=== fp_div_seq ===
`config.mk`:
```
export PLATFORM = sky130hd
export DESIGN_NAME = fp_div_seq
export DESIGN_NICKNAME = d
export VERILOG_FILES = /design/src/rtl/fp_pkg.sv /design/src/rtl/mant_div_seq.sv /design/src/rtl/fp_div_seq.sv
export SDC_FILE = /design/constraint.sdc
export NUM_CORES = 1
export LEC_CHECK = 0
export CORE_MARGIN = 2
export CORE_UTILIZATION = 63
export DETAILED_ROUTE_END_ITERATION = 7
export GPL_TIMING_DRIVEN = 0
export HOLD_SLACK_MARGIN = 0.15
export PLACE_DENSITY = 0.87
export SKIP_LAST_GASP = 1
export SLEW_MARGIN = 20
export SYNTH_ARGS = -nofsm -noshare
export SYNTH_HDL_FRONTEND = slang
export SYNTH_SLANG_ARGS = --single-unit
```
`constraint.sdc`:
```
create_clock -name clk -period 10.7 [get_ports clk]
set_input_delay 2.14 -clock clk [delete_from_list [all_inputs] [get_ports clk]]
set_output_delay 2.14 -clock clk [all_outputs]
set_load 0.005 [all_outputs]
```
`src/rtl/fp_pkg.sv`:
```
// fp_pkg: shared types, constants and special-operand classification for the FP datapath
package fp_pkg;
  typedef enum logic [2:0] {RNE = 3'd0, RTZ = 3'd1, RUP = 3'd2, RDN = 3'd3, RNA = 3'd4, RAW = 3'd5} rnd_t;
  typedef enum logic [1:0] {IDLE, ITER, ROUND, DONE} state_t;
  typedef struct packed {
    logic hit;
    logic [31:0] z;
    logic [7:0] st;
  } spec_t;
  localparam int ST_ZERO = 0;
  localparam int ST_INF = 1;
  localparam int ST_NAN = 2;
  localparam int ST_TINY = 3;
  localparam int ST_HUGE = 4;
  localparam int ST_INEXACT = 5;
  localparam int ST_DBZ = 6;
  localparam int BIAS = 127;
  localparam logic [31:0] QNAN = 32'h7FC00000;
  localparam logic [31:0] INF = 32'h7F800000;
  localparam logic [31:0] MAX_NORM = 32'h7F7FFFFF;
  function automatic logic is_special(input logic [31:0] a, input logic [31:0] b);
    return (&a[30:23]) || (&b[30:23]) || (a[30:23] == 8'd0) || (b[30:23] == 8'd0);
  endfunction
  function automatic spec_t classify(input logic [31:0] a, input logic [31:0] b);
    logic an, bn, ai, bi, az, bz, sg;
    spec_t r;
    an = (&a[30:23]) && (|a[22:0]);
    bn = (&b[30:23]) && (|b[22:0]);
    ai = (&a[30:23]) && !(|a[22:0]);
    bi = (&b[30:23]) && !(|b[22:0]);
    az = a[30:23] == 8'd0;
    bz = b[30:23] == 8'd0;
    sg = a[31] ^ b[31];
    r.hit = is_special(a, b);
    r.z = {sg, 31'd0};
    r.st = '0;
    if (an || bn || (az && bz) || (ai && bi)) begin
      r.z = QNAN;
      r.st[ST_NAN] = 1'b1;
    end else if (bz) begin
      r.z = {sg, INF[30:0]};
      r.st[ST_INF] = 1'b1;
      r.st[ST_DBZ] = 1'b1;
    end else if (ai) begin
      r.z = {sg, INF[30:0]};
      r.st[ST_INF] = 1'b1;
    end else begin
      r.st[ST_ZERO] = 1'b1;
    end
    return r;
  endfunction
endpackage

```
`src/rtl/mant_div_seq.sv`:
```
// mant_div_seq: restoring mantissa divider producing one quotient bit per step
module mant_div_seq (
  input  logic        clk,
  input  logic        rst,
  input  logic        load,
  input  logic        step,
  input  logic [23:0] ma,
  input  logic [23:0] mb,
  output logic [25:0] q,
  output logic        sticky
);
  logic [24:0] rem;
  logic [23:0] d;
  logic        ge;
  logic [24:0] diff;
  assign ge = rem >= {1'b0, d};
  assign diff = rem - {1'b0, d};
  assign sticky = rem != 25'd0;
  // pre-normalise the dividend so the quotient lands in [1,2), then shift in one bit per step
  always_ff @(posedge clk or posedge rst)
    if (rst) begin
      rem <= '0;
      d <= '0;
      q <= '0;
    end else if (load) begin
      rem <= (ma < mb) ? {ma, 1'b0} : {1'b0, ma};
      d <= mb;
      q <= '0;
    end else if (step) begin
      q <= {q[24:0], ge};
      rem <= (ge ? diff : rem) << 1;
    end
endmodule

```
`src/rtl/fp_div_seq.sv`:
```
// fp_div_seq: sequential single-precision divider; FP_DIV_EARLY_EXIT_EN enables the special-operand fast path
module fp_div_seq
  import fp_pkg::*;
(
  input  logic        clk,
  input  logic        rst,
  input  logic        start,
  input  logic [31:0] a,
  input  logic [31:0] b,
  input  logic [2:0]  rnd,
  output logic        busy,
  output logic        done,
  output logic [31:0] z,
  output logic [7:0]  status
);
  state_t state, nxt;
  logic [31:0] ra, rb;
  rnd_t mode;
  logic signed [9:0] e, er;
  logic [4:0] cnt;
  logic [25:0] q;
  logic sticky, load, step, fast, lt_in;
  logic [23:0] ma_in, mb_in, m;
  logic g, r, x, sg, away, toinf, inc;
  logic [24:0] mr;
  logic [31:0] res_z;
  logic [7:0] res_st;
  spec_t sp_r;
  assign ma_in = {1'b1, a[22:0]};
  assign mb_in = {1'b1, b[22:0]};
  assign lt_in = ma_in < mb_in;
  assign load = state == IDLE && start;
  assign step = state == ITER;
  assign sp_r = classify(ra, rb);
`ifdef FP_DIV_EARLY_EXIT_EN
  assign fast = is_special(a, b);
`else
  assign fast = 1'b0;
`endif
  mant_div_seq u_mant (
    .clk(clk),
    .rst(rst),
    .load(load),
    .step(step),
    .ma(ma_in),
    .mb(mb_in),
    .q(q),
    .sticky(sticky)
  );
  // state register
  always_ff @(posedge clk or posedge rst)
    if (rst) state <= IDLE;
    else state <= nxt;
  // next-state and handshake outputs
  always_comb begin
    nxt = state;
    busy = state == ITER || state == ROUND;
    done = state == DONE;
    case (state)
      IDLE: nxt = start ? (fast ? ROUND : ITER) : IDLE;
      ITER: nxt = cnt == 5'd25 ? ROUND : ITER;
      ROUND: nxt = DONE;
      default: nxt = IDLE;
    endcase
  end
  // operand capture, iteration count and result registers
  always_ff @(posedge clk or posedge rst)
    if (rst) begin
      ra <= '0;
      rb <= '0;
      mode <= RNE;
      e <= '0;
      cnt <= '0;
      z <= '0;
      status <= '0;
    end else begin
      if (load) begin
        ra <= a;
        rb <= b;
        mode <= rnd > 3'd5 ? RNE : rnd_t'(rnd);
        e <= $signed({2'b0, a[30:23]}) - $signed({2'b0, b[30:23]}) + $signed(10'(BIAS)) - $signed({9'b0, lt_in});
        cnt <= '0;
      end
      if (step) cnt <= cnt + 5'd1;
      if (state == ROUND) begin
        z <= res_z;
        status <= res_st;
      end
    end
  // rounding, overflow/underflow clamping and special-case override
  always_comb begin
    m = q[25:2];
    g = q[1];
    r = q[0];
    x = g | r | sticky;
    sg = ra[31] ^ rb[31];
    away = mode == RAW || (mode == RUP && !sg) || (mode == RDN && sg);
    toinf = away || mode == RNE || mode == RNA;
    inc = mode == RNE ? g & (r | sticky | m[0]) : mode == RNA ? g : away & x;
    mr = {1'b0, m} + {24'd0, inc};
    er = e + $signed({9'b0, mr[24]});
    res_z = {sg, er[7:0], mr[24] ? mr[23:1] : mr[22:0]};
    res_st = '0;
    if (er >= 10'sd255) begin
      res_z = toinf ? {sg, INF[30:0]} : {sg, MAX_NORM[30:0]};
      res_st[ST_HUGE] = 1'b1;
      res_st[ST_INEXACT] = 1'b1;
      res_st[ST_INF] = toinf;
    end else if (er <= 10'sd0) begin
      res_z = {sg, away ? 8'd1 : 8'd0, 23'd0};
      res_st[ST_TINY] = 1'b1;
      res_st[ST_INEXACT] = 1'b1;
      res_st[ST_ZERO] = !away;
    end else begin
      res_st[ST_INEXACT] = x;
    end
    if (sp_r.hit) begin
      res_z = sp_r.z;
      res_st = sp_r.st;
    end
  end
endmodule

```
=== sha2_core_mb ===
$ cat config.mk
export PLATFORM = sky130hd
export DESIGN_NAME = sha2_core_mb
export DESIGN_NICKNAME = d
export VERILOG_FILES = /design/src/rtl/sha2_pkg.sv /design/src/rtl/sha2_round.sv /design/src/rtl/sha2_core_mb.sv
export SDC_FILE = /design/constraint.sdc
export NUM_CORES = 2
export LEC_CHECK = 0
export ABC_AREA = 0
export CAP_MARGIN = 20
export CORE_ASPECT_RATIO = 1.5
export CORE_MARGIN = 2
export CORE_UTILIZATION = 30
export DETAILED_ROUTE_END_ITERATION = 12
export PLACE_DENSITY = 0.57
export SYNTH_ARGS = -nofsm -noshare
export SYNTH_HDL_FRONTEND = slang
export SYNTH_SLANG_ARGS = --single-unit
$ cat constraint.sdc
create_clock -name clk -period 47.1 [get_ports clk]
set_input_delay 14.13 -clock clk [delete_from_list [all_inputs] [get_ports clk]]
set_output_delay 14.13 -clock clk [all_outputs]
set_load 0.02 [all_outputs]
$ cat src/rtl/sha2_pkg.sv
// Shared SHA-2 definitions: round constants, initial hash values,
// compression helper functions and the core's state encoding.
package sha2_pkg;

  typedef enum logic [1:0] {
    ST_IDLE,
    ST_ROUND,
    ST_UPDATE,
    ST_DONE
  } state_t;

  typedef struct packed {
    logic [31:0] a;
    logic [31:0] b;
    logic [31:0] c;
    logic [31:0] d;
    logic [31:0] e;
    logic [31:0] f;
    logic [31:0] g;
    logic [31:0] h;
  } vars_t;

  localparam vars_t IV_256 = 256'h6a09e667_bb67ae85_3c6ef372_a54ff53a_510e527f_9b05688c_1f83d9ab_5be0cd19;
  localparam vars_t IV_224 = 256'hc1059ed8_367cd507_3070dd17_f70e5939_ffc00b31_68581511_64f98fa7_befa4fa4;

  localparam logic [31:0] K [64] = '{
    32'h428a2f98, 32'h71374491, 32'hb5c0fbcf, 32'he9b5dba5, 32'h3956c25b, 32'h59f111f1, 32'h923f82a4, 32'hab1c5ed5,
    32'hd807aa98, 32'h12835b01, 32'h243185be, 32'h550c7dc3, 32'h72be5d74, 32'h80deb1fe, 32'h9bdc06a7, 32'hc19bf174,
    32'he49b69c1, 32'hefbe4786, 32'h0fc19dc6, 32'h240ca1cc, 32'h2de92c6f, 32'h4a7484aa, 32'h5cb0a9dc, 32'h76f988da,
    32'h983e5152, 32'ha831c66d, 32'hb00327c8, 32'hbf597fc7, 32'hc6e00bf3, 32'hd5a79147, 32'h06ca6351, 32'h14292967,
    32'h27b70a85, 32'h2e1b2138, 32'h4d2c6dfc, 32'h53380d13, 32'h650a7354, 32'h766a0abb, 32'h81c2c92e, 32'h92722c85,
    32'ha2bfe8a1, 32'ha81a664b, 32'hc24b8b70, 32'hc76c51a3, 32'hd192e819, 32'hd6990624, 32'hf40e3585, 32'h106aa070,
    32'h19a4c116, 32'h1e376c08, 32'h2748774c, 32'h34b0bcb5, 32'h391c0cb3, 32'h4ed8aa4a, 32'h5b9cca4f, 32'h682e6ff3,
    32'h748f82ee, 32'h78a5636f, 32'h84c87814, 32'h8cc70208, 32'h90befffa, 32'ha4506ceb, 32'hbef9a3f7, 32'hc67178f2
  };

  function automatic logic [31:0] rotr(input logic [31:0] x, input int n);
    return (x >> n) | (x << (32 - n));
  endfunction

  function automatic logic [31:0] big_sigma0(input logic [31:0] x);
    return rotr(x, 2) ^ rotr(x, 13) ^ rotr(x, 22);
  endfunction

  function automatic logic [31:0] big_sigma1(input logic [31:0] x);
    return rotr(x, 6) ^ rotr(x, 11) ^ rotr(x, 25);
  endfunction

  function automatic logic [31:0] small_sigma0(input logic [31:0] x);
    return rotr(x, 7) ^ rotr(x, 18) ^ (x >> 3);
  endfunction

  function automatic logic [31:0] small_sigma1(input logic [31:0] x);
    return rotr(x, 17) ^ rotr(x, 19) ^ (x >> 10);
  endfunction

  function automatic logic [31:0] ch(input logic [31:0] x, input logic [31:0] y, input logic [31:0] z);
    return (x & y) ^ (~x & z);
  endfunction

  function automatic logic [31:0] maj(input logic [31:0] x, input logic [31:0] y, input logic [31:0] z);
    return (x & y) ^ (x & z) ^ (y & z);
  endfunction

  // Word-wise modular add used when folding a block into the chaining value.
  function automatic vars_t add_vars(input vars_t x, input vars_t y);
    vars_t r;
    r.a = x.a + y.a;
    r.b = x.b + y.b;
    r.c = x.c + y.c;
    r.d = x.d + y.d;
    r.e = x.e + y.e;
    r.f = x.f + y.f;
    r.g = x.g + y.g;
    r.h = x.h + y.h;
    return r;
  endfunction

endpackage

$ cat src/rtl/sha2_round.sv
// One combinational SHA-2 compression round: (a..h, Kt, Wt) -> (a..h)'.
module sha2_round
  import sha2_pkg::*;
(
  input  vars_t       cur,
  input  logic [31:0] kt,
  input  logic [31:0] wt,
  output vars_t       nxt
);

  logic [31:0] t1;
  logic [31:0] t2;

  assign t1 = cur.h + big_sigma1(cur.e) + ch(cur.e, cur.f, cur.g) + kt + wt;
  assign t2 = big_sigma0(cur.a) + maj(cur.a, cur.b, cur.c);

  assign nxt.a = t1 + t2;
  assign nxt.b = cur.a;
  assign nxt.c = cur.b;
  assign nxt.d = cur.c;
  assign nxt.e = cur.d + t1;
  assign nxt.f = cur.e;
  assign nxt.g = cur.f;
  assign nxt.h = cur.g;

endmodule

$ cat src/rtl/sha2_core_mb.sv
// Multi-block SHA-224/SHA-256 compression core with UNROLL rounds per clock,
// block input handshake and held digest output handshake.
module sha2_core_mb
  import sha2_pkg::*;
#(
  parameter int MODE   = 256,
  parameter int UNROLL = 1
) (
  input  logic         clk,
  input  logic         reset,
  input  logic         blk_valid,
  output logic         blk_ready,
  input  logic [511:0] blk_data,
  input  logic         blk_first,
  input  logic         blk_last,
  output logic         hash_done,
  output logic         s_valid,
  input  logic         s_ready,
  output logic [255:0] s_data
);

  generate
    if (MODE != 256 && MODE != 224) begin : g_bad_mode
      $error("sha2_core_mb: MODE must be 224 or 256");
    end
    if (UNROLL != 1 && UNROLL != 2 && UNROLL != 4 && UNROLL != 8) begin : g_bad_unroll
      $error("sha2_core_mb: UNROLL must be 1, 2, 4 or 8");
    end
  endgenerate

  localparam vars_t IV = (MODE == 224) ? IV_224 : IV_256;

  state_t      state, state_nxt;
  logic [5:0]  cnt;
  logic        last_blk;
  vars_t       hv;
  vars_t       wv;
  logic [31:0] w     [16];
  logic [31:0] ext   [16+UNROLL];
  logic [31:0] kt    [UNROLL];
  vars_t       chain [UNROLL+1];

  // Extend the window by UNROLL schedule words; later ones feed on earlier ones.
  always_comb begin
    for (int i = 0; i < 16; i++) ext[i] = w[i];
    for (int j = 0; j < UNROLL; j++)
      ext[16+j] = small_sigma1(ext[14+j]) + ext[9+j] + small_sigma0(ext[1+j]) + ext[j];
  end

  assign chain[0] = wv;

  generate
    for (genvar g = 0; g < UNROLL; g++) begin : g_round
      assign kt[g] = K[cnt + 6'(g)];
      sha2_round u_round (
        .cur (chain[g]),
        .kt  (kt[g]),
        .wt  (w[g]),
        .nxt (chain[g+1])
      );
    end
  endgenerate

  always_ff @(posedge clk or posedge reset) begin
    if (reset) state <= ST_IDLE;
    else       state <= state_nxt;
  end

  always_comb begin
    state_nxt = state;
    case (state)
      ST_IDLE:   if (blk_valid) state_nxt = ST_ROUND;
      ST_ROUND:  if (cnt == 6'(64 - UNROLL)) state_nxt = ST_UPDATE;
      ST_UPDATE: state_nxt = last_blk ? ST_DONE : ST_IDLE;
      ST_DONE:   if (s_ready) state_nxt = ST_IDLE;
      default:   state_nxt = ST_IDLE;
    endcase
  end

  always_ff @(posedge clk or posedge reset) begin
    if (reset) begin
      hv       <= IV;
      wv       <= '0;
      cnt      <= '0;
      last_blk <= 1'b0;
      for (int i = 0; i < 16; i++) w[i] <= '0;
    end else begin
      case (state)
        ST_IDLE: begin
          if (blk_valid) begin
            for (int i = 0; i < 16; i++) w[i] <= blk_data[511-32*i -: 32];
            cnt      <= '0;
            last_blk <= blk_last;
            if (blk_first) begin
              hv <= IV;
              wv <= IV;
            end else begin
              wv <= hv;
            end
          end
        end
        ST_ROUND: begin
          wv  <= chain[UNROLL];
          cnt <= cnt + 6'(UNROLL);
          for (int i = 0; i < 16; i++) w[i] <= ext[i+UNROLL];
        end
        ST_UPDATE: hv <= add_vars(hv, wv);
        default: ;
      endcase
    end
  end

  assign blk_ready = (state == ST_IDLE);
  assign hash_done = (state == ST_UPDATE);
  assign s_valid   = (state == ST_DONE);

  generate
    if (MODE == 224) begin : g_out224
      assign s_data = {hv[255:32], 32'h0};
    end else begin : g_out256
      assign s_data = hv;
    end
  endgenerate

endmodule

=== cpu_control_sequencer_flat ===
--- src/rtl/cpu_control_sequencer_if.sv ---
// ---------------------------------------------------------------------------
// cpu_ctrl_if
// Control bundle between the multicycle control sequencer and the rest of the
// CPU (instruction register, datapath, shared memory port).
//
// Signals:
//   opcode        IR[15:12], valid from DECODE onward
//   zero          ALU zero flag, sampled in EXECUTE
//   mem_ready     memory completes the current read/write this cycle
//   mem_read      memory read request
//   mem_write     memory write request
//   ir_write      load IR from memory data
//   pc_write      update PC
//   pc_src        00 PC+2, 01 branch target, 10 jump target
//   reg_write     register file write
//   mem_to_reg    writeback source: 1 memory data, 0 ALU result
//   alu_src_imm   ALU B operand is the immediate
//   alu_op        000 add, 001 sub, 010 R-type, 011 pass
//   halted        sequencer parked in HALT
//   state         current state code (debug)
//   retire_count  retired-instruction counter (only with CTRL_RETIRE_COUNT_EN)
//
// Modports: master = sequencer side, slave = datapath/memory side.
// ---------------------------------------------------------------------------
interface cpu_ctrl_if #(
    parameter int unsigned OPW   = 4,
    parameter int unsigned CNT_W = 16
);
    logic [OPW-1:0]   opcode;
    logic             zero;
    logic             mem_ready;
    logic             mem_read;
    logic             mem_write;
    logic             ir_write;
    logic             pc_write;
    logic [1:0]       pc_src;
    logic             reg_write;
    logic             mem_to_reg;
    logic             alu_src_imm;
    logic [2:0]       alu_op;
    logic             halted;
    logic [2:0]       state;
`ifdef CTRL_RETIRE_COUNT_EN
    logic [CNT_W-1:0] retire_count;
`endif

    modport master (
        input  opcode, zero, mem_ready,
        output mem_read, mem_write, ir_write, pc_write, pc_src, reg_write,
               mem_to_reg, alu_src_imm, alu_op, halted, state
`ifdef CTRL_RETIRE_COUNT_EN
        , output retire_count
`endif
    );

    modport slave (
        output opcode, zero, mem_ready,
        input  mem_read, mem_write, ir_write, pc_write, pc_src, reg_write,
               mem_to_reg, alu_src_imm, alu_op, halted, state
`ifdef CTRL_RETIRE_COUNT_EN
        , input retire_count
`endif
    );
endinterface

--- src/rtl/cpu_control_sequencer.sv ---
// ---------------------------------------------------------------------------
// cpu_control_sequencer
// Multicycle control FSM of the 16-bit CPU: FETCH, DECODE, EXECUTE, MEM, WB,
// HALT. Only the state register (and the optional retire counter) is
// sequential; every control output decodes combinationally from the state,
// opcode, zero flag and memory-ready handshake.
//
// Ports:
//   clk_i   system clock, rising edge
//   rst_i   synchronous active-high reset (state -> FETCH, counter -> 0)
//   ctrl    cpu_ctrl_if.master control bundle
//
// Optional feature: define CTRL_RETIRE_COUNT_EN to add ctrl.retire_count,
// a wrapping count of retired instructions.
// ---------------------------------------------------------------------------
module cpu_control_sequencer #(
    parameter int unsigned    OPW     = 4,
    parameter logic [OPW-1:0] HALT_OP = '1,
    parameter int unsigned    CNT_W   = 16
) (
    input  logic        clk_i,
    input  logic        rst_i,
    cpu_ctrl_if.master  ctrl
);
    typedef enum logic [2:0] {
        S_FETCH   = 3'd0,
        S_DECODE  = 3'd1,
        S_EXECUTE = 3'd2,
        S_MEM     = 3'd3,
        S_WB      = 3'd4,
        S_HALT    = 3'd5
    } state_t;

    localparam logic [OPW-1:0] OP_R    = OPW'(0);
    localparam logic [OPW-1:0] OP_ADDI = OPW'(1);
    localparam logic [OPW-1:0] OP_LW   = OPW'(2);
    localparam logic [OPW-1:0] OP_SW   = OPW'(3);
    localparam logic [OPW-1:0] OP_BEQ  = OPW'(4);
    localparam logic [OPW-1:0] OP_JMP  = OPW'(5);

    state_t state_q, state_d;

    // Opcodes that need an EXECUTE cycle; everything else except JMP/HALT is a NOP.
    function automatic logic is_exec_op(input logic [OPW-1:0] op);
        return (op == OP_R) || (op == OP_ADDI) || (op == OP_LW) ||
               (op == OP_SW) || (op == OP_BEQ);
    endfunction

    always_ff @(posedge clk_i) begin
        if (rst_i) begin
            state_q <= S_FETCH;
        end else begin
            state_q <= state_d;
        end
    end

    always_comb begin
        state_d          = state_q;
        ctrl.mem_read    = 1'b0;
        ctrl.mem_write   = 1'b0;
        ctrl.ir_write    = 1'b0;
        ctrl.pc_write    = 1'b0;
        ctrl.pc_src      = 2'b00;
        ctrl.reg_write   = 1'b0;
        ctrl.mem_to_reg  = 1'b0;
        ctrl.alu_src_imm = 1'b0;
        ctrl.alu_op      = 3'b000;
        ctrl.halted      = 1'b0;
        ctrl.state       = state_q;

        case (state_q)
            S_FETCH: begin
                ctrl.mem_read = 1'b1;
                if (ctrl.mem_ready) begin
                    ctrl.ir_write = 1'b1;
                    ctrl.pc_write = 1'b1;
                    state_d       = S_DECODE;
                end
            end
            S_DECODE: begin
                // HALT_OP is tested first so an override onto a used opcode still halts.
                if (ctrl.opcode == HALT_OP) begin
                    state_d = S_HALT;
                end else if (ctrl.opcode == OP_JMP) begin
                    ctrl.pc_write = 1'b1;
                    ctrl.pc_src   = 2'b10;
                    state_d       = S_FETCH;
                end else if (is_exec_op(ctrl.opcode)) begin
                    state_d = S_EXECUTE;
                end else begin
                    state_d = S_FETCH;
                end
            end
            S_EXECUTE: begin
                state_d = S_FETCH;
                case (ctrl.opcode)
                    OP_R: begin
                        ctrl.alu_op = 3'b010;
                        state_d     = S_WB;
                    end
                    OP_ADDI: begin
                        ctrl.alu_src_imm = 1'b1;
                        state_d          = S_WB;
                    end
                    OP_LW, OP_SW: begin
                        ctrl.alu_src_imm = 1'b1;
                        state_d          = S_MEM;
                    end
                    OP_BEQ: begin
                        ctrl.alu_op = 3'b001;
                        if (ctrl.zero) begin
                            ctrl.pc_write = 1'b1;
                            ctrl.pc_src   = 2'b01;
                        end
                    end
                    default: ;
                endcase
            end
            S_MEM: begin
                if (ctrl.opcode == OP_SW) begin
                    ctrl.mem_write = 1'b1;
                    if (ctrl.mem_ready) state_d = S_FETCH;
                end else if (ctrl.opcode == OP_LW) begin
                    ctrl.mem_read = 1'b1;
                    if (ctrl.mem_ready) state_d = S_WB;
                end else begin
                    state_d = S_FETCH;
                end
            end
            S_WB: begin
                ctrl.reg_write  = 1'b1;
                ctrl.mem_to_reg = (ctrl.opcode == OP_LW);
                state_d         = S_FETCH;
            end
            S_HALT: begin
                ctrl.halted = 1'b1;
            end
            default: state_d = S_FETCH;   // codes 6/7 recover
        endcase
    end

`ifdef CTRL_RETIRE_COUNT_EN
    logic [CNT_W-1:0] cnt_q;
    logic             retire;

    // An instruction retires on the edge leaving its last state.
    always_comb begin
        retire = 1'b0;
        case (state_q)
            S_DECODE:  retire = (ctrl.opcode == HALT_OP) || !is_exec_op(ctrl.opcode);
            S_EXECUTE: retire = (ctrl.opcode == OP_BEQ);
            S_MEM:     retire = (ctrl.opcode == OP_SW) && ctrl.mem_ready;
            S_WB:      retire = 1'b1;
            default:   retire = 1'b0;
        endcase
    end

    always_ff @(posedge clk_i) begin
        if (rst_i) begin
            cnt_q <= '0;
        end else if (retire) begin
            cnt_q <= cnt_q + 1'b1;
        end
    end

    assign ctrl.retire_count = cnt_q;
`endif
endmodule
--- src/flat_wrapper.sv ---
// flat-port wrapper written by rule: the top's interface ports become plain ports
module cpu_control_sequencer_flat 
#(
    parameter int unsigned    OPW     = 4,
    parameter logic [OPW-1:0] HALT_OP = '1,
    parameter int unsigned    CNT_W   = 16
)
  (clk_i, rst_i, ctrl_opcode, ctrl_zero, ctrl_mem_ready, ctrl_mem_read, ctrl_mem_write, ctrl_ir_write, ctrl_pc_write, ctrl_pc_src, ctrl_reg_write, ctrl_mem_to_reg, ctrl_alu_src_imm, ctrl_alu_op, ctrl_halted, ctrl_state);
  cpu_ctrl_if #(.OPW(OPW), .CNT_W(CNT_W)) ctrl_i ();
  input  logic clk_i;
  input  logic rst_i;
  input wire logic [$bits(ctrl_i.opcode)-1:0] ctrl_opcode;
  input wire logic [$bits(ctrl_i.zero)-1:0] ctrl_zero;
  input wire logic [$bits(ctrl_i.mem_ready)-1:0] ctrl_mem_ready;
  output wire logic [$bits(ctrl_i.mem_read)-1:0] ctrl_mem_read;
  output wire logic [$bits(ctrl_i.mem_write)-1:0] ctrl_mem_write;
  output wire logic [$bits(ctrl_i.ir_write)-1:0] ctrl_ir_write;
  output wire logic [$bits(ctrl_i.pc_write)-1:0] ctrl_pc_write;
  output wire logic [$bits(ctrl_i.pc_src)-1:0] ctrl_pc_src;
  output wire logic [$bits(ctrl_i.reg_write)-1:0] ctrl_reg_write;
  output wire logic [$bits(ctrl_i.mem_to_reg)-1:0] ctrl_mem_to_reg;
  output wire logic [$bits(ctrl_i.alu_src_imm)-1:0] ctrl_alu_src_imm;
  output wire logic [$bits(ctrl_i.alu_op)-1:0] ctrl_alu_op;
  output wire logic [$bits(ctrl_i.halted)-1:0] ctrl_halted;
  output wire logic [$bits(ctrl_i.state)-1:0] ctrl_state;
  assign ctrl_i.opcode = ctrl_opcode;
  assign ctrl_i.zero = ctrl_zero;
  assign ctrl_i.mem_ready = ctrl_mem_ready;
  assign ctrl_mem_read = ctrl_i.mem_read;
  assign ctrl_mem_write = ctrl_i.mem_write;
  assign ctrl_ir_write = ctrl_i.ir_write;
  assign ctrl_pc_write = ctrl_i.pc_write;
  assign ctrl_pc_src = ctrl_i.pc_src;
  assign ctrl_reg_write = ctrl_i.reg_write;
  assign ctrl_mem_to_reg = ctrl_i.mem_to_reg;
  assign ctrl_alu_src_imm = ctrl_i.alu_src_imm;
  assign ctrl_alu_op = ctrl_i.alu_op;
  assign ctrl_halted = ctrl_i.halted;
  assign ctrl_state = ctrl_i.state;
  cpu_control_sequencer #(.OPW(OPW), .HALT_OP(HALT_OP), .CNT_W(CNT_W)) u_core (.clk_i(clk_i), .rst_i(rst_i), .ctrl(ctrl_i));
endmodule
--- config.mk ---
export PLATFORM = sky130hd
export DESIGN_NAME = cpu_control_sequencer_flat
export DESIGN_NICKNAME = d
export VERILOG_FILES = /design/src/rtl/cpu_control_sequencer_if.sv /design/src/rtl/cpu_control_sequencer.sv /design/src/flat_wrapper.sv
export SDC_FILE = /design/constraint.sdc
export NUM_CORES = 1
export LEC_CHECK = 0
export ABC_AREA = 1
export CORE_AREA = 10 10 50 52
export CTS_CLUSTER_SIZE = 28
export DETAILED_ROUTE_END_ITERATION = 16
export DIE_AREA = 0 0 60 62
export PLACE_DENSITY = 0.64
export SLEW_MARGIN = 20
export SYNTH_ARGS = -nofsm -noshare
export SYNTH_HDL_FRONTEND = slang
export SYNTH_SLANG_ARGS = --single-unit
--- constraint.sdc ---
create_clock -name clk_i -period 1.18 [get_ports clk_i]
set_clock_uncertainty 0.2 [all_clocks]
set_input_delay 0.118 -clock clk_i [delete_from_list [all_inputs] [get_ports clk_i]]
set_output_delay 0.118 -clock clk_i [all_outputs]
set_load 0.02 [all_outputs]
**cpu_control_sequencer_flat: pin map**

(8 px per micron) Pins as bars across the die edge, other pins in gray.
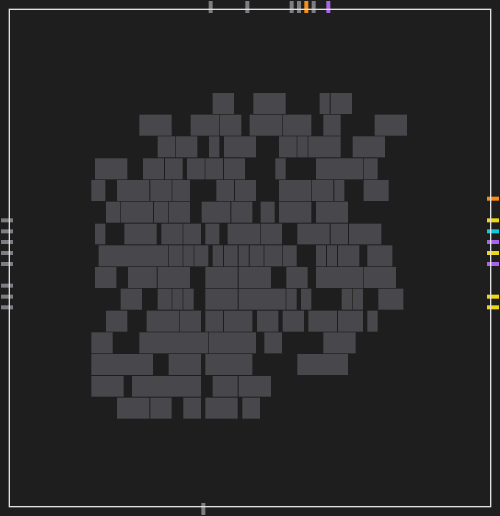
orange -> `ctrl_pc_src`  # pins 2, direction output, edge 1 top, 1 right
yellow -> `ctrl_opcode`  # pins 4, direction input, edge right
purple -> `ctrl_alu_op`  # pins 3, direction output, edge 2 right, 1 top
cyan -> `ctrl_alu_src_imm`  # pins 1, direction output, edge right
IO buf count: 22
Die Wd: 60 microns
Die Y-Extent: 62 microns

==> flow_summary.yaml, cpu_control_sequencer_flat <==
# physical design summary
floorplan:
  dieArea_sq_um: 3720
status:
  status: "finished, violations left"
  violations: "setup timing"
grt:
  grt_use_met3_pct: 4.27
  met1_usage_pct: 10.0
detailed_routing:
  route.top_layer_used: "met4"
  vias: 617
sta:
  worst_slack_ps: -431
  min_period_ps: 1610
  layout_worst_path_cycle_share_pct: 137
  finalSetupViolations: 18
  tns_ps: -5190
final_layout:
  fillers: 142
  diodes: 0
hold_path:
  min_from: "rst_i"
clock_tree:
  cts_sinks: 3
logic_synthesis:
  top_cells_by_count: "nand2_1 (13), nand3_1 (9), nor2_1 (9)"
  synth_warnings: 0
  fp_nets: 75
critical_path:
  cp_common_cell: "nor3_4"
  required_ps: 860
  crit_chain: "inv_6 > nor3_4 > nand3_2 > nor3_4 > nor2_1 > nand2_2 > buf_6"
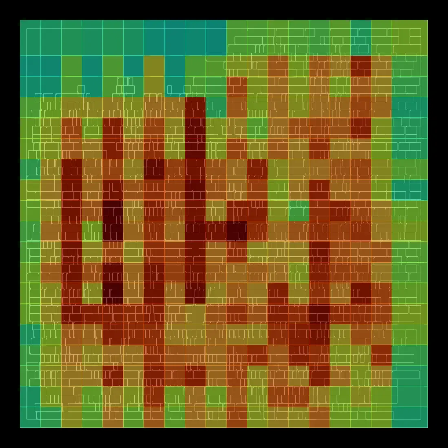
**Above:** fp_div_seq (congestion heat map).
post-DR wirelength/cell: 19.3 microns
met3 Usage GRT: 5.44%
met2 usage: 57.6%

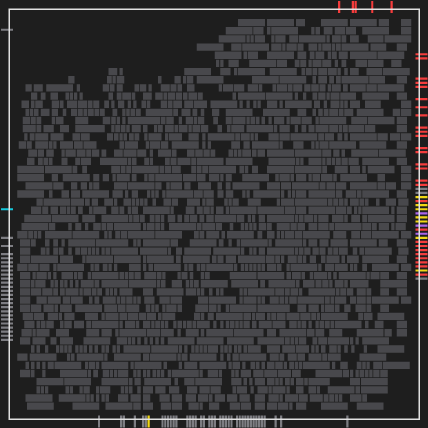
**Above:** fp_div_seq (pin map).
(3 px per micron) Pins as bars across the die edge, other pins in gray.
cyan -> `start`  # pins 1, direction input, edge left
yellow -> `status`  # pins 8, direction output, edge 7 right, 1 bottom
red -> `z`  # pins 32, direction output, edge 27 right, 5 top
purple -> `rnd`  # pins 3, direction input, edge right
all pins by edge = 41 bottom, 40 right, 26 left, 5 top

==> flow_summary.yaml, fp_div_seq <==
# physical design summary
final_layout:
  signal_buffers: 170
  layout_top_cells: "nand2_1 (206), dfrtp_1 (175), clkdlybuf4s50_1 (110)"
  comb_share_pct: 46.3
logic_synthesis:
  ys_seq_share_pct: 39.8
  ys_cells: 1240
  top_cell: "nand2_1"
  synth_flops: 175
critical_path:
  r2r_end: "z[3]"
  critPathTopFamily: "AND-OR/OR-AND gates"
  worstSetupPathType: "primary input to register"
  cp.arrival_ps: 6320
  path_buffers: 4
placement:
  placed_area_sq_um: 12400
  post-place-ws_ps: 4270
status:
  status: "complete, no violations"
grt:
  met1_usage_pct: 43.4
  gr-total-overflow: 0
  antenna_found_initial: 0
clock_tree:
  tritoncts: "yes"
  clk_latency_ps: 440
hold_path:
  holdPathStages: 2
floorplan:
  fp_util_pct: 64.0
  num_rows: 48
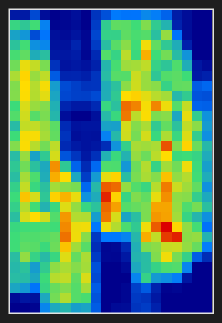
**Above:** sha2_core_mb (routed metal per tile).
(0.5 px per micron) 20 x 30 tiles, from dark blue (low) to red (high), scaled to the fullest tile. Values are wire area over tile area, all layers added.
nearly empty tiles = 9.8%
mean over tiles = 0.23
emptiest ninth of the die = bottom center

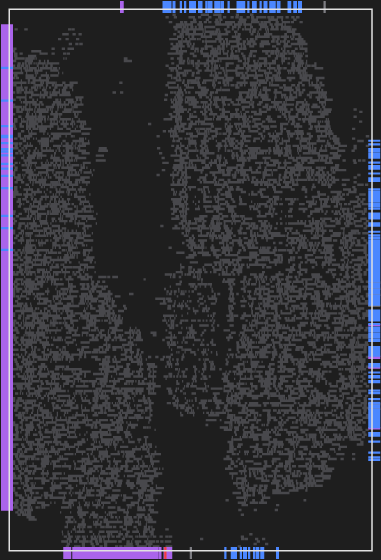
**Above:** sha2_core_mb (pin map).
Pins as bars across the die edge, other pins in gray.
blue -> `s_data`  # pins 256, direction output, edge 156 right, 66 top, 18 bottom, 16 left
purple -> `blk_data`  # pins 512, direction input, edge 384 left, 120 bottom, 5 right, 3 top
red -> `reset`  # pins 1, direction input, edge bottom
all pins by edge = 400 left, 167 right, 140 bottom, 70 top

==> flow_summary.yaml, sha2_core_mb <==
# physical design summary
detailed_routing:
  postRouteAntennaNets: 0
  first_iter_violations: 6164
final_layout:
  comb_area_sq_um: 42500
  signal_buffers: 878
  inverters: 430
  layout_top_cells: "nand2_1 (1,452), dfrtp_1 (895), nor2_1 (811)"
critical_path:
  critPathLaunchType: "primary input"
  cp_max_fo: 104
  path_buffers: 5
  worstReg2RegStart: "cnt[1]"
placement:
  port_buffers: 776
floorplan:
  ios: 777
logic_synthesis:
  mux_share_pct: 0.770
  synthTopLogicFamily: "AND-OR/OR-AND gates"
  ys_sh_xor_pct: 7.04
  ys_cells: 8705
  ys_sh_adder_pct: 12.6
clock_tree:
  cts-root-buf: "clkbuf_16"
status:
  status: "complete, no violations"

==> notes/layouts.md <==
Pictures saved along the way, in no particular order.

Signal wires on met3.
image #1
(1 px per micron) Cells faint in the background.
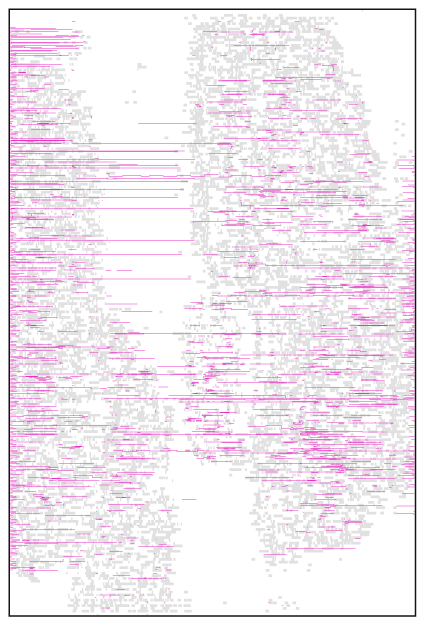
image #2
(8 px per micron) Cells faint in the background.
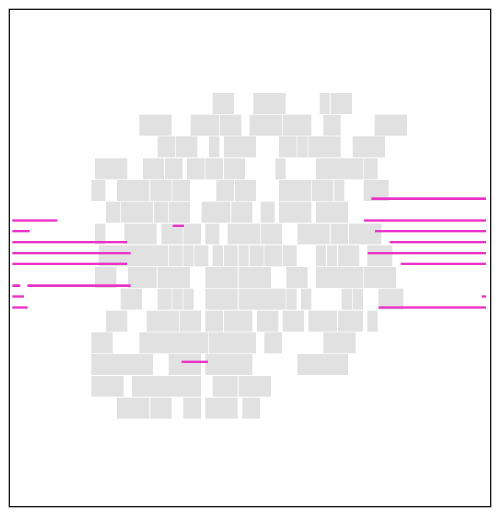
image #3
(3 px per micron) Cells faint in the background.
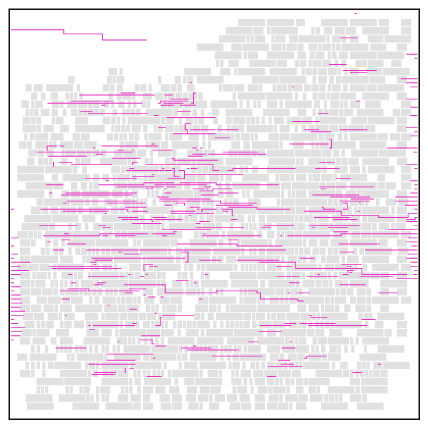
image #3 -> fp_div_seq
image #2 -> cpu_control_sequencer_flat
image #1 -> sha2_core_mb
- largest die: image #1
- smallest die: image #2


=== tia_audio_sched_flat ===
**tia_audio_sched_flat: routed metal per tile**

(4 px per micron) 20 x 20 tiles, from dark blue (low) to red (high), scaled to the fullest tile. Values are wire area over tile area, all layers added.
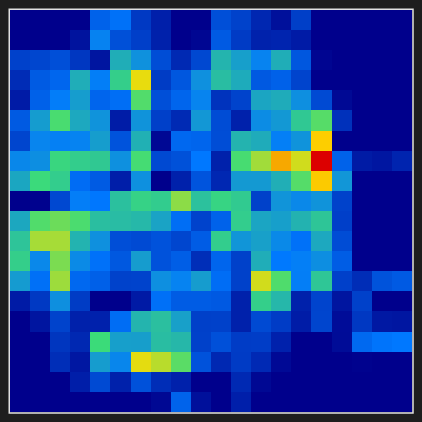

File: config.mk
export PLATFORM = sky130hd
export DESIGN_NAME = tia_audio_sched_flat
export DESIGN_NICKNAME = d
export VERILOG_FILES = /design/src/rtl/tia_audio_sched_if.sv /design/src/rtl/tia_audio_sched.sv /design/src/flat_wrapper.sv
export SDC_FILE = /design/constraint.sdc
export NUM_CORES = 1
export LEC_CHECK = 0
export CAP_MARGIN = 20
export CELL_PAD_IN_SITES_DETAIL_PLACEMENT = 0
export CELL_PAD_IN_SITES_GLOBAL_PLACEMENT = 1
export CORE_MARGIN = 2
export CORE_UTILIZATION = 23
export CTS_CLUSTER_DIAMETER = 80
export DETAILED_ROUTE_END_ITERATION = 10
export PLACE_DENSITY_LB_ADDON = 0.1
export SYNTH_ARGS = -nofsm -noshare
export SYNTH_HDL_FRONTEND = slang
export SYNTH_SLANG_ARGS = --single-unit
File: constraint.sdc
create_clock -name clk -period 3.8 [get_ports clk]
set_input_delay 0.38 -clock clk [delete_from_list [all_inputs] [get_ports clk]]
set_output_delay 0.38 -clock clk [all_outputs]
set_load 0.005 [all_outputs]
File: src/rtl/tia_audio_sched_if.sv
// CPU register-write bus into the TIA audio block.
interface tia_audio_sched_if;
    logic       wr_en;
    logic [5:0] wr_addr;
    logic [7:0] wr_data;

    modport master (output wr_en, output wr_addr, output wr_data);
    modport slave  (input  wr_en, input  wr_addr, input  wr_data);
endinterface

File: src/rtl/tia_audio_sched.sv
// TIA audio front end: AUDCx/AUDFx/AUDVx register decode, audio-rate prescaler,
// and one down-counter datapath time-shared between both channels.
module tia_audio_sched #(
    parameter int unsigned AUD_CLK_DIV = 114
) (
    input  logic                clk,
    input  logic                rst_n,
    tia_audio_sched_if.slave    cpu,
    output logic [3:0]          audc0,
    output logic [3:0]          audc1,
    output logic [4:0]          audf0,
    output logic [4:0]          audf1,
    output logic [3:0]          audv0,
    output logic [3:0]          audv1,
    output logic                aud_tick,
    output logic [1:0]          ch_tick,
    output logic                busy
);

    localparam int unsigned PW = (AUD_CLK_DIV > 1) ? $clog2(AUD_CLK_DIV) : 1;
    localparam logic [PW-1:0] PRESC_LAST = PW'(AUD_CLK_DIV - 1);

    localparam logic [5:0] ADDR_AUDC0 = 6'h15;
    localparam logic [5:0] ADDR_AUDC1 = 6'h16;
    localparam logic [5:0] ADDR_AUDF0 = 6'h17;
    localparam logic [5:0] ADDR_AUDF1 = 6'h18;
    localparam logic [5:0] ADDR_AUDV0 = 6'h19;
    localparam logic [5:0] ADDR_AUDV1 = 6'h1A;

    typedef enum logic [1:0] {IDLE, SERV0, SERV1} state_t;

    state_t        state_q, state_d;
    logic [PW-1:0] presc_q, presc_d;
    logic          aud_tick_q, aud_tick_d;
    logic          busy_q, busy_d;
    logic [1:0]    ch_tick_q, ch_tick_d;
    logic [4:0]    cnt0_q, cnt0_d;
    logic [4:0]    cnt1_q, cnt1_d;
    logic [3:0]    audc0_q, audc0_d, audc1_q, audc1_d;
    logic [4:0]    audf0_q, audf0_d, audf1_q, audf1_d;
    logic [3:0]    audv0_q, audv0_d, audv1_q, audv1_d;

    logic [4:0]    cnt_cur, audf_cur, cnt_nxt;
    logic          cnt_zero;

    always_comb begin
        audc0_d = audc0_q;
        audc1_d = audc1_q;
        audf0_d = audf0_q;
        audf1_d = audf1_q;
        audv0_d = audv0_q;
        audv1_d = audv1_q;
        if (cpu.wr_en) begin
            case (cpu.wr_addr)
                ADDR_AUDC0: audc0_d = cpu.wr_data[3:0];
                ADDR_AUDC1: audc1_d = cpu.wr_data[3:0];
                ADDR_AUDF0: audf0_d = cpu.wr_data[4:0];
                ADDR_AUDF1: audf1_d = cpu.wr_data[4:0];
                ADDR_AUDV0: audv0_d = cpu.wr_data[3:0];
                ADDR_AUDV1: audv1_d = cpu.wr_data[3:0];
                default: ;
            endcase
        end
    end

    always_comb begin
        presc_d    = (presc_q == PRESC_LAST) ? '0 : presc_q + PW'(1);
        aud_tick_d = (presc_q == PRESC_LAST);
    end

    always_comb begin
        state_d = state_q;
        case (state_q)
            IDLE:    if (aud_tick_q) state_d = SERV0;
            SERV0:   state_d = SERV1;
            SERV1:   state_d = IDLE;
            default: state_d = IDLE;
        endcase
        busy_d = (state_d != IDLE);
    end

    // Shared datapath: reads the live AUDF register, so a write landing in the
    // service cycle is only seen at the following reload.
    always_comb begin
        cnt_cur  = (state_q == SERV1) ? cnt1_q  : cnt0_q;
        audf_cur = (state_q == SERV1) ? audf1_q : audf0_q;
        cnt_zero = (cnt_cur == '0);
        cnt_nxt  = cnt_zero ? audf_cur : cnt_cur - 5'd1;

        cnt0_d    = cnt0_q;
        cnt1_d    = cnt1_q;
        ch_tick_d = '0;
        if (state_q == SERV0) begin
            cnt0_d       = cnt_nxt;
            ch_tick_d[0] = cnt_zero;
        end else if (state_q == SERV1) begin
            cnt1_d       = cnt_nxt;
            ch_tick_d[1] = cnt_zero;
        end
    end

    always_ff @(posedge clk or negedge rst_n) begin
        if (!rst_n) begin
            state_q    <= IDLE;
            presc_q    <= '0;
            aud_tick_q <= 1'b0;
            busy_q     <= 1'b0;
            ch_tick_q  <= '0;
            cnt0_q     <= '0;
            cnt1_q     <= '0;
            audc0_q    <= '0;
            audc1_q    <= '0;
            audf0_q    <= '0;
            audf1_q    <= '0;
            audv0_q    <= '0;
            audv1_q    <= '0;
        end else begin
            state_q    <= state_d;
            presc_q    <= presc_d;
            aud_tick_q <= aud_tick_d;
            busy_q     <= busy_d;
            ch_tick_q  <= ch_tick_d;
            cnt0_q     <= cnt0_d;
            cnt1_q     <= cnt1_d;
            audc0_q    <= audc0_d;
            audc1_q    <= audc1_d;
            audf0_q    <= audf0_d;
            audf1_q    <= audf1_d;
            audv0_q    <= audv0_d;
            audv1_q    <= audv1_d;
        end
    end

    assign audc0    = audc0_q;
    assign audc1    = audc1_q;
    assign audf0    = audf0_q;
    assign audf1    = audf1_q;
    assign audv0    = audv0_q;
    assign audv1    = audv1_q;
    assign aud_tick = aud_tick_q;
    assign ch_tick  = ch_tick_q;
    assign busy     = busy_q;

endmodule

File: src/flat_wrapper.sv
// flat-port wrapper written by rule: the top's interface ports become plain ports
module tia_audio_sched_flat 
#(
    parameter int unsigned AUD_CLK_DIV = 114
)
  (clk, rst_n, audc0, audc1, audf0, audf1, audv0, audv1, aud_tick, ch_tick, busy, cpu_wr_en, cpu_wr_addr, cpu_wr_data);
  tia_audio_sched_if cpu_i ();
  input  logic clk;
  input  logic rst_n;
  output logic [3:0] audc0;
  output logic [3:0] audc1;
  output logic [4:0] audf0;
  output logic [4:0] audf1;
  output logic [3:0] audv0;
  output logic [3:0] audv1;
  output logic aud_tick;
  output logic [1:0] ch_tick;
  output logic busy;
  input wire logic [$bits(cpu_i.wr_en)-1:0] cpu_wr_en;
  input wire logic [$bits(cpu_i.wr_addr)-1:0] cpu_wr_addr;
  input wire logic [$bits(cpu_i.wr_data)-1:0] cpu_wr_data;
  assign cpu_i.wr_en = cpu_wr_en;
  assign cpu_i.wr_addr = cpu_wr_addr;
  assign cpu_i.wr_data = cpu_wr_data;
  tia_audio_sched #(.AUD_CLK_DIV(AUD_CLK_DIV)) u_core (.clk(clk), .rst_n(rst_n), .cpu(cpu_i), .audc0(audc0), .audc1(audc1), .audf0(audf0), .audf1(audf1), .audv0(audv0), .audv1(audv1), .aud_tick(aud_tick), .ch_tick(ch_tick), .busy(busy));
endmodule
=== microstate_sequencer ===
$ cat src/rtl/microstate_sequencer.sv
// microstate_sequencer: control-unit next-state logic.
// Holds the current microstate and selects the next one from NS_SEL each cycle.
// Optional feature macro: MICROSEQ_TIMEOUT_EN (WAIT_MOC timeout abort to ABORT_STATE).
module microstate_sequencer #(
  parameter int unsigned     SW          = 8,
  parameter logic [SW-1:0]   RESET_STATE = '0,
  parameter logic [SW-1:0]   FETCH_STATE = SW'(1),
  parameter logic [SW-1:0]   ABORT_STATE = SW'(60),
  parameter int unsigned     TIMEOUT     = 15
) (
  input  logic          CLK,
  input  logic          RESET,
  input  logic [SW-1:0] ENC_IN,
  input  logic [SW-1:0] CR_ADDR,
  input  logic [2:0]    NS_SEL,
  input  logic          COND,
  input  logic          MOC,
  output logic [SW-1:0] STATE,
  output logic          STALL,
  output logic          ERR
);

  typedef enum logic [2:0] {
    NS_FETCH    = 3'd0,
    NS_INCR     = 3'd1,
    NS_DECODE   = 3'd2,
    NS_JUMP     = 3'd3,
    NS_CJUMP    = 3'd4,
    NS_WAIT_MOC = 3'd5,
    NS_CALL     = 3'd6,
    NS_RETURN   = 3'd7
  } ns_mode_t;

  ns_mode_t      mode;
  logic [SW-1:0] link;
  logic [SW-1:0] state_inc;
  logic          at_max;
  logic [SW-1:0] next_state;
  logic [SW-1:0] next_link;
  logic          next_err;

  assign mode      = ns_mode_t'(NS_SEL);
  assign state_inc = STATE + 1'b1;
  assign at_max    = &STATE;

`ifdef MICROSEQ_TIMEOUT_EN
  localparam int unsigned CW = (TIMEOUT > 1) ? $clog2(TIMEOUT) : 1;

  logic [CW-1:0] wait_cnt;
  logic [CW-1:0] next_wait_cnt;
  logic          expired;

  assign expired = (wait_cnt == CW'(TIMEOUT - 1));

  // Stalled-cycle counter: counts only while waiting without MOC; clears on exit or abort.
  always_comb begin
    next_wait_cnt = '0;
    if (mode == NS_WAIT_MOC && !MOC && !expired)
      next_wait_cnt = wait_cnt + 1'b1;
  end

  // Wait counter register.
  always_ff @(posedge CLK or posedge RESET) begin
    if (RESET) wait_cnt <= '0;
    else       wait_cnt <= next_wait_cnt;
  end
`else
  // Timeout configuration is inert in this build.
  logic unused_cfg;
  assign unused_cfg = (^ABORT_STATE) ^ TIMEOUT[0];
`endif

  // State, link and error-pulse registers.
  always_ff @(posedge CLK or posedge RESET) begin
    if (RESET) begin
      STATE <= RESET_STATE;
      link  <= RESET_STATE;
      ERR   <= 1'b0;
    end else begin
      STATE <= next_state;
      link  <= next_link;
      ERR   <= next_err;
    end
  end

  // Next-state selection by NS_SEL mode.
  always_comb begin
    next_state = STATE;
    next_link  = link;
    next_err   = 1'b0;
    case (mode)
      NS_FETCH:  next_state = FETCH_STATE;
      NS_INCR: begin
        next_state = at_max ? RESET_STATE : state_inc;
        next_err   = at_max;
      end
      NS_DECODE: next_state = (ENC_IN == '0) ? FETCH_STATE : ENC_IN;
      NS_JUMP:   next_state = CR_ADDR;
      NS_CJUMP: begin
        if (COND) begin
          next_state = CR_ADDR;
        end else begin
          next_state = at_max ? RESET_STATE : state_inc;
          next_err   = at_max;
        end
      end
      NS_WAIT_MOC: begin
        // MOC takes priority over a simultaneous timeout expiry.
        if (MOC) begin
          next_state = state_inc;
        end
`ifdef MICROSEQ_TIMEOUT_EN
        else if (expired) begin
          next_state = ABORT_STATE;
          next_err   = 1'b1;
        end
`endif
      end
      NS_CALL: begin
        next_link  = state_inc;
        next_state = CR_ADDR;
      end
      NS_RETURN: next_state = link;
      default:   next_state = STATE;
    endcase
  end

  // Stall indication: waiting on memory that has not completed.
  always_comb begin
    STALL = (mode == NS_WAIT_MOC) && !MOC;
  end

endmodule

$ cat config.mk
export PLATFORM = sky130hd
export DESIGN_NAME = microstate_sequencer
export DESIGN_NICKNAME = d
export VERILOG_FILES = /design/src/rtl/microstate_sequencer.sv
export SDC_FILE = /design/constraint.sdc
export NUM_CORES = 1
export LEC_CHECK = 0
export ABC_AREA = 0
export CAP_MARGIN = 5
export CORE_UTILIZATION = 47
export DETAILED_ROUTE_END_ITERATION = 7
export GPL_ROUTABILITY_DRIVEN = 0
export HOLD_SLACK_MARGIN = 0.03
export PLACE_DENSITY = 0.79
export SLEW_MARGIN = 5
export SYNTH_ARGS = -nofsm -noshare
export SYNTH_HDL_FRONTEND = slang
export SYNTH_SLANG_ARGS = --single-unit
$ cat constraint.sdc
create_clock -name CLK -period 2 [get_ports CLK]
set_input_delay 0.4 -clock CLK [delete_from_list [all_inputs] [get_ports CLK]]
set_output_delay 0.4 -clock CLK [all_outputs]
set_load 0.01 [all_outputs]
=== rc4_key_search_ctrl_flat ===
==> src/rtl/rc4_pkg.sv <==
// Shared types and defaults for the RC4 key-search controller and its per-core slots.
package rc4_pkg;

  localparam int KEY_WIDTH_DEFAULT = 22;

  typedef enum logic [2:0] {
    ST_IDLE,
    ST_DISPATCH,
    ST_RUN,
    ST_FOUND,
    ST_EXHAUSTED
  } state_t;

endpackage

==> src/rtl/rc4_key_search_ctrl_if.sv <==
// Bus between the key-search controller (master) and its bank of RC4 decrypt cores (slave).
interface rc4_key_search_ctrl_if
  import rc4_pkg::*;
#(
  parameter int NUM_CORES = 2,
  parameter int KEY_WIDTH = KEY_WIDTH_DEFAULT
);

  logic [NUM_CORES-1:0]           core_start;
  logic [NUM_CORES*KEY_WIDTH-1:0] core_key;
  logic [NUM_CORES-1:0]           core_abort;
  logic [NUM_CORES-1:0]           core_done;
  logic [NUM_CORES-1:0]           core_valid;

  modport master (
    output core_start,
    output core_key,
    output core_abort,
    input  core_done,
    input  core_valid
  );

  modport slave (
    input  core_start,
    input  core_key,
    input  core_abort,
    output core_done,
    output core_valid
  );

endinterface

==> src/rtl/rc4_core_slot.sv <==
// Key counter and idle flag for one decrypt core; walks keys SLOT_INDEX, +NUM_CORES, ... up to KEY_MAX.
module rc4_core_slot
  import rc4_pkg::*;
#(
  parameter int KEY_WIDTH  = KEY_WIDTH_DEFAULT,
  parameter int KEY_MAX    = 2**KEY_WIDTH-1,
  parameter int NUM_CORES  = 2,
  parameter int SLOT_INDEX = 0
) (
  input  logic                 clk,
  input  logic                 reset_n,
  input  logic                 load,
  input  logic                 advance,
  input  logic                 halt,
  output logic [KEY_WIDTH-1:0] key,
  output logic                 active,
  output logic                 start_pulse
);

  localparam logic [KEY_WIDTH:0] KEY_LIMIT = (KEY_WIDTH+1)'(KEY_MAX);
  localparam logic [KEY_WIDTH:0] STRIDE    = (KEY_WIDTH+1)'(NUM_CORES);
  localparam bit                 IN_RANGE  = (SLOT_INDEX <= KEY_MAX);

  // One extra bit so a step past the top of the key space is seen as out of range, not wrapped.
  logic [KEY_WIDTH:0] key_next;
  assign key_next = {1'b0, key} + STRIDE;

  always_ff @(posedge clk or negedge reset_n) begin
    if (!reset_n) begin
      key         <= '0;
      active      <= 1'b0;
      start_pulse <= 1'b0;
    end else begin
      start_pulse <= 1'b0;
      if (load) begin
        if (IN_RANGE) begin
          key         <= KEY_WIDTH'(SLOT_INDEX);
          active      <= 1'b1;
          start_pulse <= 1'b1;
        end else begin
          active <= 1'b0;
        end
      end else if (halt) begin
        active <= 1'b0;
      end else if (advance) begin
        if (key_next <= KEY_LIMIT) begin
          key         <= key_next[KEY_WIDTH-1:0];
          start_pulse <= 1'b1;
        end else begin
          active <= 1'b0;
        end
      end
    end
  end

endmodule

==> src/rtl/rc4_key_search_ctrl.sv <==
// Brute-force RC4 key search: dispatches interleaved keys to NUM_CORES cores, stops on the first valid plaintext.
module rc4_key_search_ctrl
  import rc4_pkg::*;
#(
  parameter int NUM_CORES = 2,
  parameter int KEY_WIDTH = KEY_WIDTH_DEFAULT,
  parameter int KEY_MAX   = 2**KEY_WIDTH-1
) (
  input  logic                   clk,
  input  logic                   reset_n,
  input  logic                   start,
  rc4_key_search_ctrl_if.master  core_bus,
  output logic [KEY_WIDTH-1:0]   correct_key,
  output logic                   correct_key_found,
  output logic                   search_exhausted,
  output logic                   busy,
  output logic [KEY_WIDTH:0]     keys_tried
);

  state_t state;
  logic   start_d;
  logic   start_edge, dispatch_go, in_run, any_win, any_active;

  logic [NUM_CORES-1:0] slot_active, slot_start, accepted, win_vec, slot_advance;
  logic [KEY_WIDTH-1:0] slot_key [NUM_CORES];
  logic [KEY_WIDTH-1:0] win_key;
  logic [KEY_WIDTH:0]   done_count;

  assign start_edge  = start & ~start_d;
  assign dispatch_go = start_edge &&
                       (state == ST_IDLE || state == ST_FOUND || state == ST_EXHAUSTED);
  assign in_run      = (state == ST_RUN);

  // Only done pulses from busy slots during RUN count; everything else is stale or spurious.
  assign accepted     = in_run ? (core_bus.core_done & slot_active) : '0;
  assign win_vec      = accepted & core_bus.core_valid;
  assign any_win      = |win_vec;
  assign any_active   = |slot_active;
  assign slot_advance = any_win ? '0 : (accepted & ~core_bus.core_valid);

  // Descending scan so the lowest-index winner is the last assignment and takes priority.
  always_comb begin
    win_key    = '0;
    done_count = '0;
    for (int i = NUM_CORES-1; i >= 0; i--) begin
      if (win_vec[i]) win_key = slot_key[i];
      done_count = done_count + {{KEY_WIDTH{1'b0}}, accepted[i]};
    end
  end

  generate
    for (genvar gi = 0; gi < NUM_CORES; gi++) begin : g_slot
      rc4_core_slot #(
        .KEY_WIDTH  (KEY_WIDTH),
        .KEY_MAX    (KEY_MAX),
        .NUM_CORES  (NUM_CORES),
        .SLOT_INDEX (gi)
      ) u_slot (
        .clk         (clk),
        .reset_n     (reset_n),
        .load        (dispatch_go),
        .advance     (slot_advance[gi]),
        .halt        (any_win),
        .key         (slot_key[gi]),
        .active      (slot_active[gi]),
        .start_pulse (slot_start[gi])
      );
      assign core_bus.core_key[gi*KEY_WIDTH +: KEY_WIDTH] = slot_key[gi];
    end
  endgenerate

  assign core_bus.core_start = slot_start;

  always_ff @(posedge clk or negedge reset_n) begin
    if (!reset_n) begin
      state               <= ST_IDLE;
      start_d             <= 1'b0;
      correct_key         <= '0;
      correct_key_found   <= 1'b0;
      search_exhausted    <= 1'b0;
      busy                <= 1'b0;
      keys_tried          <= '0;
      core_bus.core_abort <= '0;
    end else begin
      start_d             <= start;
      core_bus.core_abort <= '0;
      case (state)
        ST_IDLE, ST_FOUND, ST_EXHAUSTED: begin
          if (dispatch_go) begin
            state             <= ST_DISPATCH;
            busy              <= 1'b1;
            correct_key       <= '0;
            correct_key_found <= 1'b0;
            search_exhausted  <= 1'b0;
            keys_tried        <= '0;
          end
        end
        ST_DISPATCH: state <= ST_RUN;
        ST_RUN: begin
          keys_tried <= keys_tried + done_count;
          if (any_win) begin
            state               <= ST_FOUND;
            busy                <= 1'b0;
            correct_key         <= win_key;
            correct_key_found   <= 1'b1;
            core_bus.core_abort <= '1;
          end else if (!any_active) begin
            state            <= ST_EXHAUSTED;
            busy             <= 1'b0;
            search_exhausted <= 1'b1;
          end
        end
        default: state <= ST_IDLE;
      endcase
    end
  end

endmodule

==> src/flat_wrapper.sv <==
// flat-port wrapper written by rule: the top's interface ports become plain ports
module rc4_key_search_ctrl_flat import rc4_pkg::*;
#(
  parameter int NUM_CORES = 2,
  parameter int KEY_WIDTH = KEY_WIDTH_DEFAULT,
  parameter int KEY_MAX   = 2**KEY_WIDTH-1
)
  (clk, reset_n, start, correct_key, correct_key_found, search_exhausted, busy, keys_tried, core_bus_core_start, core_bus_core_key, core_bus_core_abort, core_bus_core_done, core_bus_core_valid);
  rc4_key_search_ctrl_if #(.NUM_CORES(NUM_CORES), .KEY_WIDTH(KEY_WIDTH)) core_bus_i ();
  input  logic clk;
  input  logic reset_n;
  input  logic start;
  output logic [KEY_WIDTH-1:0] correct_key;
  output logic correct_key_found;
  output logic search_exhausted;
  output logic busy;
  output logic [KEY_WIDTH:0] keys_tried;
  output wire logic [$bits(core_bus_i.core_start)-1:0] core_bus_core_start;
  output wire logic [$bits(core_bus_i.core_key)-1:0] core_bus_core_key;
  output wire logic [$bits(core_bus_i.core_abort)-1:0] core_bus_core_abort;
  input wire logic [$bits(core_bus_i.core_done)-1:0] core_bus_core_done;
  input wire logic [$bits(core_bus_i.core_valid)-1:0] core_bus_core_valid;
  assign core_bus_core_start = core_bus_i.core_start;
  assign core_bus_core_key = core_bus_i.core_key;
  assign core_bus_core_abort = core_bus_i.core_abort;
  assign core_bus_i.core_done = core_bus_core_done;
  assign core_bus_i.core_valid = core_bus_core_valid;
  rc4_key_search_ctrl #(.NUM_CORES(NUM_CORES), .KEY_WIDTH(KEY_WIDTH), .KEY_MAX(KEY_MAX)) u_core (.clk(clk), .reset_n(reset_n), .start(start), .core_bus(core_bus_i), .correct_key(correct_key), .correct_key_found(correct_key_found), .search_exhausted(search_exhausted), .busy(busy), .keys_tried(keys_tried));
endmodule
==> config.mk <==
export PLATFORM = sky130hd
export DESIGN_NAME = rc4_key_search_ctrl_flat
export DESIGN_NICKNAME = d
export VERILOG_FILES = /design/src/rtl/rc4_pkg.sv /design/src/rtl/rc4_key_search_ctrl_if.sv /design/src/rtl/rc4_core_slot.sv /design/src/rtl/rc4_key_search_ctrl.sv /design/src/flat_wrapper.sv
export SDC_FILE = /design/constraint.sdc
export NUM_CORES = 1
export LEC_CHECK = 0
export CORE_UTILIZATION = 56
export DETAILED_ROUTE_END_ITERATION = 12
export HOLD_SLACK_MARGIN = 0.15
export PLACE_DENSITY = 0.81
export SLEW_MARGIN = 20
export SYNTH_ARGS = -nofsm -noshare
export SYNTH_HDL_FRONTEND = slang
export SYNTH_SLANG_ARGS = --single-unit
==> constraint.sdc <==
create_clock -name clk -period 4.95 [get_ports clk]
set_input_delay 0.99 -clock clk [delete_from_list [all_inputs] [get_ports clk]]
set_output_delay 0.99 -clock clk [all_outputs]
set_load 0.05 [all_outputs]
=== melody_scheduler_flat ===
**config.mk**
```make
export PLATFORM = sky130hd
export DESIGN_NAME = melody_scheduler_flat
export DESIGN_NICKNAME = d
export VERILOG_FILES = /design/src/rtl/melody_if.sv /design/src/rtl/melody_scheduler.sv /design/src/flat_wrapper.sv
export SDC_FILE = /design/constraint.sdc
export NUM_CORES = 1
export LEC_CHECK = 0
export CORE_ASPECT_RATIO = 1.2
export CORE_MARGIN = 2
export CORE_UTILIZATION = 62
export DETAILED_ROUTE_END_ITERATION = 8
export PLACE_DENSITY = 0.9
export SKIP_CTS_REPAIR_TIMING = 1
export SYNTH_ARGS = -nofsm -noshare
export SYNTH_HDL_FRONTEND = slang
export SYNTH_SLANG_ARGS = --single-unit
```
**constraint.sdc**
```tcl
create_clock -name sysclk -period 4.6 [get_ports sysclk]
set_input_delay 0.92 -clock sysclk [delete_from_list [all_inputs] [get_ports sysclk]]
set_output_delay 0.92 -clock sysclk [all_outputs]
set_load 0.02 [all_outputs]
```
**src/rtl/melody_if.sv**
```systemverilog
`default_nettype none
// ============================================================================
//  Module   : melody_if
//  Purpose  : Request, score-ROM and tone-generator signals of the melody
//             scheduler, with master (scheduler) and slave (environment) views.
//  Revision : 1.0  initial release
// ============================================================================
interface melody_if #(
    parameter int ROM_AW = 6
) ();
    logic              req_alarm;
    logic              req_chime;
    logic              stop;
    logic [ROM_AW-1:0] rom_addr;
    logic [8:0]        rom_data;
    logic [5:0]        din;
    logic              tran_vld;
    logic              tran_end;
    logic              busy;
    logic [1:0]        owner;

    modport master (
        input  req_alarm, req_chime, stop, rom_data,
        output rom_addr, din, tran_vld, tran_end, busy, owner
    );

    modport slave (
        output req_alarm, req_chime, stop, rom_data,
        input  rom_addr, din, tran_vld, tran_end, busy, owner
    );
endinterface
`default_nettype wire

```
**src/rtl/melody_scheduler.sv**
```systemverilog
`default_nettype none
// ============================================================================
//  Module   : melody_scheduler
//  Purpose  : Arbitrates alarm/chime requests, walks the score ROM and drives
//             the tone generator din/tran_vld/tran_end handshake.
//  Revision : 1.0  initial release
// ============================================================================
module melody_scheduler #(
    parameter int                BEAT_CYC   = 12_500_000,
    parameter int                ROM_AW     = 6,
    parameter logic [ROM_AW-1:0] ALARM_BASE = '0,
    parameter logic [ROM_AW-1:0] CHIME_BASE = ROM_AW'(32)
) (
    input  wire       sysclk,
    input  wire       rst_n,
    melody_if.master  bus
);
    localparam int               CNT_W  = $clog2(7 * BEAT_CYC);
    localparam logic [CNT_W-1:0] BEAT_W = CNT_W'(BEAT_CYC);

    localparam logic [1:0] OWN_NONE  = 2'b00;
    localparam logic [1:0] OWN_CHIME = 2'b01;
    localparam logic [1:0] OWN_ALARM = 2'b10;

    typedef enum logic [2:0] {
        S_IDLE  = 3'd0,
        S_FETCH = 3'd1,
        S_WAIT  = 3'd2,
        S_LOAD  = 3'd3,
        S_PLAY  = 3'd4,
        S_FIN   = 3'd5
    } state_t;

    state_t            state, state_next;
    logic [CNT_W-1:0]  dur_cnt, dur_cnt_next;
    logic [ROM_AW-1:0] rom_addr_next;
    logic [5:0]        din_next;
    logic              tran_vld_next, tran_end_next, busy_next;
    logic [1:0]        owner_next;
    logic              go_fin;
    logic [2:0]        note_dur;

    assign note_dur = bus.rom_data[8:6];

    always_ff @(posedge sysclk or negedge rst_n) begin
        if (!rst_n) begin
            state        <= S_IDLE;
            dur_cnt      <= '0;
            bus.rom_addr <= '0;
            bus.din      <= '0;
            bus.tran_vld <= 1'b0;
            bus.tran_end <= 1'b0;
            bus.busy     <= 1'b0;
            bus.owner    <= OWN_NONE;
        end else begin
            state        <= state_next;
            dur_cnt      <= dur_cnt_next;
            bus.rom_addr <= rom_addr_next;
            bus.din      <= din_next;
            bus.tran_vld <= tran_vld_next;
            bus.tran_end <= tran_end_next;
            bus.busy     <= busy_next;
            bus.owner    <= owner_next;
        end
    end

    always_comb begin
        state_next    = state;
        dur_cnt_next  = dur_cnt;
        rom_addr_next = bus.rom_addr;
        din_next      = bus.din;
        tran_vld_next = 1'b0;
        tran_end_next = 1'b0;
        busy_next     = bus.busy;
        owner_next    = bus.owner;
        go_fin        = 1'b0;

        case (state)
            S_IDLE: begin
                if (bus.req_alarm) begin
                    rom_addr_next = ALARM_BASE;
                    owner_next    = OWN_ALARM;
                    busy_next     = 1'b1;
                    state_next    = S_FETCH;
                end else if (bus.req_chime) begin
                    rom_addr_next = CHIME_BASE;
                    owner_next    = OWN_CHIME;
                    busy_next     = 1'b1;
                    state_next    = S_FETCH;
                end
            end
            S_FETCH: state_next = S_WAIT;
            S_WAIT:  state_next = S_LOAD;
            S_LOAD: begin
                if (note_dur == 3'd0) begin
                    go_fin = 1'b1;
                end else begin
                    din_next      = bus.rom_data[5:0];
                    tran_vld_next = 1'b1;
                    dur_cnt_next  = CNT_W'(note_dur) * BEAT_W - CNT_W'(1);
                    state_next    = S_PLAY;
                end
            end
            S_PLAY: begin
                if (dur_cnt == '0) begin
                    rom_addr_next = bus.rom_addr + ROM_AW'(1);
                    state_next    = S_FETCH;
                end else begin
                    dur_cnt_next = dur_cnt - CNT_W'(1);
                end
            end
            S_FIN: begin
                busy_next  = 1'b0;
                state_next = S_IDLE;
            end
            default: state_next = S_IDLE;
        endcase

        // Stop beats a preempting alarm; a preempting alarm beats end-of-song.
        if (state != S_IDLE && state != S_FIN) begin
            if (bus.stop) begin
                go_fin = 1'b1;
            end else if (bus.req_alarm && bus.owner == OWN_CHIME) begin
                go_fin        = 1'b0;
                rom_addr_next = ALARM_BASE;
                owner_next    = OWN_ALARM;
                tran_vld_next = 1'b0;
                state_next    = S_FETCH;
            end
        end

        if (go_fin) begin
            state_next    = S_FIN;
            tran_end_next = 1'b1;
            tran_vld_next = 1'b0;
            din_next      = '0;
            owner_next    = OWN_NONE;
        end
    end
endmodule
`default_nettype wire

```
**src/flat_wrapper.sv**
```systemverilog
// flat-port wrapper written by rule: the top's interface ports become plain ports
module melody_scheduler_flat 
#(
    parameter int                BEAT_CYC   = 12_500_000,
    parameter int                ROM_AW     = 6,
    parameter logic [ROM_AW-1:0] ALARM_BASE = '0,
    parameter logic [ROM_AW-1:0] CHIME_BASE = ROM_AW'(32)
)
  (sysclk, rst_n, bus_req_alarm, bus_req_chime, bus_stop, bus_rom_data, bus_rom_addr, bus_din, bus_tran_vld, bus_tran_end, bus_busy, bus_owner);
  melody_if #(.ROM_AW(ROM_AW)) bus_i ();
  input  wire sysclk;
  input  wire rst_n;
  input wire logic [$bits(bus_i.req_alarm)-1:0] bus_req_alarm;
  input wire logic [$bits(bus_i.req_chime)-1:0] bus_req_chime;
  input wire logic [$bits(bus_i.stop)-1:0] bus_stop;
  input wire logic [$bits(bus_i.rom_data)-1:0] bus_rom_data;
  output wire logic [$bits(bus_i.rom_addr)-1:0] bus_rom_addr;
  output wire logic [$bits(bus_i.din)-1:0] bus_din;
  output wire logic [$bits(bus_i.tran_vld)-1:0] bus_tran_vld;
  output wire logic [$bits(bus_i.tran_end)-1:0] bus_tran_end;
  output wire logic [$bits(bus_i.busy)-1:0] bus_busy;
  output wire logic [$bits(bus_i.owner)-1:0] bus_owner;
  assign bus_i.req_alarm = bus_req_alarm;
  assign bus_i.req_chime = bus_req_chime;
  assign bus_i.stop = bus_stop;
  assign bus_i.rom_data = bus_rom_data;
  assign bus_rom_addr = bus_i.rom_addr;
  assign bus_din = bus_i.din;
  assign bus_tran_vld = bus_i.tran_vld;
  assign bus_tran_end = bus_i.tran_end;
  assign bus_busy = bus_i.busy;
  assign bus_owner = bus_i.owner;
  melody_scheduler #(.BEAT_CYC(BEAT_CYC), .ROM_AW(ROM_AW), .ALARM_BASE(ALARM_BASE), .CHIME_BASE(CHIME_BASE)) u_core (.sysclk(sysclk), .rst_n(rst_n), .bus(bus_i));
endmodule
```
**tia_audio_sched_flat: congestion heat map**

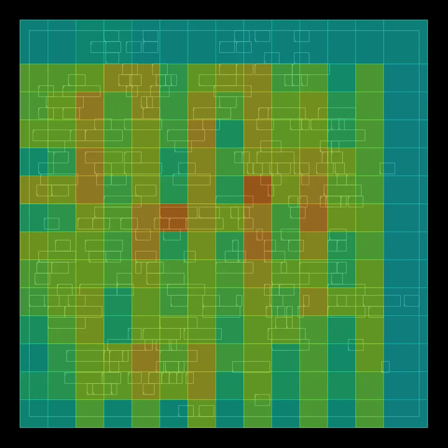
M1 GR Usage: 14.5%
met3 Usage GRT: 3.88%

Notes on 'routed metal per tile' of tia_audio_sched_flat above:
mean over tiles = 0.078
emptiest ninth of the die = lower right
tiles over half the peak = 6.5%
nearly empty tiles = 27%
densest ninth of the die = middle left

==> flow_summary.yaml, tia_audio_sched_flat <==
# physical design summary
final_layout:
  comb_share_pct: 31.6
critical_path:
  path_buffers: 0
  critPathSlowestCell: "or4_4"
  critPathTopFamily: "simple AND/OR/NAND/NOR gates"
  required_ps: 3990
  ff2ff_setup_slack_ps: 1100
power_and_ir_drop:
  power_leader: "sequential cells"
  pwr_density_cell_nw_per_um2: 375
detailed_routing:
  first_iter_violations: 18
  wl_met2_microns: 2190
clock_tree:
  clk_pin_slew_ps: 90
  cts_buffers: 5
  cts-root-buf: "clkbuf_8"
status:
  status: "complete, no violations"
hold_path:
  hold_class: "primary input to async pin"
floorplan:
  fp.dieH_microns: 101
logic_synthesis:
  ys_sh_simple_pct: 15.2
grt:
  grt_max_degree: 29
  grt_pass1_wl_microns: 8220
placement:
  placed_area_sq_um: 2700
  place_hpwl_microns: 3660
sta:
  min_period_ps: 2700
  worstMarginPinSlew_ps: 747
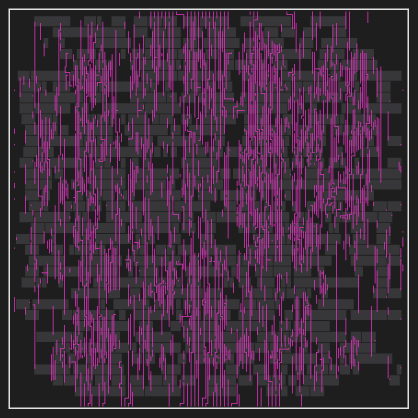
**Above:** rc4_key_search_ctrl_flat (met2 routing).
(4 px per micron) Cells faint in the background.
main direction = vertical
share of all routed wire = 48%
longest straight run = 43.9 microns
wire length on this layer = 6,580 microns
nets with wire on the layer = 576

==> flow_summary.yaml, rc4_key_search_ctrl_flat <==
# physical design summary
status:
  status: "complete, no violations"
logic_synthesis:
  synth_warnings: 0
  fp_nets: 593
  ys_sh_simple_pct: 24.9
  synthTopLogicFamily: "simple AND/OR/NAND/NOR gates"
  synth_cell_types: 59
  aoi_share_pct: 15.5
critical_path:
  required_ps: 5200
sta:
  tns_ps: 0
  hold_ws_ps: 500
  finClkSkew_ps: 9.31
detailed_routing:
  route.top_layer_used: "met4"
  vias_per_cell: 6.20
clock_tree:
  cts_resized: 0
  tritoncts: "yes"
final_layout:
  fillers: 715
  layout_top_cells: "clkdlybuf4s50_1 (100), dfrtp_1 (100), nor2_1 (79)"
  diodes: 0
  final-seq-area_sq_um: 2500
  signal_buffers: 108
grt:
  gr-total-overflow: 0
hold_path:
  min_from: "u_core.keys_tried[22]"
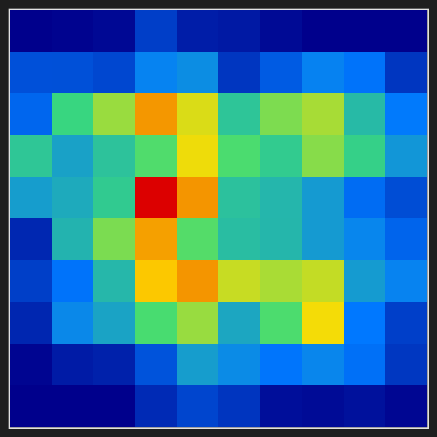
**Above:** microstate_sequencer (routed metal per tile).
(8 px per micron) 10 x 10 tiles, from dark blue (low) to red (high), scaled to the fullest tile. Values are wire area over tile area, all layers added.
densest ninth of the die = center
tiles over half the peak = 23%
fullest tile = 0.66
nearly empty tiles = 11%

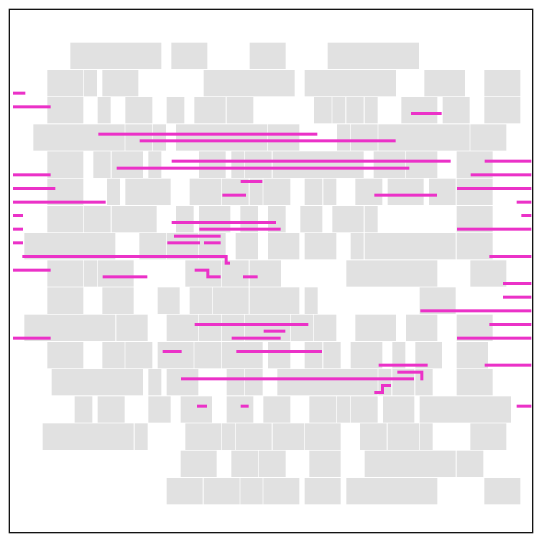
**Above:** microstate_sequencer (signal wires on met3).
(10 px per micron) Cells faint in the background.
share of all routed wire = 9.4%
wire length on this layer = 325 microns
final wirelength: 3440 microns
DR vias: 1,199

==> flow_summary.yaml, microstate_sequencer <==
# physical design summary
status:
  status: "complete, no violations"
final_layout:
  flop-count: 17
  final-nonclk-buf-share_pct: 25.1
  drive_gt1_share_pct: 16.0
  largest_class: "multi-input combinational cells"
  clockNetworkAreaShare_pct: 1.72
  reg_top3: "STATE (8), link (8), ERR (1)"
critical_path:
  cp.arrival_ps: 2120
  reg2regPathDepth: 6
  cp_max_fo: 5
placement:
  place_inst: 187
  port_buffers: 32
run:
  tool_warnings: 26
detailed_routing:
  drt-met1-wl_microns: 1360
  drt_pre_antenna_iters: 5
  first_iter_violations: 64
power_and_ir_drop:
  leakage_nw: 0.649
  finalPower_w: 0.00102
  pg_clk_w: 0.000195
  p_comb_w: 0.000355
clock_tree:
  clk_pin_slew_ps: 110
  hold_buffers: 0
grt:
  grt_usage_pct: 29.4
  met1_usage_pct: 36.1
  grt_pass1_wl_microns: 5730
sta:
  finalMaxSlewViolations: 0
logic_synthesis:
  top_cells_by_count: "dfrtp_1 (17), nand2_1 (14), inv_1 (7)"
  synthCells: 122
  aoi_share_pct: 28.5
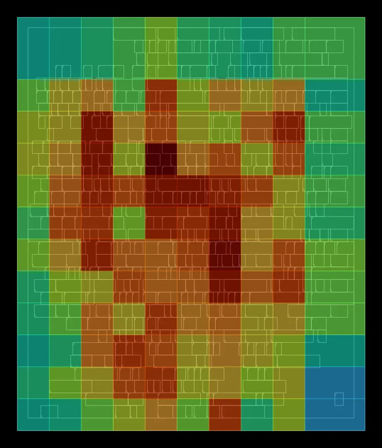
**Above:** melody_scheduler_flat (congestion heat map).
gr busiest metal: met2
met3 Usage GRT: 3.38%
post-DR wirelength/cell: 16.8 microns
M1 GR Usage: 34.0%

==> flow_summary.yaml, melody_scheduler_flat <==
# physical design summary
power_and_ir_drop:
  pwr_density_cell_nw_per_um2: 496
  finalPower_w: 0.00208
  seq_power_w: 0.000753
  comb_power_share_pct: 51.9
  p_int_w: 0.00113
placement:
  place_inst: 560
  routabilityCongestion: 1.02
detailed_routing:
  vias_per_cell: 6.56
  wl_microns: 9550
  first_iter_violations: 326
final_layout:
  utilization_pct: 70.8
  fillers: 475
  layout_top_cells: "nor2_1 (49), dfrtp_1 (47), a21oi_1 (39)"
  comb_share_pct: 56.8
logic_synthesis:
  synthTopLogicFamily: "simple AND/OR/NAND/NOR gates"
  synth_flops: 47
  fp_nets: 495
status:
  status: "complete, no violations"
sta:
  finClkSkew_ps: 10.7
floorplan:
  dieArea_sq_um: 6700
grt:
  grt_max_degree: 48
critical_path:
  endpoint_kind: "register"
hold_path:
  min_from: "u_core.dur_cnt[5]"

==> screenshots <==
Pin map.
Plate I
(10 px per micron) Pins as bars across the die edge, other pins in gray.
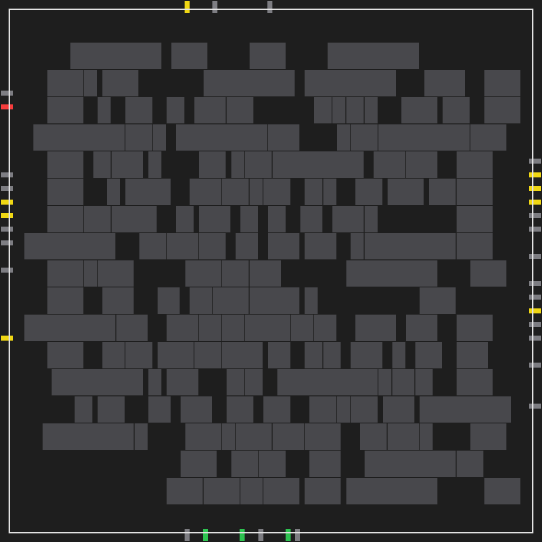
Plate II
(6 px per micron) Pins as bars across the die edge, other pins in gray.
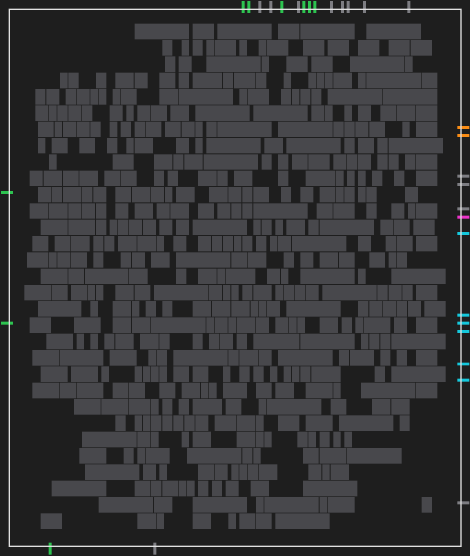
Plate III
(4 px per micron) Pins as bars across the die edge, other pins in gray.
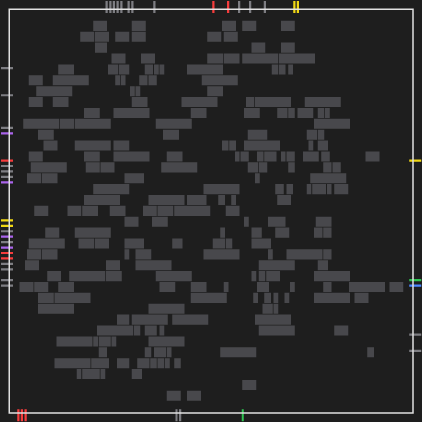
Plate IV
(4 px per micron) Pins as bars across the die edge, other pins in gray.
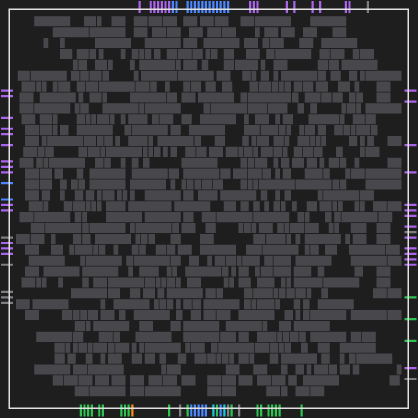
The one with the smallest die is Plate I.
The one with the most pins is Plate IV.
| picture | from |
|---|---|
| Plate II | melody_scheduler_flat |
| Plate III | tia_audio_sched_flat |
| Plate I | microstate_sequencer |
| Plate IV | rc4_key_search_ctrl_flat |


=== bcd7segs_mux ===
==> config.mk <==
export PLATFORM = sky130hd
export DESIGN_NAME = bcd7segs_mux
export DESIGN_NICKNAME = d
export VERILOG_FILES = /design/src/rtl/bcd7segs_mux.sv
export SDC_FILE = /design/constraint.sdc
export NUM_CORES = 1
export LEC_CHECK = 0
export CAP_MARGIN = 0
export CORE_MARGIN = 1.5
export CORE_UTILIZATION = 57
export CTS_BUF_LIST = sky130_fd_sc_hd__clkbuf_8
export DETAILED_ROUTE_END_ITERATION = 8
export PLACE_DENSITY = 0.78
export SYNTH_ARGS = -nofsm -noshare
export SYNTH_HDL_FRONTEND = slang
export SYNTH_SLANG_ARGS = --single-unit
export TNS_END_PERCENT = 5
==> constraint.sdc <==
create_clock -name clk -period 2.4 [get_ports clk]
set_input_delay 0.72 -clock clk [delete_from_list [all_inputs] [get_ports clk]]
set_output_delay 0.72 -clock clk [all_outputs]
set_load 0.1 [all_outputs]
==> src/rtl/bcd7segs_mux.sv <==
// bcd7segs_mux: scans a DIGITS-wide BCD word onto a common-anode display with dead time, leading-zero blanking and frame-synchronous updates
module bcd7segs_mux #(
    parameter int DIGITS      = 4,
    parameter int SCAN_DIV    = 1000,
    parameter bit LZ_SUPPRESS = 1'b1
) (
    input  logic                  clk,
    input  logic                  rst_n,
    input  logic                  load,
    input  logic [4*DIGITS-1:0]   bcd_in,
    output logic [6:0]            seg,
    output logic [DIGITS-1:0]     dig_n,
    output logic                  pending,
    output logic                  frame
);
    localparam int CW = $clog2(SCAN_DIV);
    localparam int IW = $clog2(DIGITS);

    logic [CW-1:0]       count;
    logic [IW-1:0]       index;
    logic [4*DIGITS-1:0] shadow;
    logic [4*DIGITS-1:0] disp;
    logic                wrapped;
    logic                tick;
    logic                wrap;
    logic [3:0]          cur;
    logic [DIGITS-1:0]   lead;
    logic                all_zero;
    logic [6:0]          seg_next;
    logic [DIGITS-1:0]   dig_next;

    function automatic logic [6:0] decode(input logic [3:0] d);
        case (d)
            4'd0:    return 7'b0000001;
            4'd1:    return 7'b1001111;
            4'd2:    return 7'b0010010;
            4'd3:    return 7'b0000110;
            4'd4:    return 7'b1001100;
            4'd5:    return 7'b0100100;
            4'd6:    return 7'b0100000;
            4'd7:    return 7'b0001111;
            4'd8:    return 7'b0000000;
            4'd9:    return 7'b0000100;
            default: return 7'h7F;
        endcase
    endfunction

    assign tick = count == CW'(SCAN_DIV - 1);
    assign wrap = tick && index == IW'(DIGITS - 1);
    assign cur  = disp[{index, 2'b00} +: 4];

    // Mark digits that sit inside a run of zeros reaching the most significant digit
    always_comb begin
        lead     = '0;
        all_zero = 1'b1;
        for (int i = DIGITS - 1; i > 0; i--) begin
            all_zero = all_zero && disp[4*i +: 4] == 4'd0;
            lead[i]  = all_zero;
        end
    end

    // Next pin values for the digit currently selected by the scan
    always_comb begin
        seg_next = (LZ_SUPPRESS && lead[index]) ? 7'h7F : decode(cur);
        dig_next = (count == '0) ? '1 : ~(DIGITS'(1) << index);
    end

    // Prescaler and digit index; the index wraps at the frame boundary
    always_ff @(posedge clk or negedge rst_n) begin
        if (!rst_n) begin
            count <= '0;
            index <= '0;
        end else begin
            count <= tick ? '0 : count + CW'(1);
            if (tick) index <= wrap ? '0 : index + IW'(1);
        end
    end

    // Shadow capture and tear-free promotion to the display register at frame boundaries
    always_ff @(posedge clk or negedge rst_n) begin
        if (!rst_n) begin
            shadow  <= '1;
            disp    <= '1;
            pending <= 1'b0;
        end else begin
            if (load) shadow <= bcd_in;
            if (wrap) begin
                disp    <= load ? bcd_in : pending ? shadow : disp;
                pending <= 1'b0;
            end else if (load) begin
                pending <= 1'b1;
            end
        end
    end

    // Registered pin drivers; frame is delayed so it lines up with slot 0's dead cycle on the pins
    always_ff @(posedge clk or negedge rst_n) begin
        if (!rst_n) begin
            seg     <= 7'h7F;
            dig_n   <= '1;
            wrapped <= 1'b0;
            frame   <= 1'b0;
        end else begin
            seg     <= seg_next;
            dig_n   <= dig_next;
            wrapped <= wrap;
            frame   <= wrapped;
        end
    end
endmodule

=== div_seq_flat ===
--- src/rtl/div_seq_if.sv ---
// div_seq_if: request/response bundle for the sequential 32-bit divider
// start/signed_div/annul/opdata1/opdata2 : requester -> divider
// result {rem, quo} / ready (one-cycle pulse) / busy : divider -> requester
interface div_seq_if;
  logic        start;
  logic        signed_div;
  logic        annul;
  logic [31:0] opdata1;
  logic [31:0] opdata2;
  logic [63:0] result;
  logic        ready;
  logic        busy;
  modport master(output start, signed_div, annul, opdata1, opdata2, input result, ready, busy);
  modport slave(input start, signed_div, annul, opdata1, opdata2, output result, ready, busy);
endinterface

--- src/rtl/div_seq.sv ---
// div_seq: 33-cycle restoring divider (DIV/DIVU) with annul and divide-by-zero shortcut
// clk    : rising-edge clock
// resetn : asynchronous active-low reset
// bus    : div_seq_if.slave (operands/controls in, {rem, quo}, ready, busy out)
module div_seq (
  input logic      clk,
  input logic      resetn,
  div_seq_if.slave bus
);
  typedef enum logic [1:0] {IDLE, DIVZERO, ON, END} state_t;
  state_t      state, state_nxt;
  logic [5:0]  cnt;
  logic [64:0] wr, wr_step;
  logic [31:0] dvs, mag1, mag2;
  logic [32:0] diff;
  logic        neg_q, neg_r, ready_q;
  logic [63:0] result_q;
  always_comb begin
    mag1 = bus.signed_div && bus.opdata1[31] ? -bus.opdata1 : bus.opdata1;
    mag2 = bus.signed_div && bus.opdata2[31] ? -bus.opdata2 : bus.opdata2;
    // trial subtract on the shifted partial remainder; keep it only if non-negative
    diff = wr[63:31] - {1'b0, dvs};
    wr_step = diff[32] ? {wr[63:0], 1'b0} : {diff, wr[30:0], 1'b1};
    state_nxt = state;
    case (state)
      IDLE:    state_nxt = bus.start && !bus.annul ? (bus.opdata2 == '0 ? DIVZERO : ON) : IDLE;
      DIVZERO: state_nxt = bus.annul ? IDLE : END;
      ON:      state_nxt = bus.annul ? IDLE : (cnt == 6'd31 ? END : ON);
      default: state_nxt = IDLE;
    endcase
  end
  always_ff @(posedge clk or negedge resetn) begin
    if (!resetn) begin
      state    <= IDLE;
      cnt      <= '0;
      wr       <= '0;
      dvs      <= '0;
      neg_q    <= 1'b0;
      neg_r    <= 1'b0;
      result_q <= '0;
      ready_q  <= 1'b0;
    end else begin
      state   <= state_nxt;
      ready_q <= state_nxt == END;
      if (state == IDLE && state_nxt != IDLE) begin
        neg_q <= bus.signed_div && (bus.opdata1[31] ^ bus.opdata2[31]);
        neg_r <= bus.signed_div && bus.opdata1[31];
        wr    <= {33'b0, mag1};
        dvs   <= mag2;
        cnt   <= '0;
      end
      if (state == ON) begin
        wr  <= wr_step;
        cnt <= cnt + 6'd1;
      end
      if (state == ON && state_nxt == END)
        result_q <= {neg_r ? -wr_step[63:32] : wr_step[63:32], neg_q ? -wr_step[31:0] : wr_step[31:0]};
      if (state == DIVZERO && state_nxt == END)
        result_q <= '0;
    end
  end
  assign bus.result = result_q;
  assign bus.ready  = ready_q;
  assign bus.busy   = state != IDLE;
endmodule

--- src/flat_wrapper.sv ---
// flat-port wrapper written by rule: the top's interface ports become plain ports
module div_seq_flat 
  (clk, resetn, bus_start, bus_signed_div, bus_annul, bus_opdata1, bus_opdata2, bus_result, bus_ready, bus_busy);
  div_seq_if bus_i ();
  input logic clk;
  input logic resetn;
  input wire logic [$bits(bus_i.start)-1:0] bus_start;
  input wire logic [$bits(bus_i.signed_div)-1:0] bus_signed_div;
  input wire logic [$bits(bus_i.annul)-1:0] bus_annul;
  input wire logic [$bits(bus_i.opdata1)-1:0] bus_opdata1;
  input wire logic [$bits(bus_i.opdata2)-1:0] bus_opdata2;
  output wire logic [$bits(bus_i.result)-1:0] bus_result;
  output wire logic [$bits(bus_i.ready)-1:0] bus_ready;
  output wire logic [$bits(bus_i.busy)-1:0] bus_busy;
  assign bus_i.start = bus_start;
  assign bus_i.signed_div = bus_signed_div;
  assign bus_i.annul = bus_annul;
  assign bus_i.opdata1 = bus_opdata1;
  assign bus_i.opdata2 = bus_opdata2;
  assign bus_result = bus_i.result;
  assign bus_ready = bus_i.ready;
  assign bus_busy = bus_i.busy;
  div_seq u_core (.clk(clk), .resetn(resetn), .bus(bus_i));
endmodule
--- config.mk ---
export PLATFORM = sky130hd
export DESIGN_NAME = div_seq_flat
export DESIGN_NICKNAME = d
export VERILOG_FILES = /design/src/rtl/div_seq_if.sv /design/src/rtl/div_seq.sv /design/src/flat_wrapper.sv
export SDC_FILE = /design/constraint.sdc
export NUM_CORES = 1
export LEC_CHECK = 0
export CORE_UTILIZATION = 40
export DETAILED_ROUTE_END_ITERATION = 10
export SYNTH_ARGS = -nofsm -noshare
export SYNTH_HDL_FRONTEND = slang
export SYNTH_SLANG_ARGS = --single-unit
--- constraint.sdc ---
create_clock -name clk -period 10.3 [get_ports clk]
set_input_delay 1.03 -clock clk [delete_from_list [all_inputs] [get_ports clk]]
set_output_delay 1.03 -clock clk [all_outputs]
set_load 0.01 [all_outputs]
=== mem_bus_arbiter ===
--- src/rtl/mem_bus_arbiter.sv ---
// -----------------------------------------------------------------------------
// mem_bus_arbiter
//
// Shares the single memory port between the CPU control unit and the DMA/debug
// loader. A registered FSM (IDLE -> ADDR -> WAIT -> RESP) picks a winner in
// IDLE, presents the command for one ADDR cycle, waits for mem_data_ready (or
// gives up after TIMEOUT cycles), and returns a one-cycle done pulse with read
// data and error status to the port that owned the transaction.
//
// Ports
//   clk, reset                  clock (rising edge), synchronous active-high reset
//   cpu_req/write/addr/wdata/size   CPU request and payload, held until cpu_done
//   cpu_done/err/rdata              CPU completion pulse, timeout flag, read data
//   dma_*                           same set for the DMA/debug loader port
//   mem_read/write/addr/wdata/size  memory command, driven from the latched payload
//   mem_addr_ready                  one-cycle command valid (ADDR state)
//   mem_data_ready, mem_rdata       memory completion and read data
//   owner                           0 = CPU, 1 = DMA (current or last grantee)
//   busy                            FSM is not in IDLE
// All outputs are registered.
// -----------------------------------------------------------------------------
module mem_bus_arbiter #(
   parameter int ADDR_W   = 32,
   parameter int DATA_W   = 32,
   parameter int MAX_WAIT = 15,
   parameter int TIMEOUT  = 255
) (
   input  logic              clk,
   input  logic              reset,
   input  logic              cpu_req,
   input  logic              cpu_write,
   input  logic [ADDR_W-1:0] cpu_addr,
   input  logic [DATA_W-1:0] cpu_wdata,
   input  logic [3:0]        cpu_size,
   output logic              cpu_done,
   output logic              cpu_err,
   output logic [DATA_W-1:0] cpu_rdata,
   input  logic              dma_req,
   input  logic              dma_write,
   input  logic [ADDR_W-1:0] dma_addr,
   input  logic [DATA_W-1:0] dma_wdata,
   input  logic [3:0]        dma_size,
   output logic              dma_done,
   output logic              dma_err,
   output logic [DATA_W-1:0] dma_rdata,
   output logic              mem_read,
   output logic              mem_write,
   output logic [ADDR_W-1:0] mem_addr,
   output logic [DATA_W-1:0] mem_wdata,
   output logic [3:0]        mem_size,
   output logic              mem_addr_ready,
   input  logic              mem_data_ready,
   input  logic [DATA_W-1:0] mem_rdata,
   output logic              owner,
   output logic              busy
);

   // Timeout counter only needs to reach TIMEOUT-1: the transition out of WAIT
   // happens on the cycle the counter shows that value.
   localparam int                TMO_W      = (TIMEOUT < 2) ? 1 : $clog2(TIMEOUT);
   localparam logic [TMO_W-1:0]  TMO_LAST   = TMO_W'(TIMEOUT - 1);
   localparam logic [3:0]        STARVE_MAX = 4'(MAX_WAIT);

   typedef enum logic [1:0] {IDLE, ADDR, WAIT, RESP} state_t;

   state_t             state, next_state;
   logic [TMO_W-1:0]   tmo_cnt;
   logic [3:0]         starve_cnt;
   logic               lat_write;

   logic               any_req, grant_dma, timeout_hit, finish;
   logic               owner_d, write_d, strobe_on;
   logic [ADDR_W-1:0]  mem_addr_d;
   logic [DATA_W-1:0]  mem_wdata_d, resp_rdata;
   logic [3:0]         mem_size_d;

   assign any_req     = cpu_req | dma_req;
   // CPU has fixed priority unless the DMA port has been passed over MAX_WAIT times.
   assign grant_dma   = dma_req & (~cpu_req | (starve_cnt >= STARVE_MAX));
   assign timeout_hit = (tmo_cnt == TMO_LAST);

   // Next-state logic
   always_comb begin
      // NOTE: every always_comb output gets a default first so no path infers a latch.
      next_state = state;
      unique case (state)
         IDLE:    if (any_req) next_state = ADDR;
         ADDR:    next_state = WAIT;
         WAIT:    if (mem_data_ready || timeout_hit) next_state = RESP;
         RESP:    next_state = IDLE;
         default: next_state = IDLE;
      endcase
   end

   // Output logic: computes the value each output register takes at the next edge.
   always_comb begin
      owner_d     = owner;
      write_d     = lat_write;
      mem_addr_d  = mem_addr;
      mem_wdata_d = mem_wdata;
      mem_size_d  = mem_size;
      if (state == IDLE && any_req) begin
         owner_d     = grant_dma;
         write_d     = grant_dma ? dma_write : cpu_write;
         mem_addr_d  = grant_dma ? dma_addr  : cpu_addr;
         mem_wdata_d = grant_dma ? dma_wdata : cpu_wdata;
         mem_size_d  = grant_dma ? dma_size  : cpu_size;
      end
      strobe_on  = (next_state == ADDR) || (next_state == WAIT);
      finish     = (state == WAIT) && (next_state == RESP);
      // A completion that coincides with the timeout counts as a success.
      resp_rdata = mem_data_ready ? mem_rdata : '0;
   end

   // State, counters and output registers
   always_ff @(posedge clk) begin
      if (reset) begin
         state          <= IDLE;
         tmo_cnt        <= '0;
         starve_cnt     <= '0;
         lat_write      <= 1'b0;
         owner          <= 1'b0;
         busy           <= 1'b0;
         mem_read       <= 1'b0;
         mem_write      <= 1'b0;
         mem_addr_ready <= 1'b0;
         mem_addr       <= '0;
         mem_wdata      <= '0;
         mem_size       <= '0;
         cpu_done       <= 1'b0;
         cpu_err        <= 1'b0;
         cpu_rdata      <= '0;
         dma_done       <= 1'b0;
         dma_err        <= 1'b0;
         dma_rdata      <= '0;
      end else begin
         // NOTE: non-blocking assignments so every register samples pre-edge values.
         state          <= next_state;
         lat_write      <= write_d;
         owner          <= owner_d;
         busy           <= (next_state != IDLE);
         mem_read       <= strobe_on & ~write_d;
         mem_write      <= strobe_on & write_d;
         mem_addr_ready <= (next_state == ADDR);
         mem_addr       <= mem_addr_d;
         mem_wdata      <= mem_wdata_d;
         mem_size       <= mem_size_d;

         if (state == WAIT && next_state == WAIT) tmo_cnt <= tmo_cnt + TMO_W'(1);
         else                                      tmo_cnt <= '0;

         // One update per arbitration decision; saturates at 15.
         if (state == IDLE) begin
            if (!dma_req || grant_dma)    starve_cnt <= '0;
            else if (starve_cnt != 4'hF)  starve_cnt <= starve_cnt + 4'd1;
         end

         cpu_done <= finish & ~owner;
         dma_done <= finish & owner;
         // rdata/err hold until the next completion for the same port.
         if (finish && !owner) begin
            cpu_rdata <= resp_rdata;
            cpu_err   <= ~mem_data_ready;
         end
         if (finish && owner) begin
            dma_rdata <= resp_rdata;
            dma_err   <= ~mem_data_ready;
         end
      end
   end

endmodule
--- config.mk ---
export PLATFORM = sky130hd
export DESIGN_NAME = mem_bus_arbiter
export DESIGN_NICKNAME = d
export VERILOG_FILES = /design/src/rtl/mem_bus_arbiter.sv
export SDC_FILE = /design/constraint.sdc
export NUM_CORES = 1
export LEC_CHECK = 0
export CAP_MARGIN = 15
export CORE_AREA = 2 2 122 124
export CTS_BUF_LIST = sky130_fd_sc_hd__clkbuf_8
export CTS_CLUSTER_SIZE = 25
export DETAILED_ROUTE_END_ITERATION = 8
export DIE_AREA = 0 0 124 126
export DONT_BUFFER_PORTS = 1
export PLACE_DENSITY_LB_ADDON = 0.1
export SETUP_SLACK_MARGIN = 0.2
export SYNTH_ARGS = -nofsm -noshare
export SYNTH_HDL_FRONTEND = slang
export SYNTH_SLANG_ARGS = --single-unit
--- constraint.sdc ---
create_clock -name clk -period 2.5 [get_ports clk]
set_input_delay 0.5 -clock clk [delete_from_list [all_inputs] [get_ports clk]]
set_output_delay 0.5 -clock clk [all_outputs]
set_load 0.02 [all_outputs]
=== muldiv_unit ===
File: src/rtl/muldiv_unit.sv
// muldiv_unit: multi-cycle HI/LO multiply/accumulate (pipelined) and radix-2 restoring divide unit.
module muldiv_unit #(
    parameter int WIDTH      = 32,
    parameter int MUL_STAGES = 2
) (
    input  logic             clk,
    input  logic             reset,
    input  logic             start,
    input  logic [3:0]       func,
    input  logic [WIDTH-1:0] a,
    input  logic [WIDTH-1:0] b,
    input  logic [WIDTH-1:0] hi_in,
    input  logic [WIDTH-1:0] lo_in,
    input  logic             flush,
    output logic             busy,
    output logic             done,
    output logic [WIDTH-1:0] hi,
    output logic [WIDTH-1:0] lo
);
    localparam logic [1:0] IDLE = 2'd0, MUL = 2'd1, DIV = 2'd2, FIX = 2'd3;
    localparam int CW = $clog2(WIDTH + MUL_STAGES) + 1;

    logic [1:0]         state;
    logic [CW-1:0]      cnt;
    logic [2*WIDTH-1:0] pipe [MUL_STAGES];
    logic [WIDTH-1:0]   quo, rem, dvs, a_org;
    logic               q_neg, r_neg, dz;
    logic               mul_op, div_op, launch, a_neg, b_neg;
    logic [2*WIDTH-1:0] ea, eb, prod, acc, mres;
    logic [WIDTH:0]     sh, diff;

    always_comb begin
        mul_op = !func[3] && func[3:1] != 3'd1;
        div_op = func[3:1] == 3'd1;
        launch = start && !busy && !flush && (mul_op || div_op);
        ea     = {{WIDTH{!func[0] && a[WIDTH-1]}}, a};
        eb     = {{WIDTH{!func[0] && b[WIDTH-1]}}, b};
        prod   = ea * eb;
        acc    = {hi_in, lo_in};
        mres   = func[2] ? (func[1] ? acc - prod : acc + prod) : prod;
        a_neg  = !func[0] && a[WIDTH-1];
        b_neg  = !func[0] && b[WIDTH-1];
        sh     = {rem, quo[WIDTH-1]};
        diff   = sh - {1'b0, dvs};
    end

    // The product is formed from the live operands at the start edge, so pipe[k] holds it in cycle k+1.
    always_ff @(posedge clk or posedge reset) begin
        if (reset) begin
            state <= IDLE;
            cnt   <= '0;
            busy  <= 1'b0;
            done  <= 1'b0;
            hi    <= '0;
            lo    <= '0;
            quo   <= '0;
            rem   <= '0;
            dvs   <= '0;
            a_org <= '0;
            q_neg <= 1'b0;
            r_neg <= 1'b0;
            dz    <= 1'b0;
            for (int i = 0; i < MUL_STAGES; i++) pipe[i] <= '0;
        end else begin
            done <= 1'b0;
            if (launch) pipe[0] <= mres;
            for (int i = 1; i < MUL_STAGES; i++) pipe[i] <= pipe[i-1];
            if (flush && state != IDLE) begin
                state <= IDLE;
            end else if (state == IDLE) begin
                busy <= launch;
                if (launch) begin
                    state <= div_op ? DIV : MUL;
                    cnt   <= '0;
                    quo   <= a_neg ? -a : a;
                    dvs   <= b_neg ? -b : b;
                    rem   <= '0;
                    a_org <= a;
                    q_neg <= a_neg ^ b_neg;
                    r_neg <= a_neg;
                    dz    <= b == '0;
                end
            end else if (state == MUL) begin
                cnt <= cnt + 1'b1;
                if (cnt == CW'(MUL_STAGES - 1)) begin
                    state    <= IDLE;
                    busy     <= 1'b0;
                    done     <= 1'b1;
                    {hi, lo} <= pipe[MUL_STAGES-1];
                end
            end else if (state == DIV) begin
                cnt   <= cnt + 1'b1;
                rem   <= diff[WIDTH] ? sh[WIDTH-1:0] : diff[WIDTH-1:0];
                quo   <= {quo[WIDTH-2:0], !diff[WIDTH]};
                state <= cnt == CW'(WIDTH - 1) ? FIX : DIV;
            end else begin
                state <= IDLE;
                busy  <= 1'b0;
                done  <= 1'b1;
                hi    <= dz ? a_org : (r_neg ? -rem : rem);
                lo    <= dz ? '1 : (q_neg ? -quo : quo);
            end
        end
    end
endmodule
File: config.mk
export PLATFORM = sky130hd
export DESIGN_NAME = muldiv_unit
export DESIGN_NICKNAME = d
export VERILOG_FILES = /design/src/rtl/muldiv_unit.sv
export SDC_FILE = /design/constraint.sdc
export NUM_CORES = 2
export LEC_CHECK = 0
export ABC_CLOCK_PERIOD_IN_PS = 11900
export CORE_ASPECT_RATIO = 0.9
export CORE_UTILIZATION = 45
export CTS_CLUSTER_DIAMETER = 100
export DETAILED_ROUTE_END_ITERATION = 7
export GPL_ROUTABILITY_DRIVEN = 1
export GPL_TIMING_DRIVEN = 0
export HOLD_SLACK_MARGIN = 0.15
export MAX_ROUTING_LAYER = met4
export SYNTH_ARGS = -nofsm -noshare
export SYNTH_HDL_FRONTEND = slang
export SYNTH_SLANG_ARGS = --single-unit
File: constraint.sdc
create_clock -name clk -period 11.9 [get_ports clk]
set_clock_uncertainty 0.05 [all_clocks]
set_input_delay 1.19 -clock clk [delete_from_list [all_inputs] [get_ports clk]]
set_output_delay 1.19 -clock clk [all_outputs]
set_load 0.05 [all_outputs]
**div_seq_flat: pin map**

(3 px per micron) Pins as bars across the die edge, other pins in gray.
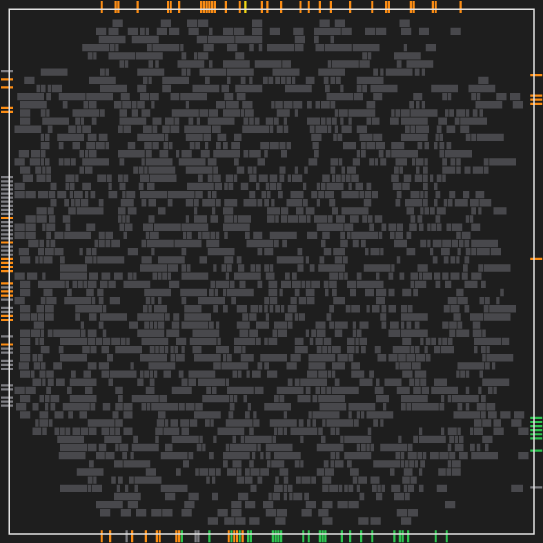
yellow -> `bus_ready`  # pins 1, direction output, edge top
orange -> `bus_result`  # pins 64, direction output, edge 31 top, 16 left, 12 bottom, 5 right
green -> `bus_opdata2`  # pins 32, direction input, edge 25 bottom, 7 right
all pins by edge = 50 left, 40 bottom, 32 top, 13 right

==> flow_summary.yaml, div_seq_flat <==
# physical design summary
logic_synthesis:
  ys_sh_adder_pct: 4.06
  synth_warnings: 0
  synth.avg_cell_area_sq_um: 8.26
  synthesis.area_sq_um: 11900
critical_path:
  cp.arrival_ps: 4970
final_layout:
  final-seq-area_sq_um: 4280
  logic_gate_count: 1132
floorplan:
  num_rows: 62
status:
  status: "complete, no violations"
clock_tree:
  clk_latency_ps: 450
  cts_resized: 0
sta:
  max_freq_mhz: 215
  min_period_ps: 4650
hold_path:
  min_from: "u_core.bus.result[57]"
  hold_class: "register to register"
detailed_routing:
  route.top_layer_used: "met4"
  wl_microns: 37000
run:
  drv_cap: 0
placement:
  placed_area_sq_um: 13500
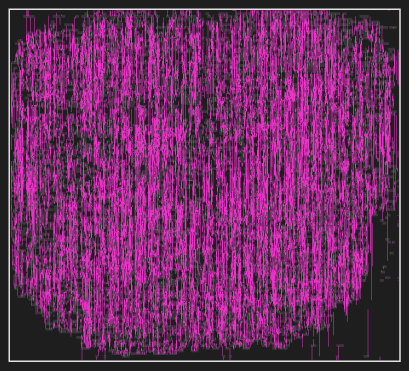
**Above:** muldiv_unit (met2 routing).
(1 px per micron) Cells faint in the background.
longest straight run = 113 microns
share of all routed wire = 44%
main direction = vertical
final wirelength: 244,000 microns
met2 usage: 55.2%
DR vias: 51,300

==> flow_summary.yaml, muldiv_unit <==
# physical design summary
status:
  status: "complete, no violations"
floorplan:
  fp_util_pct: 45.4
  die_w_microns: 389
logic_synthesis:
  ys_sh_simple_pct: 16.7
  mux_share_pct: 0.569
  ys_sh_xor_pct: 4.74
  synth_cell_types: 103
  synth_warnings: 0
critical_path:
  cp_max_fo: 10
  critPathLaunchType: "primary input"
  cp.arrival_ps: 12150
clock_tree:
  postCtsSetupRepairBufs: 61
  clk_pin_slew_ps: 80
grt:
  grt_usage_pct: 37.3
final_layout:
  fin_cells: 9180
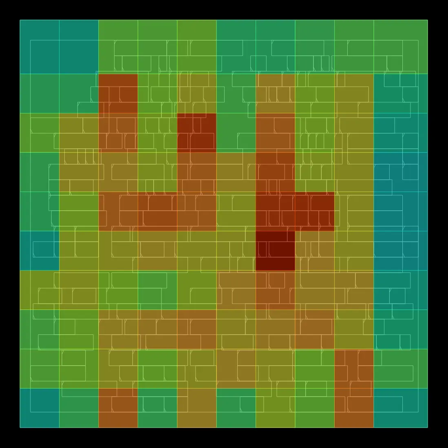
**Above:** bcd7segs_mux (congestion heat map).
met3 Usage GRT: 6.75%
Finished Core Util: 72.6%

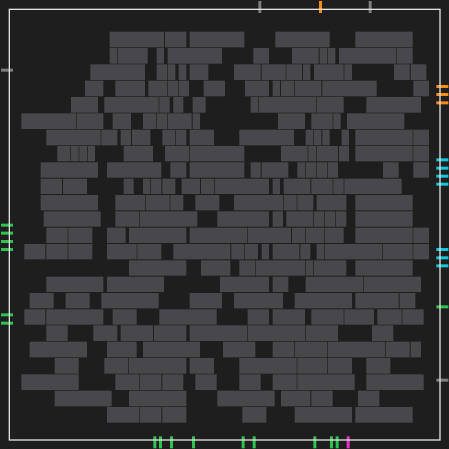
**Above:** bcd7segs_mux (pin map).
(6 px per micron) Pins as bars across the die edge, other pins in gray.
cyan -> `seg`  # pins 7, direction output, edge right
green -> `bcd_in`  # pins 16, direction input, edge 9 bottom, 6 left, 1 right
orange -> `dig_n`  # pins 4, direction output, edge 3 right, 1 top
magenta -> `load`  # pins 1, direction input, edge bottom
all pins by edge = 12 right, 10 bottom, 7 left, 3 top
Die Wd: 71.6 microns
Die Y-Extent: 71.6 microns

==> flow_summary.yaml, bcd7segs_mux <==
# physical design summary
sta:
  tns_ps: 0
placement:
  place_hpwl_microns: 3330
  port_buffers: 31
final_layout:
  drive_gt1_share_pct: 51.7
  logic_gate_count: 118
  comb_share_pct: 34.2
  reg_top3: "disp (16), shadow (16), count (10)"
logic_synthesis:
  top_cell: "dfstp_2"
  synthTopLogicFamily: "multiplexers"
  synth_cell_types: 42
  synth_flops: 58
critical_path:
  cp_num_cells: 6
  cp.arrival_ps: 2350
clock_tree:
  cts_max_path_buffers: 2
  cts_sinks: 58
  cts_buffers: 9
status:
  status: "complete, no violations"
grt:
  antenna_found_initial: 0
detailed_routing:
  wl_microns: 4740
  drt_pre_antenna_iters: 6
floorplan:
  fp_util_pct: 60.3
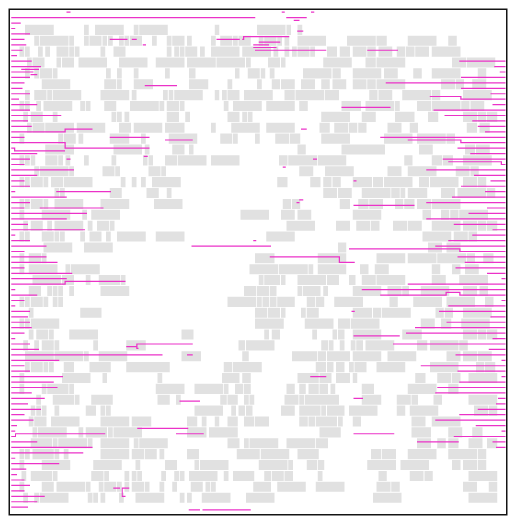
**Above:** mem_bus_arbiter (signal wires on met3).
(4 px per micron) Cells faint in the background.
nets with wire on the layer = 186
wire length on this layer = 1,890 microns
main direction = horizontal
share of all routed wire = 11%
final wirelength: 17,600 microns
met3 Usage GRT: 8.51%

==> flow_summary.yaml, mem_bus_arbiter <==
# physical design summary
logic_synthesis:
  mux_share_pct: 9.51
  yosysTopAreaCellShare_pct: 44.6
  ys_sh_adder_pct: 1.07
  synth_flops: 156
  synth-edff-count: 0
  ys_sh_xor_pct: 0.751
clock_tree:
  clk_latency_ps: 450
final_layout:
  design_area_sq_um: 7270
  diodes: 0
  comb_area_sq_um: 3440
sta:
  worstMarginPinSlew_ps: 525
  min_period_ps: 2100
detailed_routing:
  drt-met1-wl_microns: 6710
critical_path:
  cp-endpoint: "dma_rdata[1]"
  path_buffers: 1
  endpoint_kind: "register"
  cp_max_fo: 32
status:
  status: "complete, no violations"
placement:
  port_buffers: 0

=== ex_hazard_ctrl ===
### src/rtl/ex_hazard_ctrl.sv
// Execute-stage hazard controller: tracks EX/MEM destinations, registers operand and flag selects, inserts load-use bubbles.
// Optional stall statistics counter enabled by defining HAZ_STATS_EN.
module ex_hazard_ctrl #(
  parameter int REG_W = 3
`ifdef HAZ_STATS_EN
  , parameter int STAT_W = 16
`endif
) (
  input  logic             clk,
  input  logic             rst,
  input  logic             id_valid,
  input  logic [REG_W-1:0] id_src1,
  input  logic [REG_W-1:0] id_src2,
  input  logic             id_use1,
  input  logic             id_use2,
  input  logic             id_imm,
  input  logic [REG_W-1:0] id_dst,
  input  logic             id_wb,
  input  logic             id_load,
  input  logic             id_flag_rst,
  input  logic             hold,
  output logic [1:0]       ALUsrc1,
  output logic [1:0]       ALUsrc2,
  output logic             flag_src,
  output logic             id_stall,
  output logic             ex_bubble
`ifdef HAZ_STATS_EN
  , output logic [STAT_W-1:0] stall_count
`endif
);

  localparam logic [1:0] SEL_REG = 2'b00;
  localparam logic [1:0] SEL_IMM = 2'b01;
  localparam logic [1:0] SEL_ALU = 2'b10;
  localparam logic [1:0] SEL_MEM = 2'b11;

  logic             ex_valid_q, ex_valid_d;
  logic [REG_W-1:0] ex_dst_q, ex_dst_d;
  logic             ex_wb_q, ex_wb_d;
  logic             ex_load_q, ex_load_d;
  logic             ex_flag_rst_q, ex_flag_rst_d;
  // MEM needs no flag-restore copy: flag_src is decided as the instruction leaves EX.
  logic             mem_valid_q, mem_valid_d;
  logic [REG_W-1:0] mem_dst_q, mem_dst_d;
  logic             mem_wb_q, mem_wb_d;
  logic [1:0]       alu_src1_q, alu_src1_d;
  logic [1:0]       alu_src2_q, alu_src2_d;
  logic             flag_src_q, flag_src_d;
  logic             ex_bubble_q, ex_bubble_d;

  logic load_use;
  logic hit1_load, hit2_load;
  logic [1:0] fwd1, fwd2;

  function automatic logic [1:0] fwd_sel(input logic used, input logic [REG_W-1:0] src,
                                         input logic ex_ok, input logic [REG_W-1:0] ex_dst,
                                         input logic mem_ok, input logic [REG_W-1:0] mem_dst);
    fwd_sel = SEL_REG;
    if (used && ex_ok && (src == ex_dst)) begin
      fwd_sel = SEL_ALU;
    end else if (used && mem_ok && (src == mem_dst)) begin
      fwd_sel = SEL_MEM;
    end
  endfunction

  // Decode offers an instruction with id_valid; it is accepted on a rising edge only while id_stall is low.
  always_comb begin
    hit1_load = id_use1 && (id_src1 == ex_dst_q);
    hit2_load = id_use2 && !id_imm && (id_src2 == ex_dst_q);
    load_use  = id_valid && ex_valid_q && ex_load_q && ex_wb_q && (hit1_load || hit2_load);
    id_stall  = !rst && (load_use || hold);
    fwd1 = fwd_sel(id_use1, id_src1, ex_valid_q && ex_wb_q && !ex_load_q, ex_dst_q,
                   mem_valid_q && mem_wb_q, mem_dst_q);
    fwd2 = id_imm ? SEL_IMM
                  : fwd_sel(id_use2, id_src2, ex_valid_q && ex_wb_q && !ex_load_q, ex_dst_q,
                            mem_valid_q && mem_wb_q, mem_dst_q);
  end

  always_comb begin
    ex_valid_d    = ex_valid_q;
    ex_dst_d      = ex_dst_q;
    ex_wb_d       = ex_wb_q;
    ex_load_d     = ex_load_q;
    ex_flag_rst_d = ex_flag_rst_q;
    mem_valid_d   = mem_valid_q;
    mem_dst_d     = mem_dst_q;
    mem_wb_d      = mem_wb_q;
    alu_src1_d    = alu_src1_q;
    alu_src2_d    = alu_src2_q;
    flag_src_d    = flag_src_q;
    ex_bubble_d   = ex_bubble_q;
    if (!hold) begin
      mem_valid_d = ex_valid_q;
      mem_dst_d   = ex_dst_q;
      mem_wb_d    = ex_wb_q;
      if (load_use) begin
        ex_valid_d    = 1'b0;
        ex_dst_d      = '0;
        ex_wb_d       = 1'b0;
        ex_load_d     = 1'b0;
        ex_flag_rst_d = 1'b0;
        alu_src1_d    = SEL_REG;
        alu_src2_d    = SEL_REG;
        flag_src_d    = 1'b0;
        ex_bubble_d   = 1'b1;
      end else begin
        ex_valid_d    = id_valid;
        ex_dst_d      = id_dst;
        ex_wb_d       = id_wb;
        ex_load_d     = id_load;
        ex_flag_rst_d = id_flag_rst;
        alu_src1_d    = fwd1;
        alu_src2_d    = fwd2;
        flag_src_d    = ex_valid_q && ex_flag_rst_q;
        ex_bubble_d   = !id_valid;
      end
    end
  end

  always_ff @(posedge clk) begin
    if (rst) begin
      ex_valid_q    <= 1'b0;
      ex_dst_q      <= '0;
      ex_wb_q       <= 1'b0;
      ex_load_q     <= 1'b0;
      ex_flag_rst_q <= 1'b0;
      mem_valid_q   <= 1'b0;
      mem_dst_q     <= '0;
      mem_wb_q      <= 1'b0;
      alu_src1_q    <= SEL_REG;
      alu_src2_q    <= SEL_REG;
      flag_src_q    <= 1'b0;
      ex_bubble_q   <= 1'b1;
    end else begin
      ex_valid_q    <= ex_valid_d;
      ex_dst_q      <= ex_dst_d;
      ex_wb_q       <= ex_wb_d;
      ex_load_q     <= ex_load_d;
      ex_flag_rst_q <= ex_flag_rst_d;
      mem_valid_q   <= mem_valid_d;
      mem_dst_q     <= mem_dst_d;
      mem_wb_q      <= mem_wb_d;
      alu_src1_q    <= alu_src1_d;
      alu_src2_q    <= alu_src2_d;
      flag_src_q    <= flag_src_d;
      ex_bubble_q   <= ex_bubble_d;
    end
  end

  assign ALUsrc1   = alu_src1_q;
  assign ALUsrc2   = alu_src2_q;
  assign flag_src  = flag_src_q;
  assign ex_bubble = ex_bubble_q;

`ifdef HAZ_STATS_EN
  logic [STAT_W-1:0] stall_cnt_q, stall_cnt_d;

  always_comb begin
    stall_cnt_d = stall_cnt_q;
    if (!hold && load_use && (stall_cnt_q != '1)) begin
      stall_cnt_d = stall_cnt_q + STAT_W'(1);
    end
  end

  always_ff @(posedge clk) begin
    if (rst) begin
      stall_cnt_q <= '0;
    end else begin
      stall_cnt_q <= stall_cnt_d;
    end
  end

  assign stall_count = stall_cnt_q;
`endif

endmodule

### config.mk
export PLATFORM = sky130hd
export DESIGN_NAME = ex_hazard_ctrl
export DESIGN_NICKNAME = d
export VERILOG_FILES = /design/src/rtl/ex_hazard_ctrl.sv
export SDC_FILE = /design/constraint.sdc
export NUM_CORES = 1
export LEC_CHECK = 0
export CAP_MARGIN = 10
export CELL_PAD_IN_SITES_DETAIL_PLACEMENT = 1
export CELL_PAD_IN_SITES_GLOBAL_PLACEMENT = 1
export CORE_MARGIN = 3
export CORE_UTILIZATION = 25
export CTS_CLUSTER_DIAMETER = 80
export DETAILED_ROUTE_END_ITERATION = 16
export MAX_ROUTING_LAYER = met4
export PLACE_DENSITY = 0.7
export SYNTH_ARGS = -nofsm -noshare
export SYNTH_HDL_FRONTEND = slang
export SYNTH_SLANG_ARGS = --single-unit
### constraint.sdc
create_clock -name clk -period 2.1 [get_ports clk]
set_clock_uncertainty 0.1 [all_clocks]
set_input_delay 0.42 -clock clk [delete_from_list [all_inputs] [get_ports clk]]
set_output_delay 0.42 -clock clk [all_outputs]
set_load 0.05 [all_outputs]
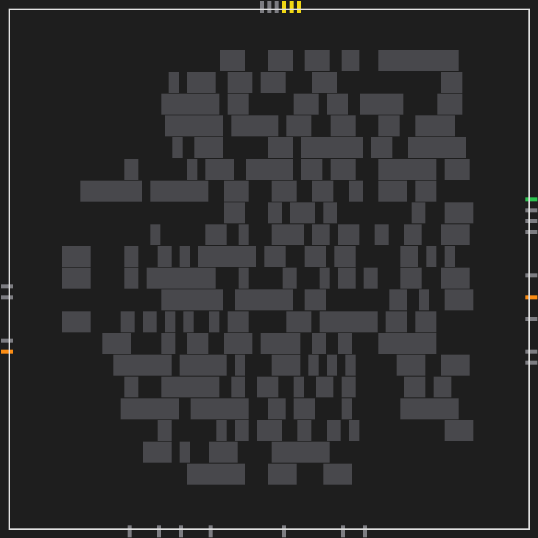
**Above:** ex_hazard_ctrl (pin map).
(8 px per micron) Pins as bars across the die edge, other pins in gray.
yellow -> `id_src2`  # pins 3, direction input, edge top
orange -> `ALUsrc1`  # pins 2, direction output, edge 1 left, 1 right
green -> `id_use2`  # pins 1, direction input, edge right
all pins by edge = 9 right, 7 bottom, 6 top, 4 left
Die Y-Extent: 64.8 microns
Die Wd: 64.8 microns
IO buf count: 25

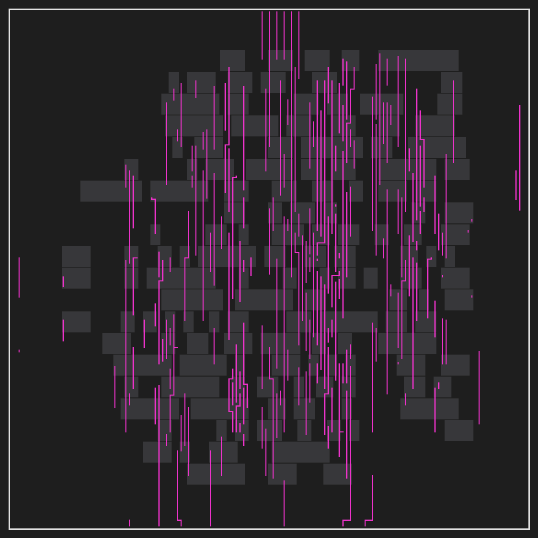
**Above:** ex_hazard_ctrl (met2 routing).
(8 px per micron) Cells faint in the background.
main direction = vertical
longest straight run = 33.1 microns
wire length on this layer = 1,450 microns
final wirelength: 2800 microns
DR vias: 890
met2 usage: 25.3%

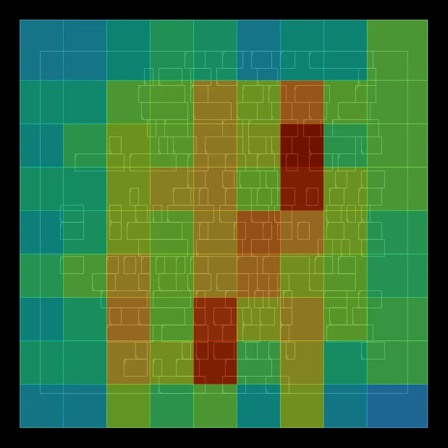
**Above:** ex_hazard_ctrl (congestion heat map).
post-DR wirelength/cell: 14.8 microns
gr busiest metal: met2
met3 Usage GRT: 3.47%

==> flow_summary.yaml <==
# physical design summary
critical_path:
  required_ps: 1580
  critPathSlowestCell: "clkdlybuf4s50_1"
  worstSetupStartpoint: "id_use1"
grt:
  grt_pass1_wl_microns: 4670
power_and_ir_drop:
  finalPower_w: 0.000749
  p_sw_w: 0.000204
  seq_power_w: 0.000368
  p_clk_share_pct: 29.6
logic_synthesis:
  area_leaders: "dfxtp_1 (42%), xor2_1 (9.1%), a21oi_1 (6.4%), nand2_1 (6.1%), nand3_1 (5.2%)"
  mux_share_pct: 4.63
  ys_seq_share_pct: 41.7
  synth_cell_types: 26
clock_tree:
  tritoncts: "yes"
  clk_latency_ps: 300
final_layout:
  logic_gate_count: 79
floorplan:
  ios: 26
placement:
  post-place-ws_ps: -400
status:
  status: "complete, no violations"


## Gallery

Congestion heat map.
picture 1
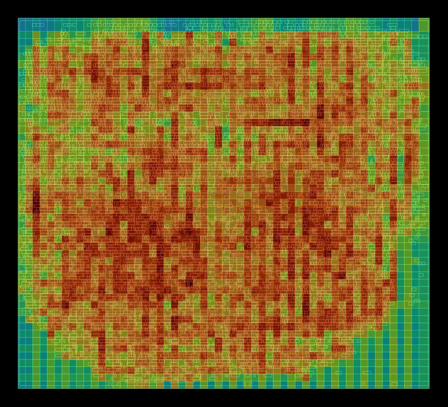
picture 2
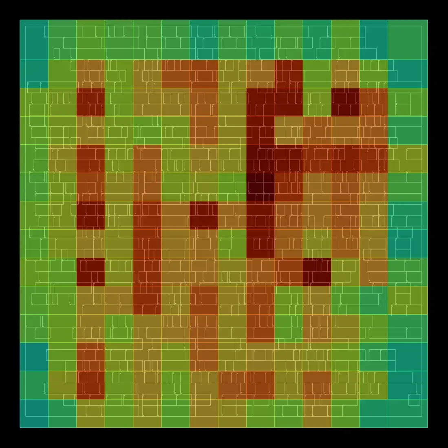
picture 3
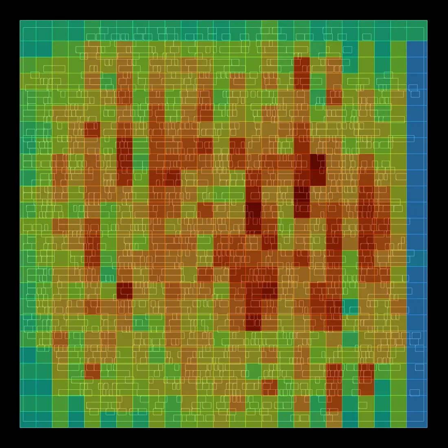
picture 4
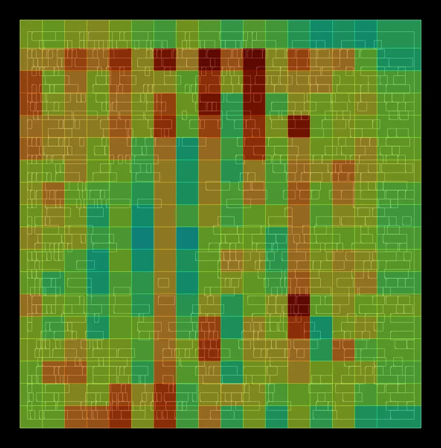
picture 5
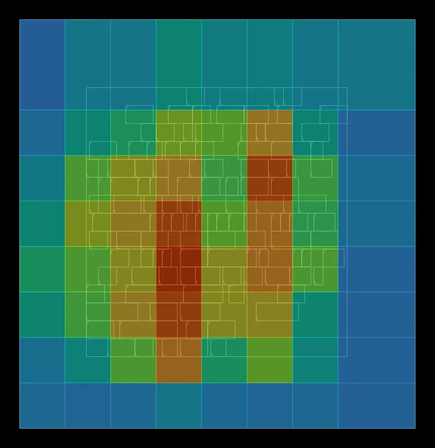
picture 6
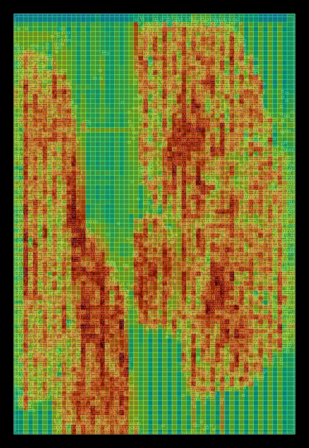
mem_bus_arbiter: picture 4
muldiv_unit: picture 1
div_seq_flat: picture 3
cpu_control_sequencer_flat: picture 5
sha2_core_mb: picture 6
rc4_key_search_ctrl_flat: picture 2


==> gallery <==
Signal wires on met3.
(a)
(4 px per micron) Cells faint in the background.
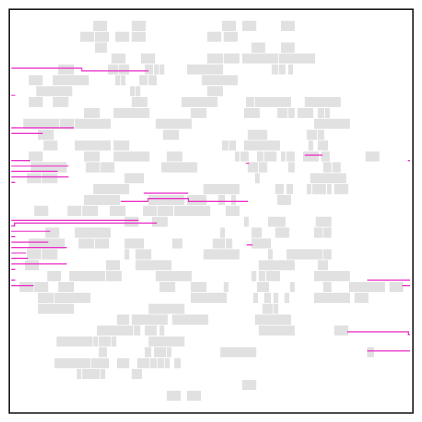
(b)
(1 px per micron) Cells faint in the background.
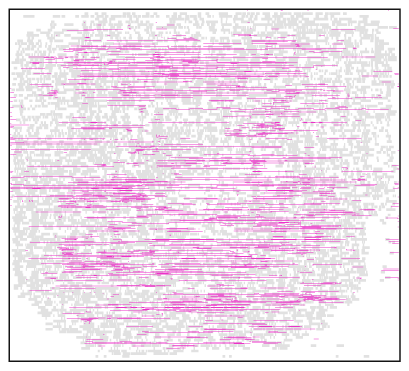
(c)
(6 px per micron) Cells faint in the background.
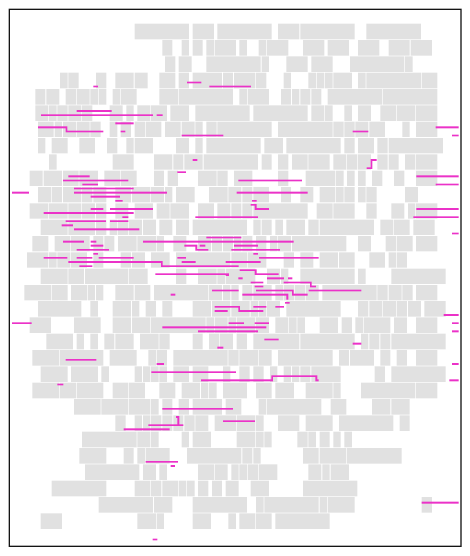
(d)
(8 px per micron) Cells faint in the background.
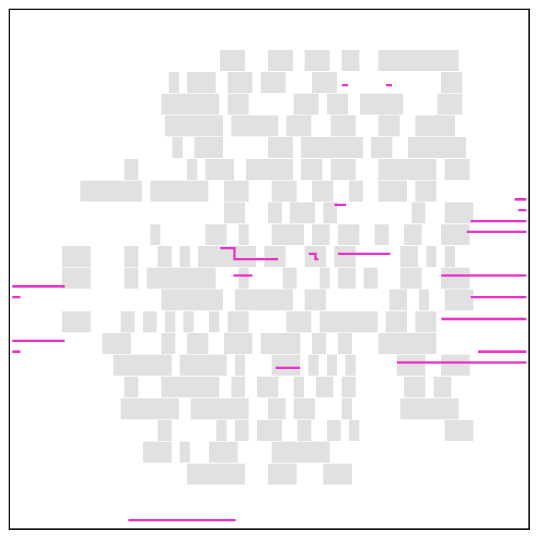
(e)
(6 px per micron) Cells faint in the background.
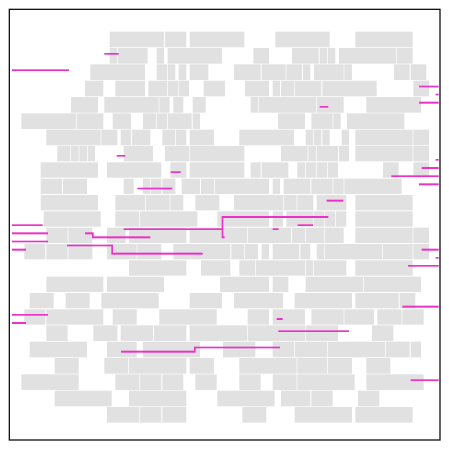
(f)
(4 px per micron) Cells faint in the background.
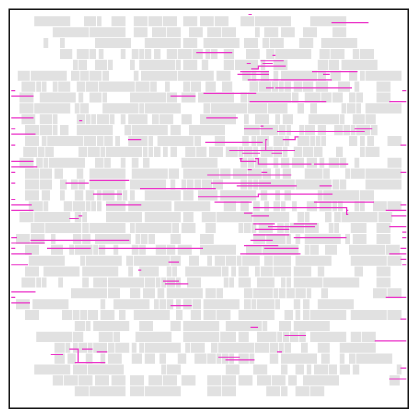
- smallest die: (d)
- largest die: (b)
tia_audio_sched_flat is (a).
rc4_key_search_ctrl_flat is (f).
ex_hazard_ctrl is (d).
melody_scheduler_flat is (c).
bcd7segs_mux is (e).
muldiv_unit is (b).

Key to (b):
longest straight run = 235 microns
wire length on this layer = 25.0 mm
main direction = horizontal

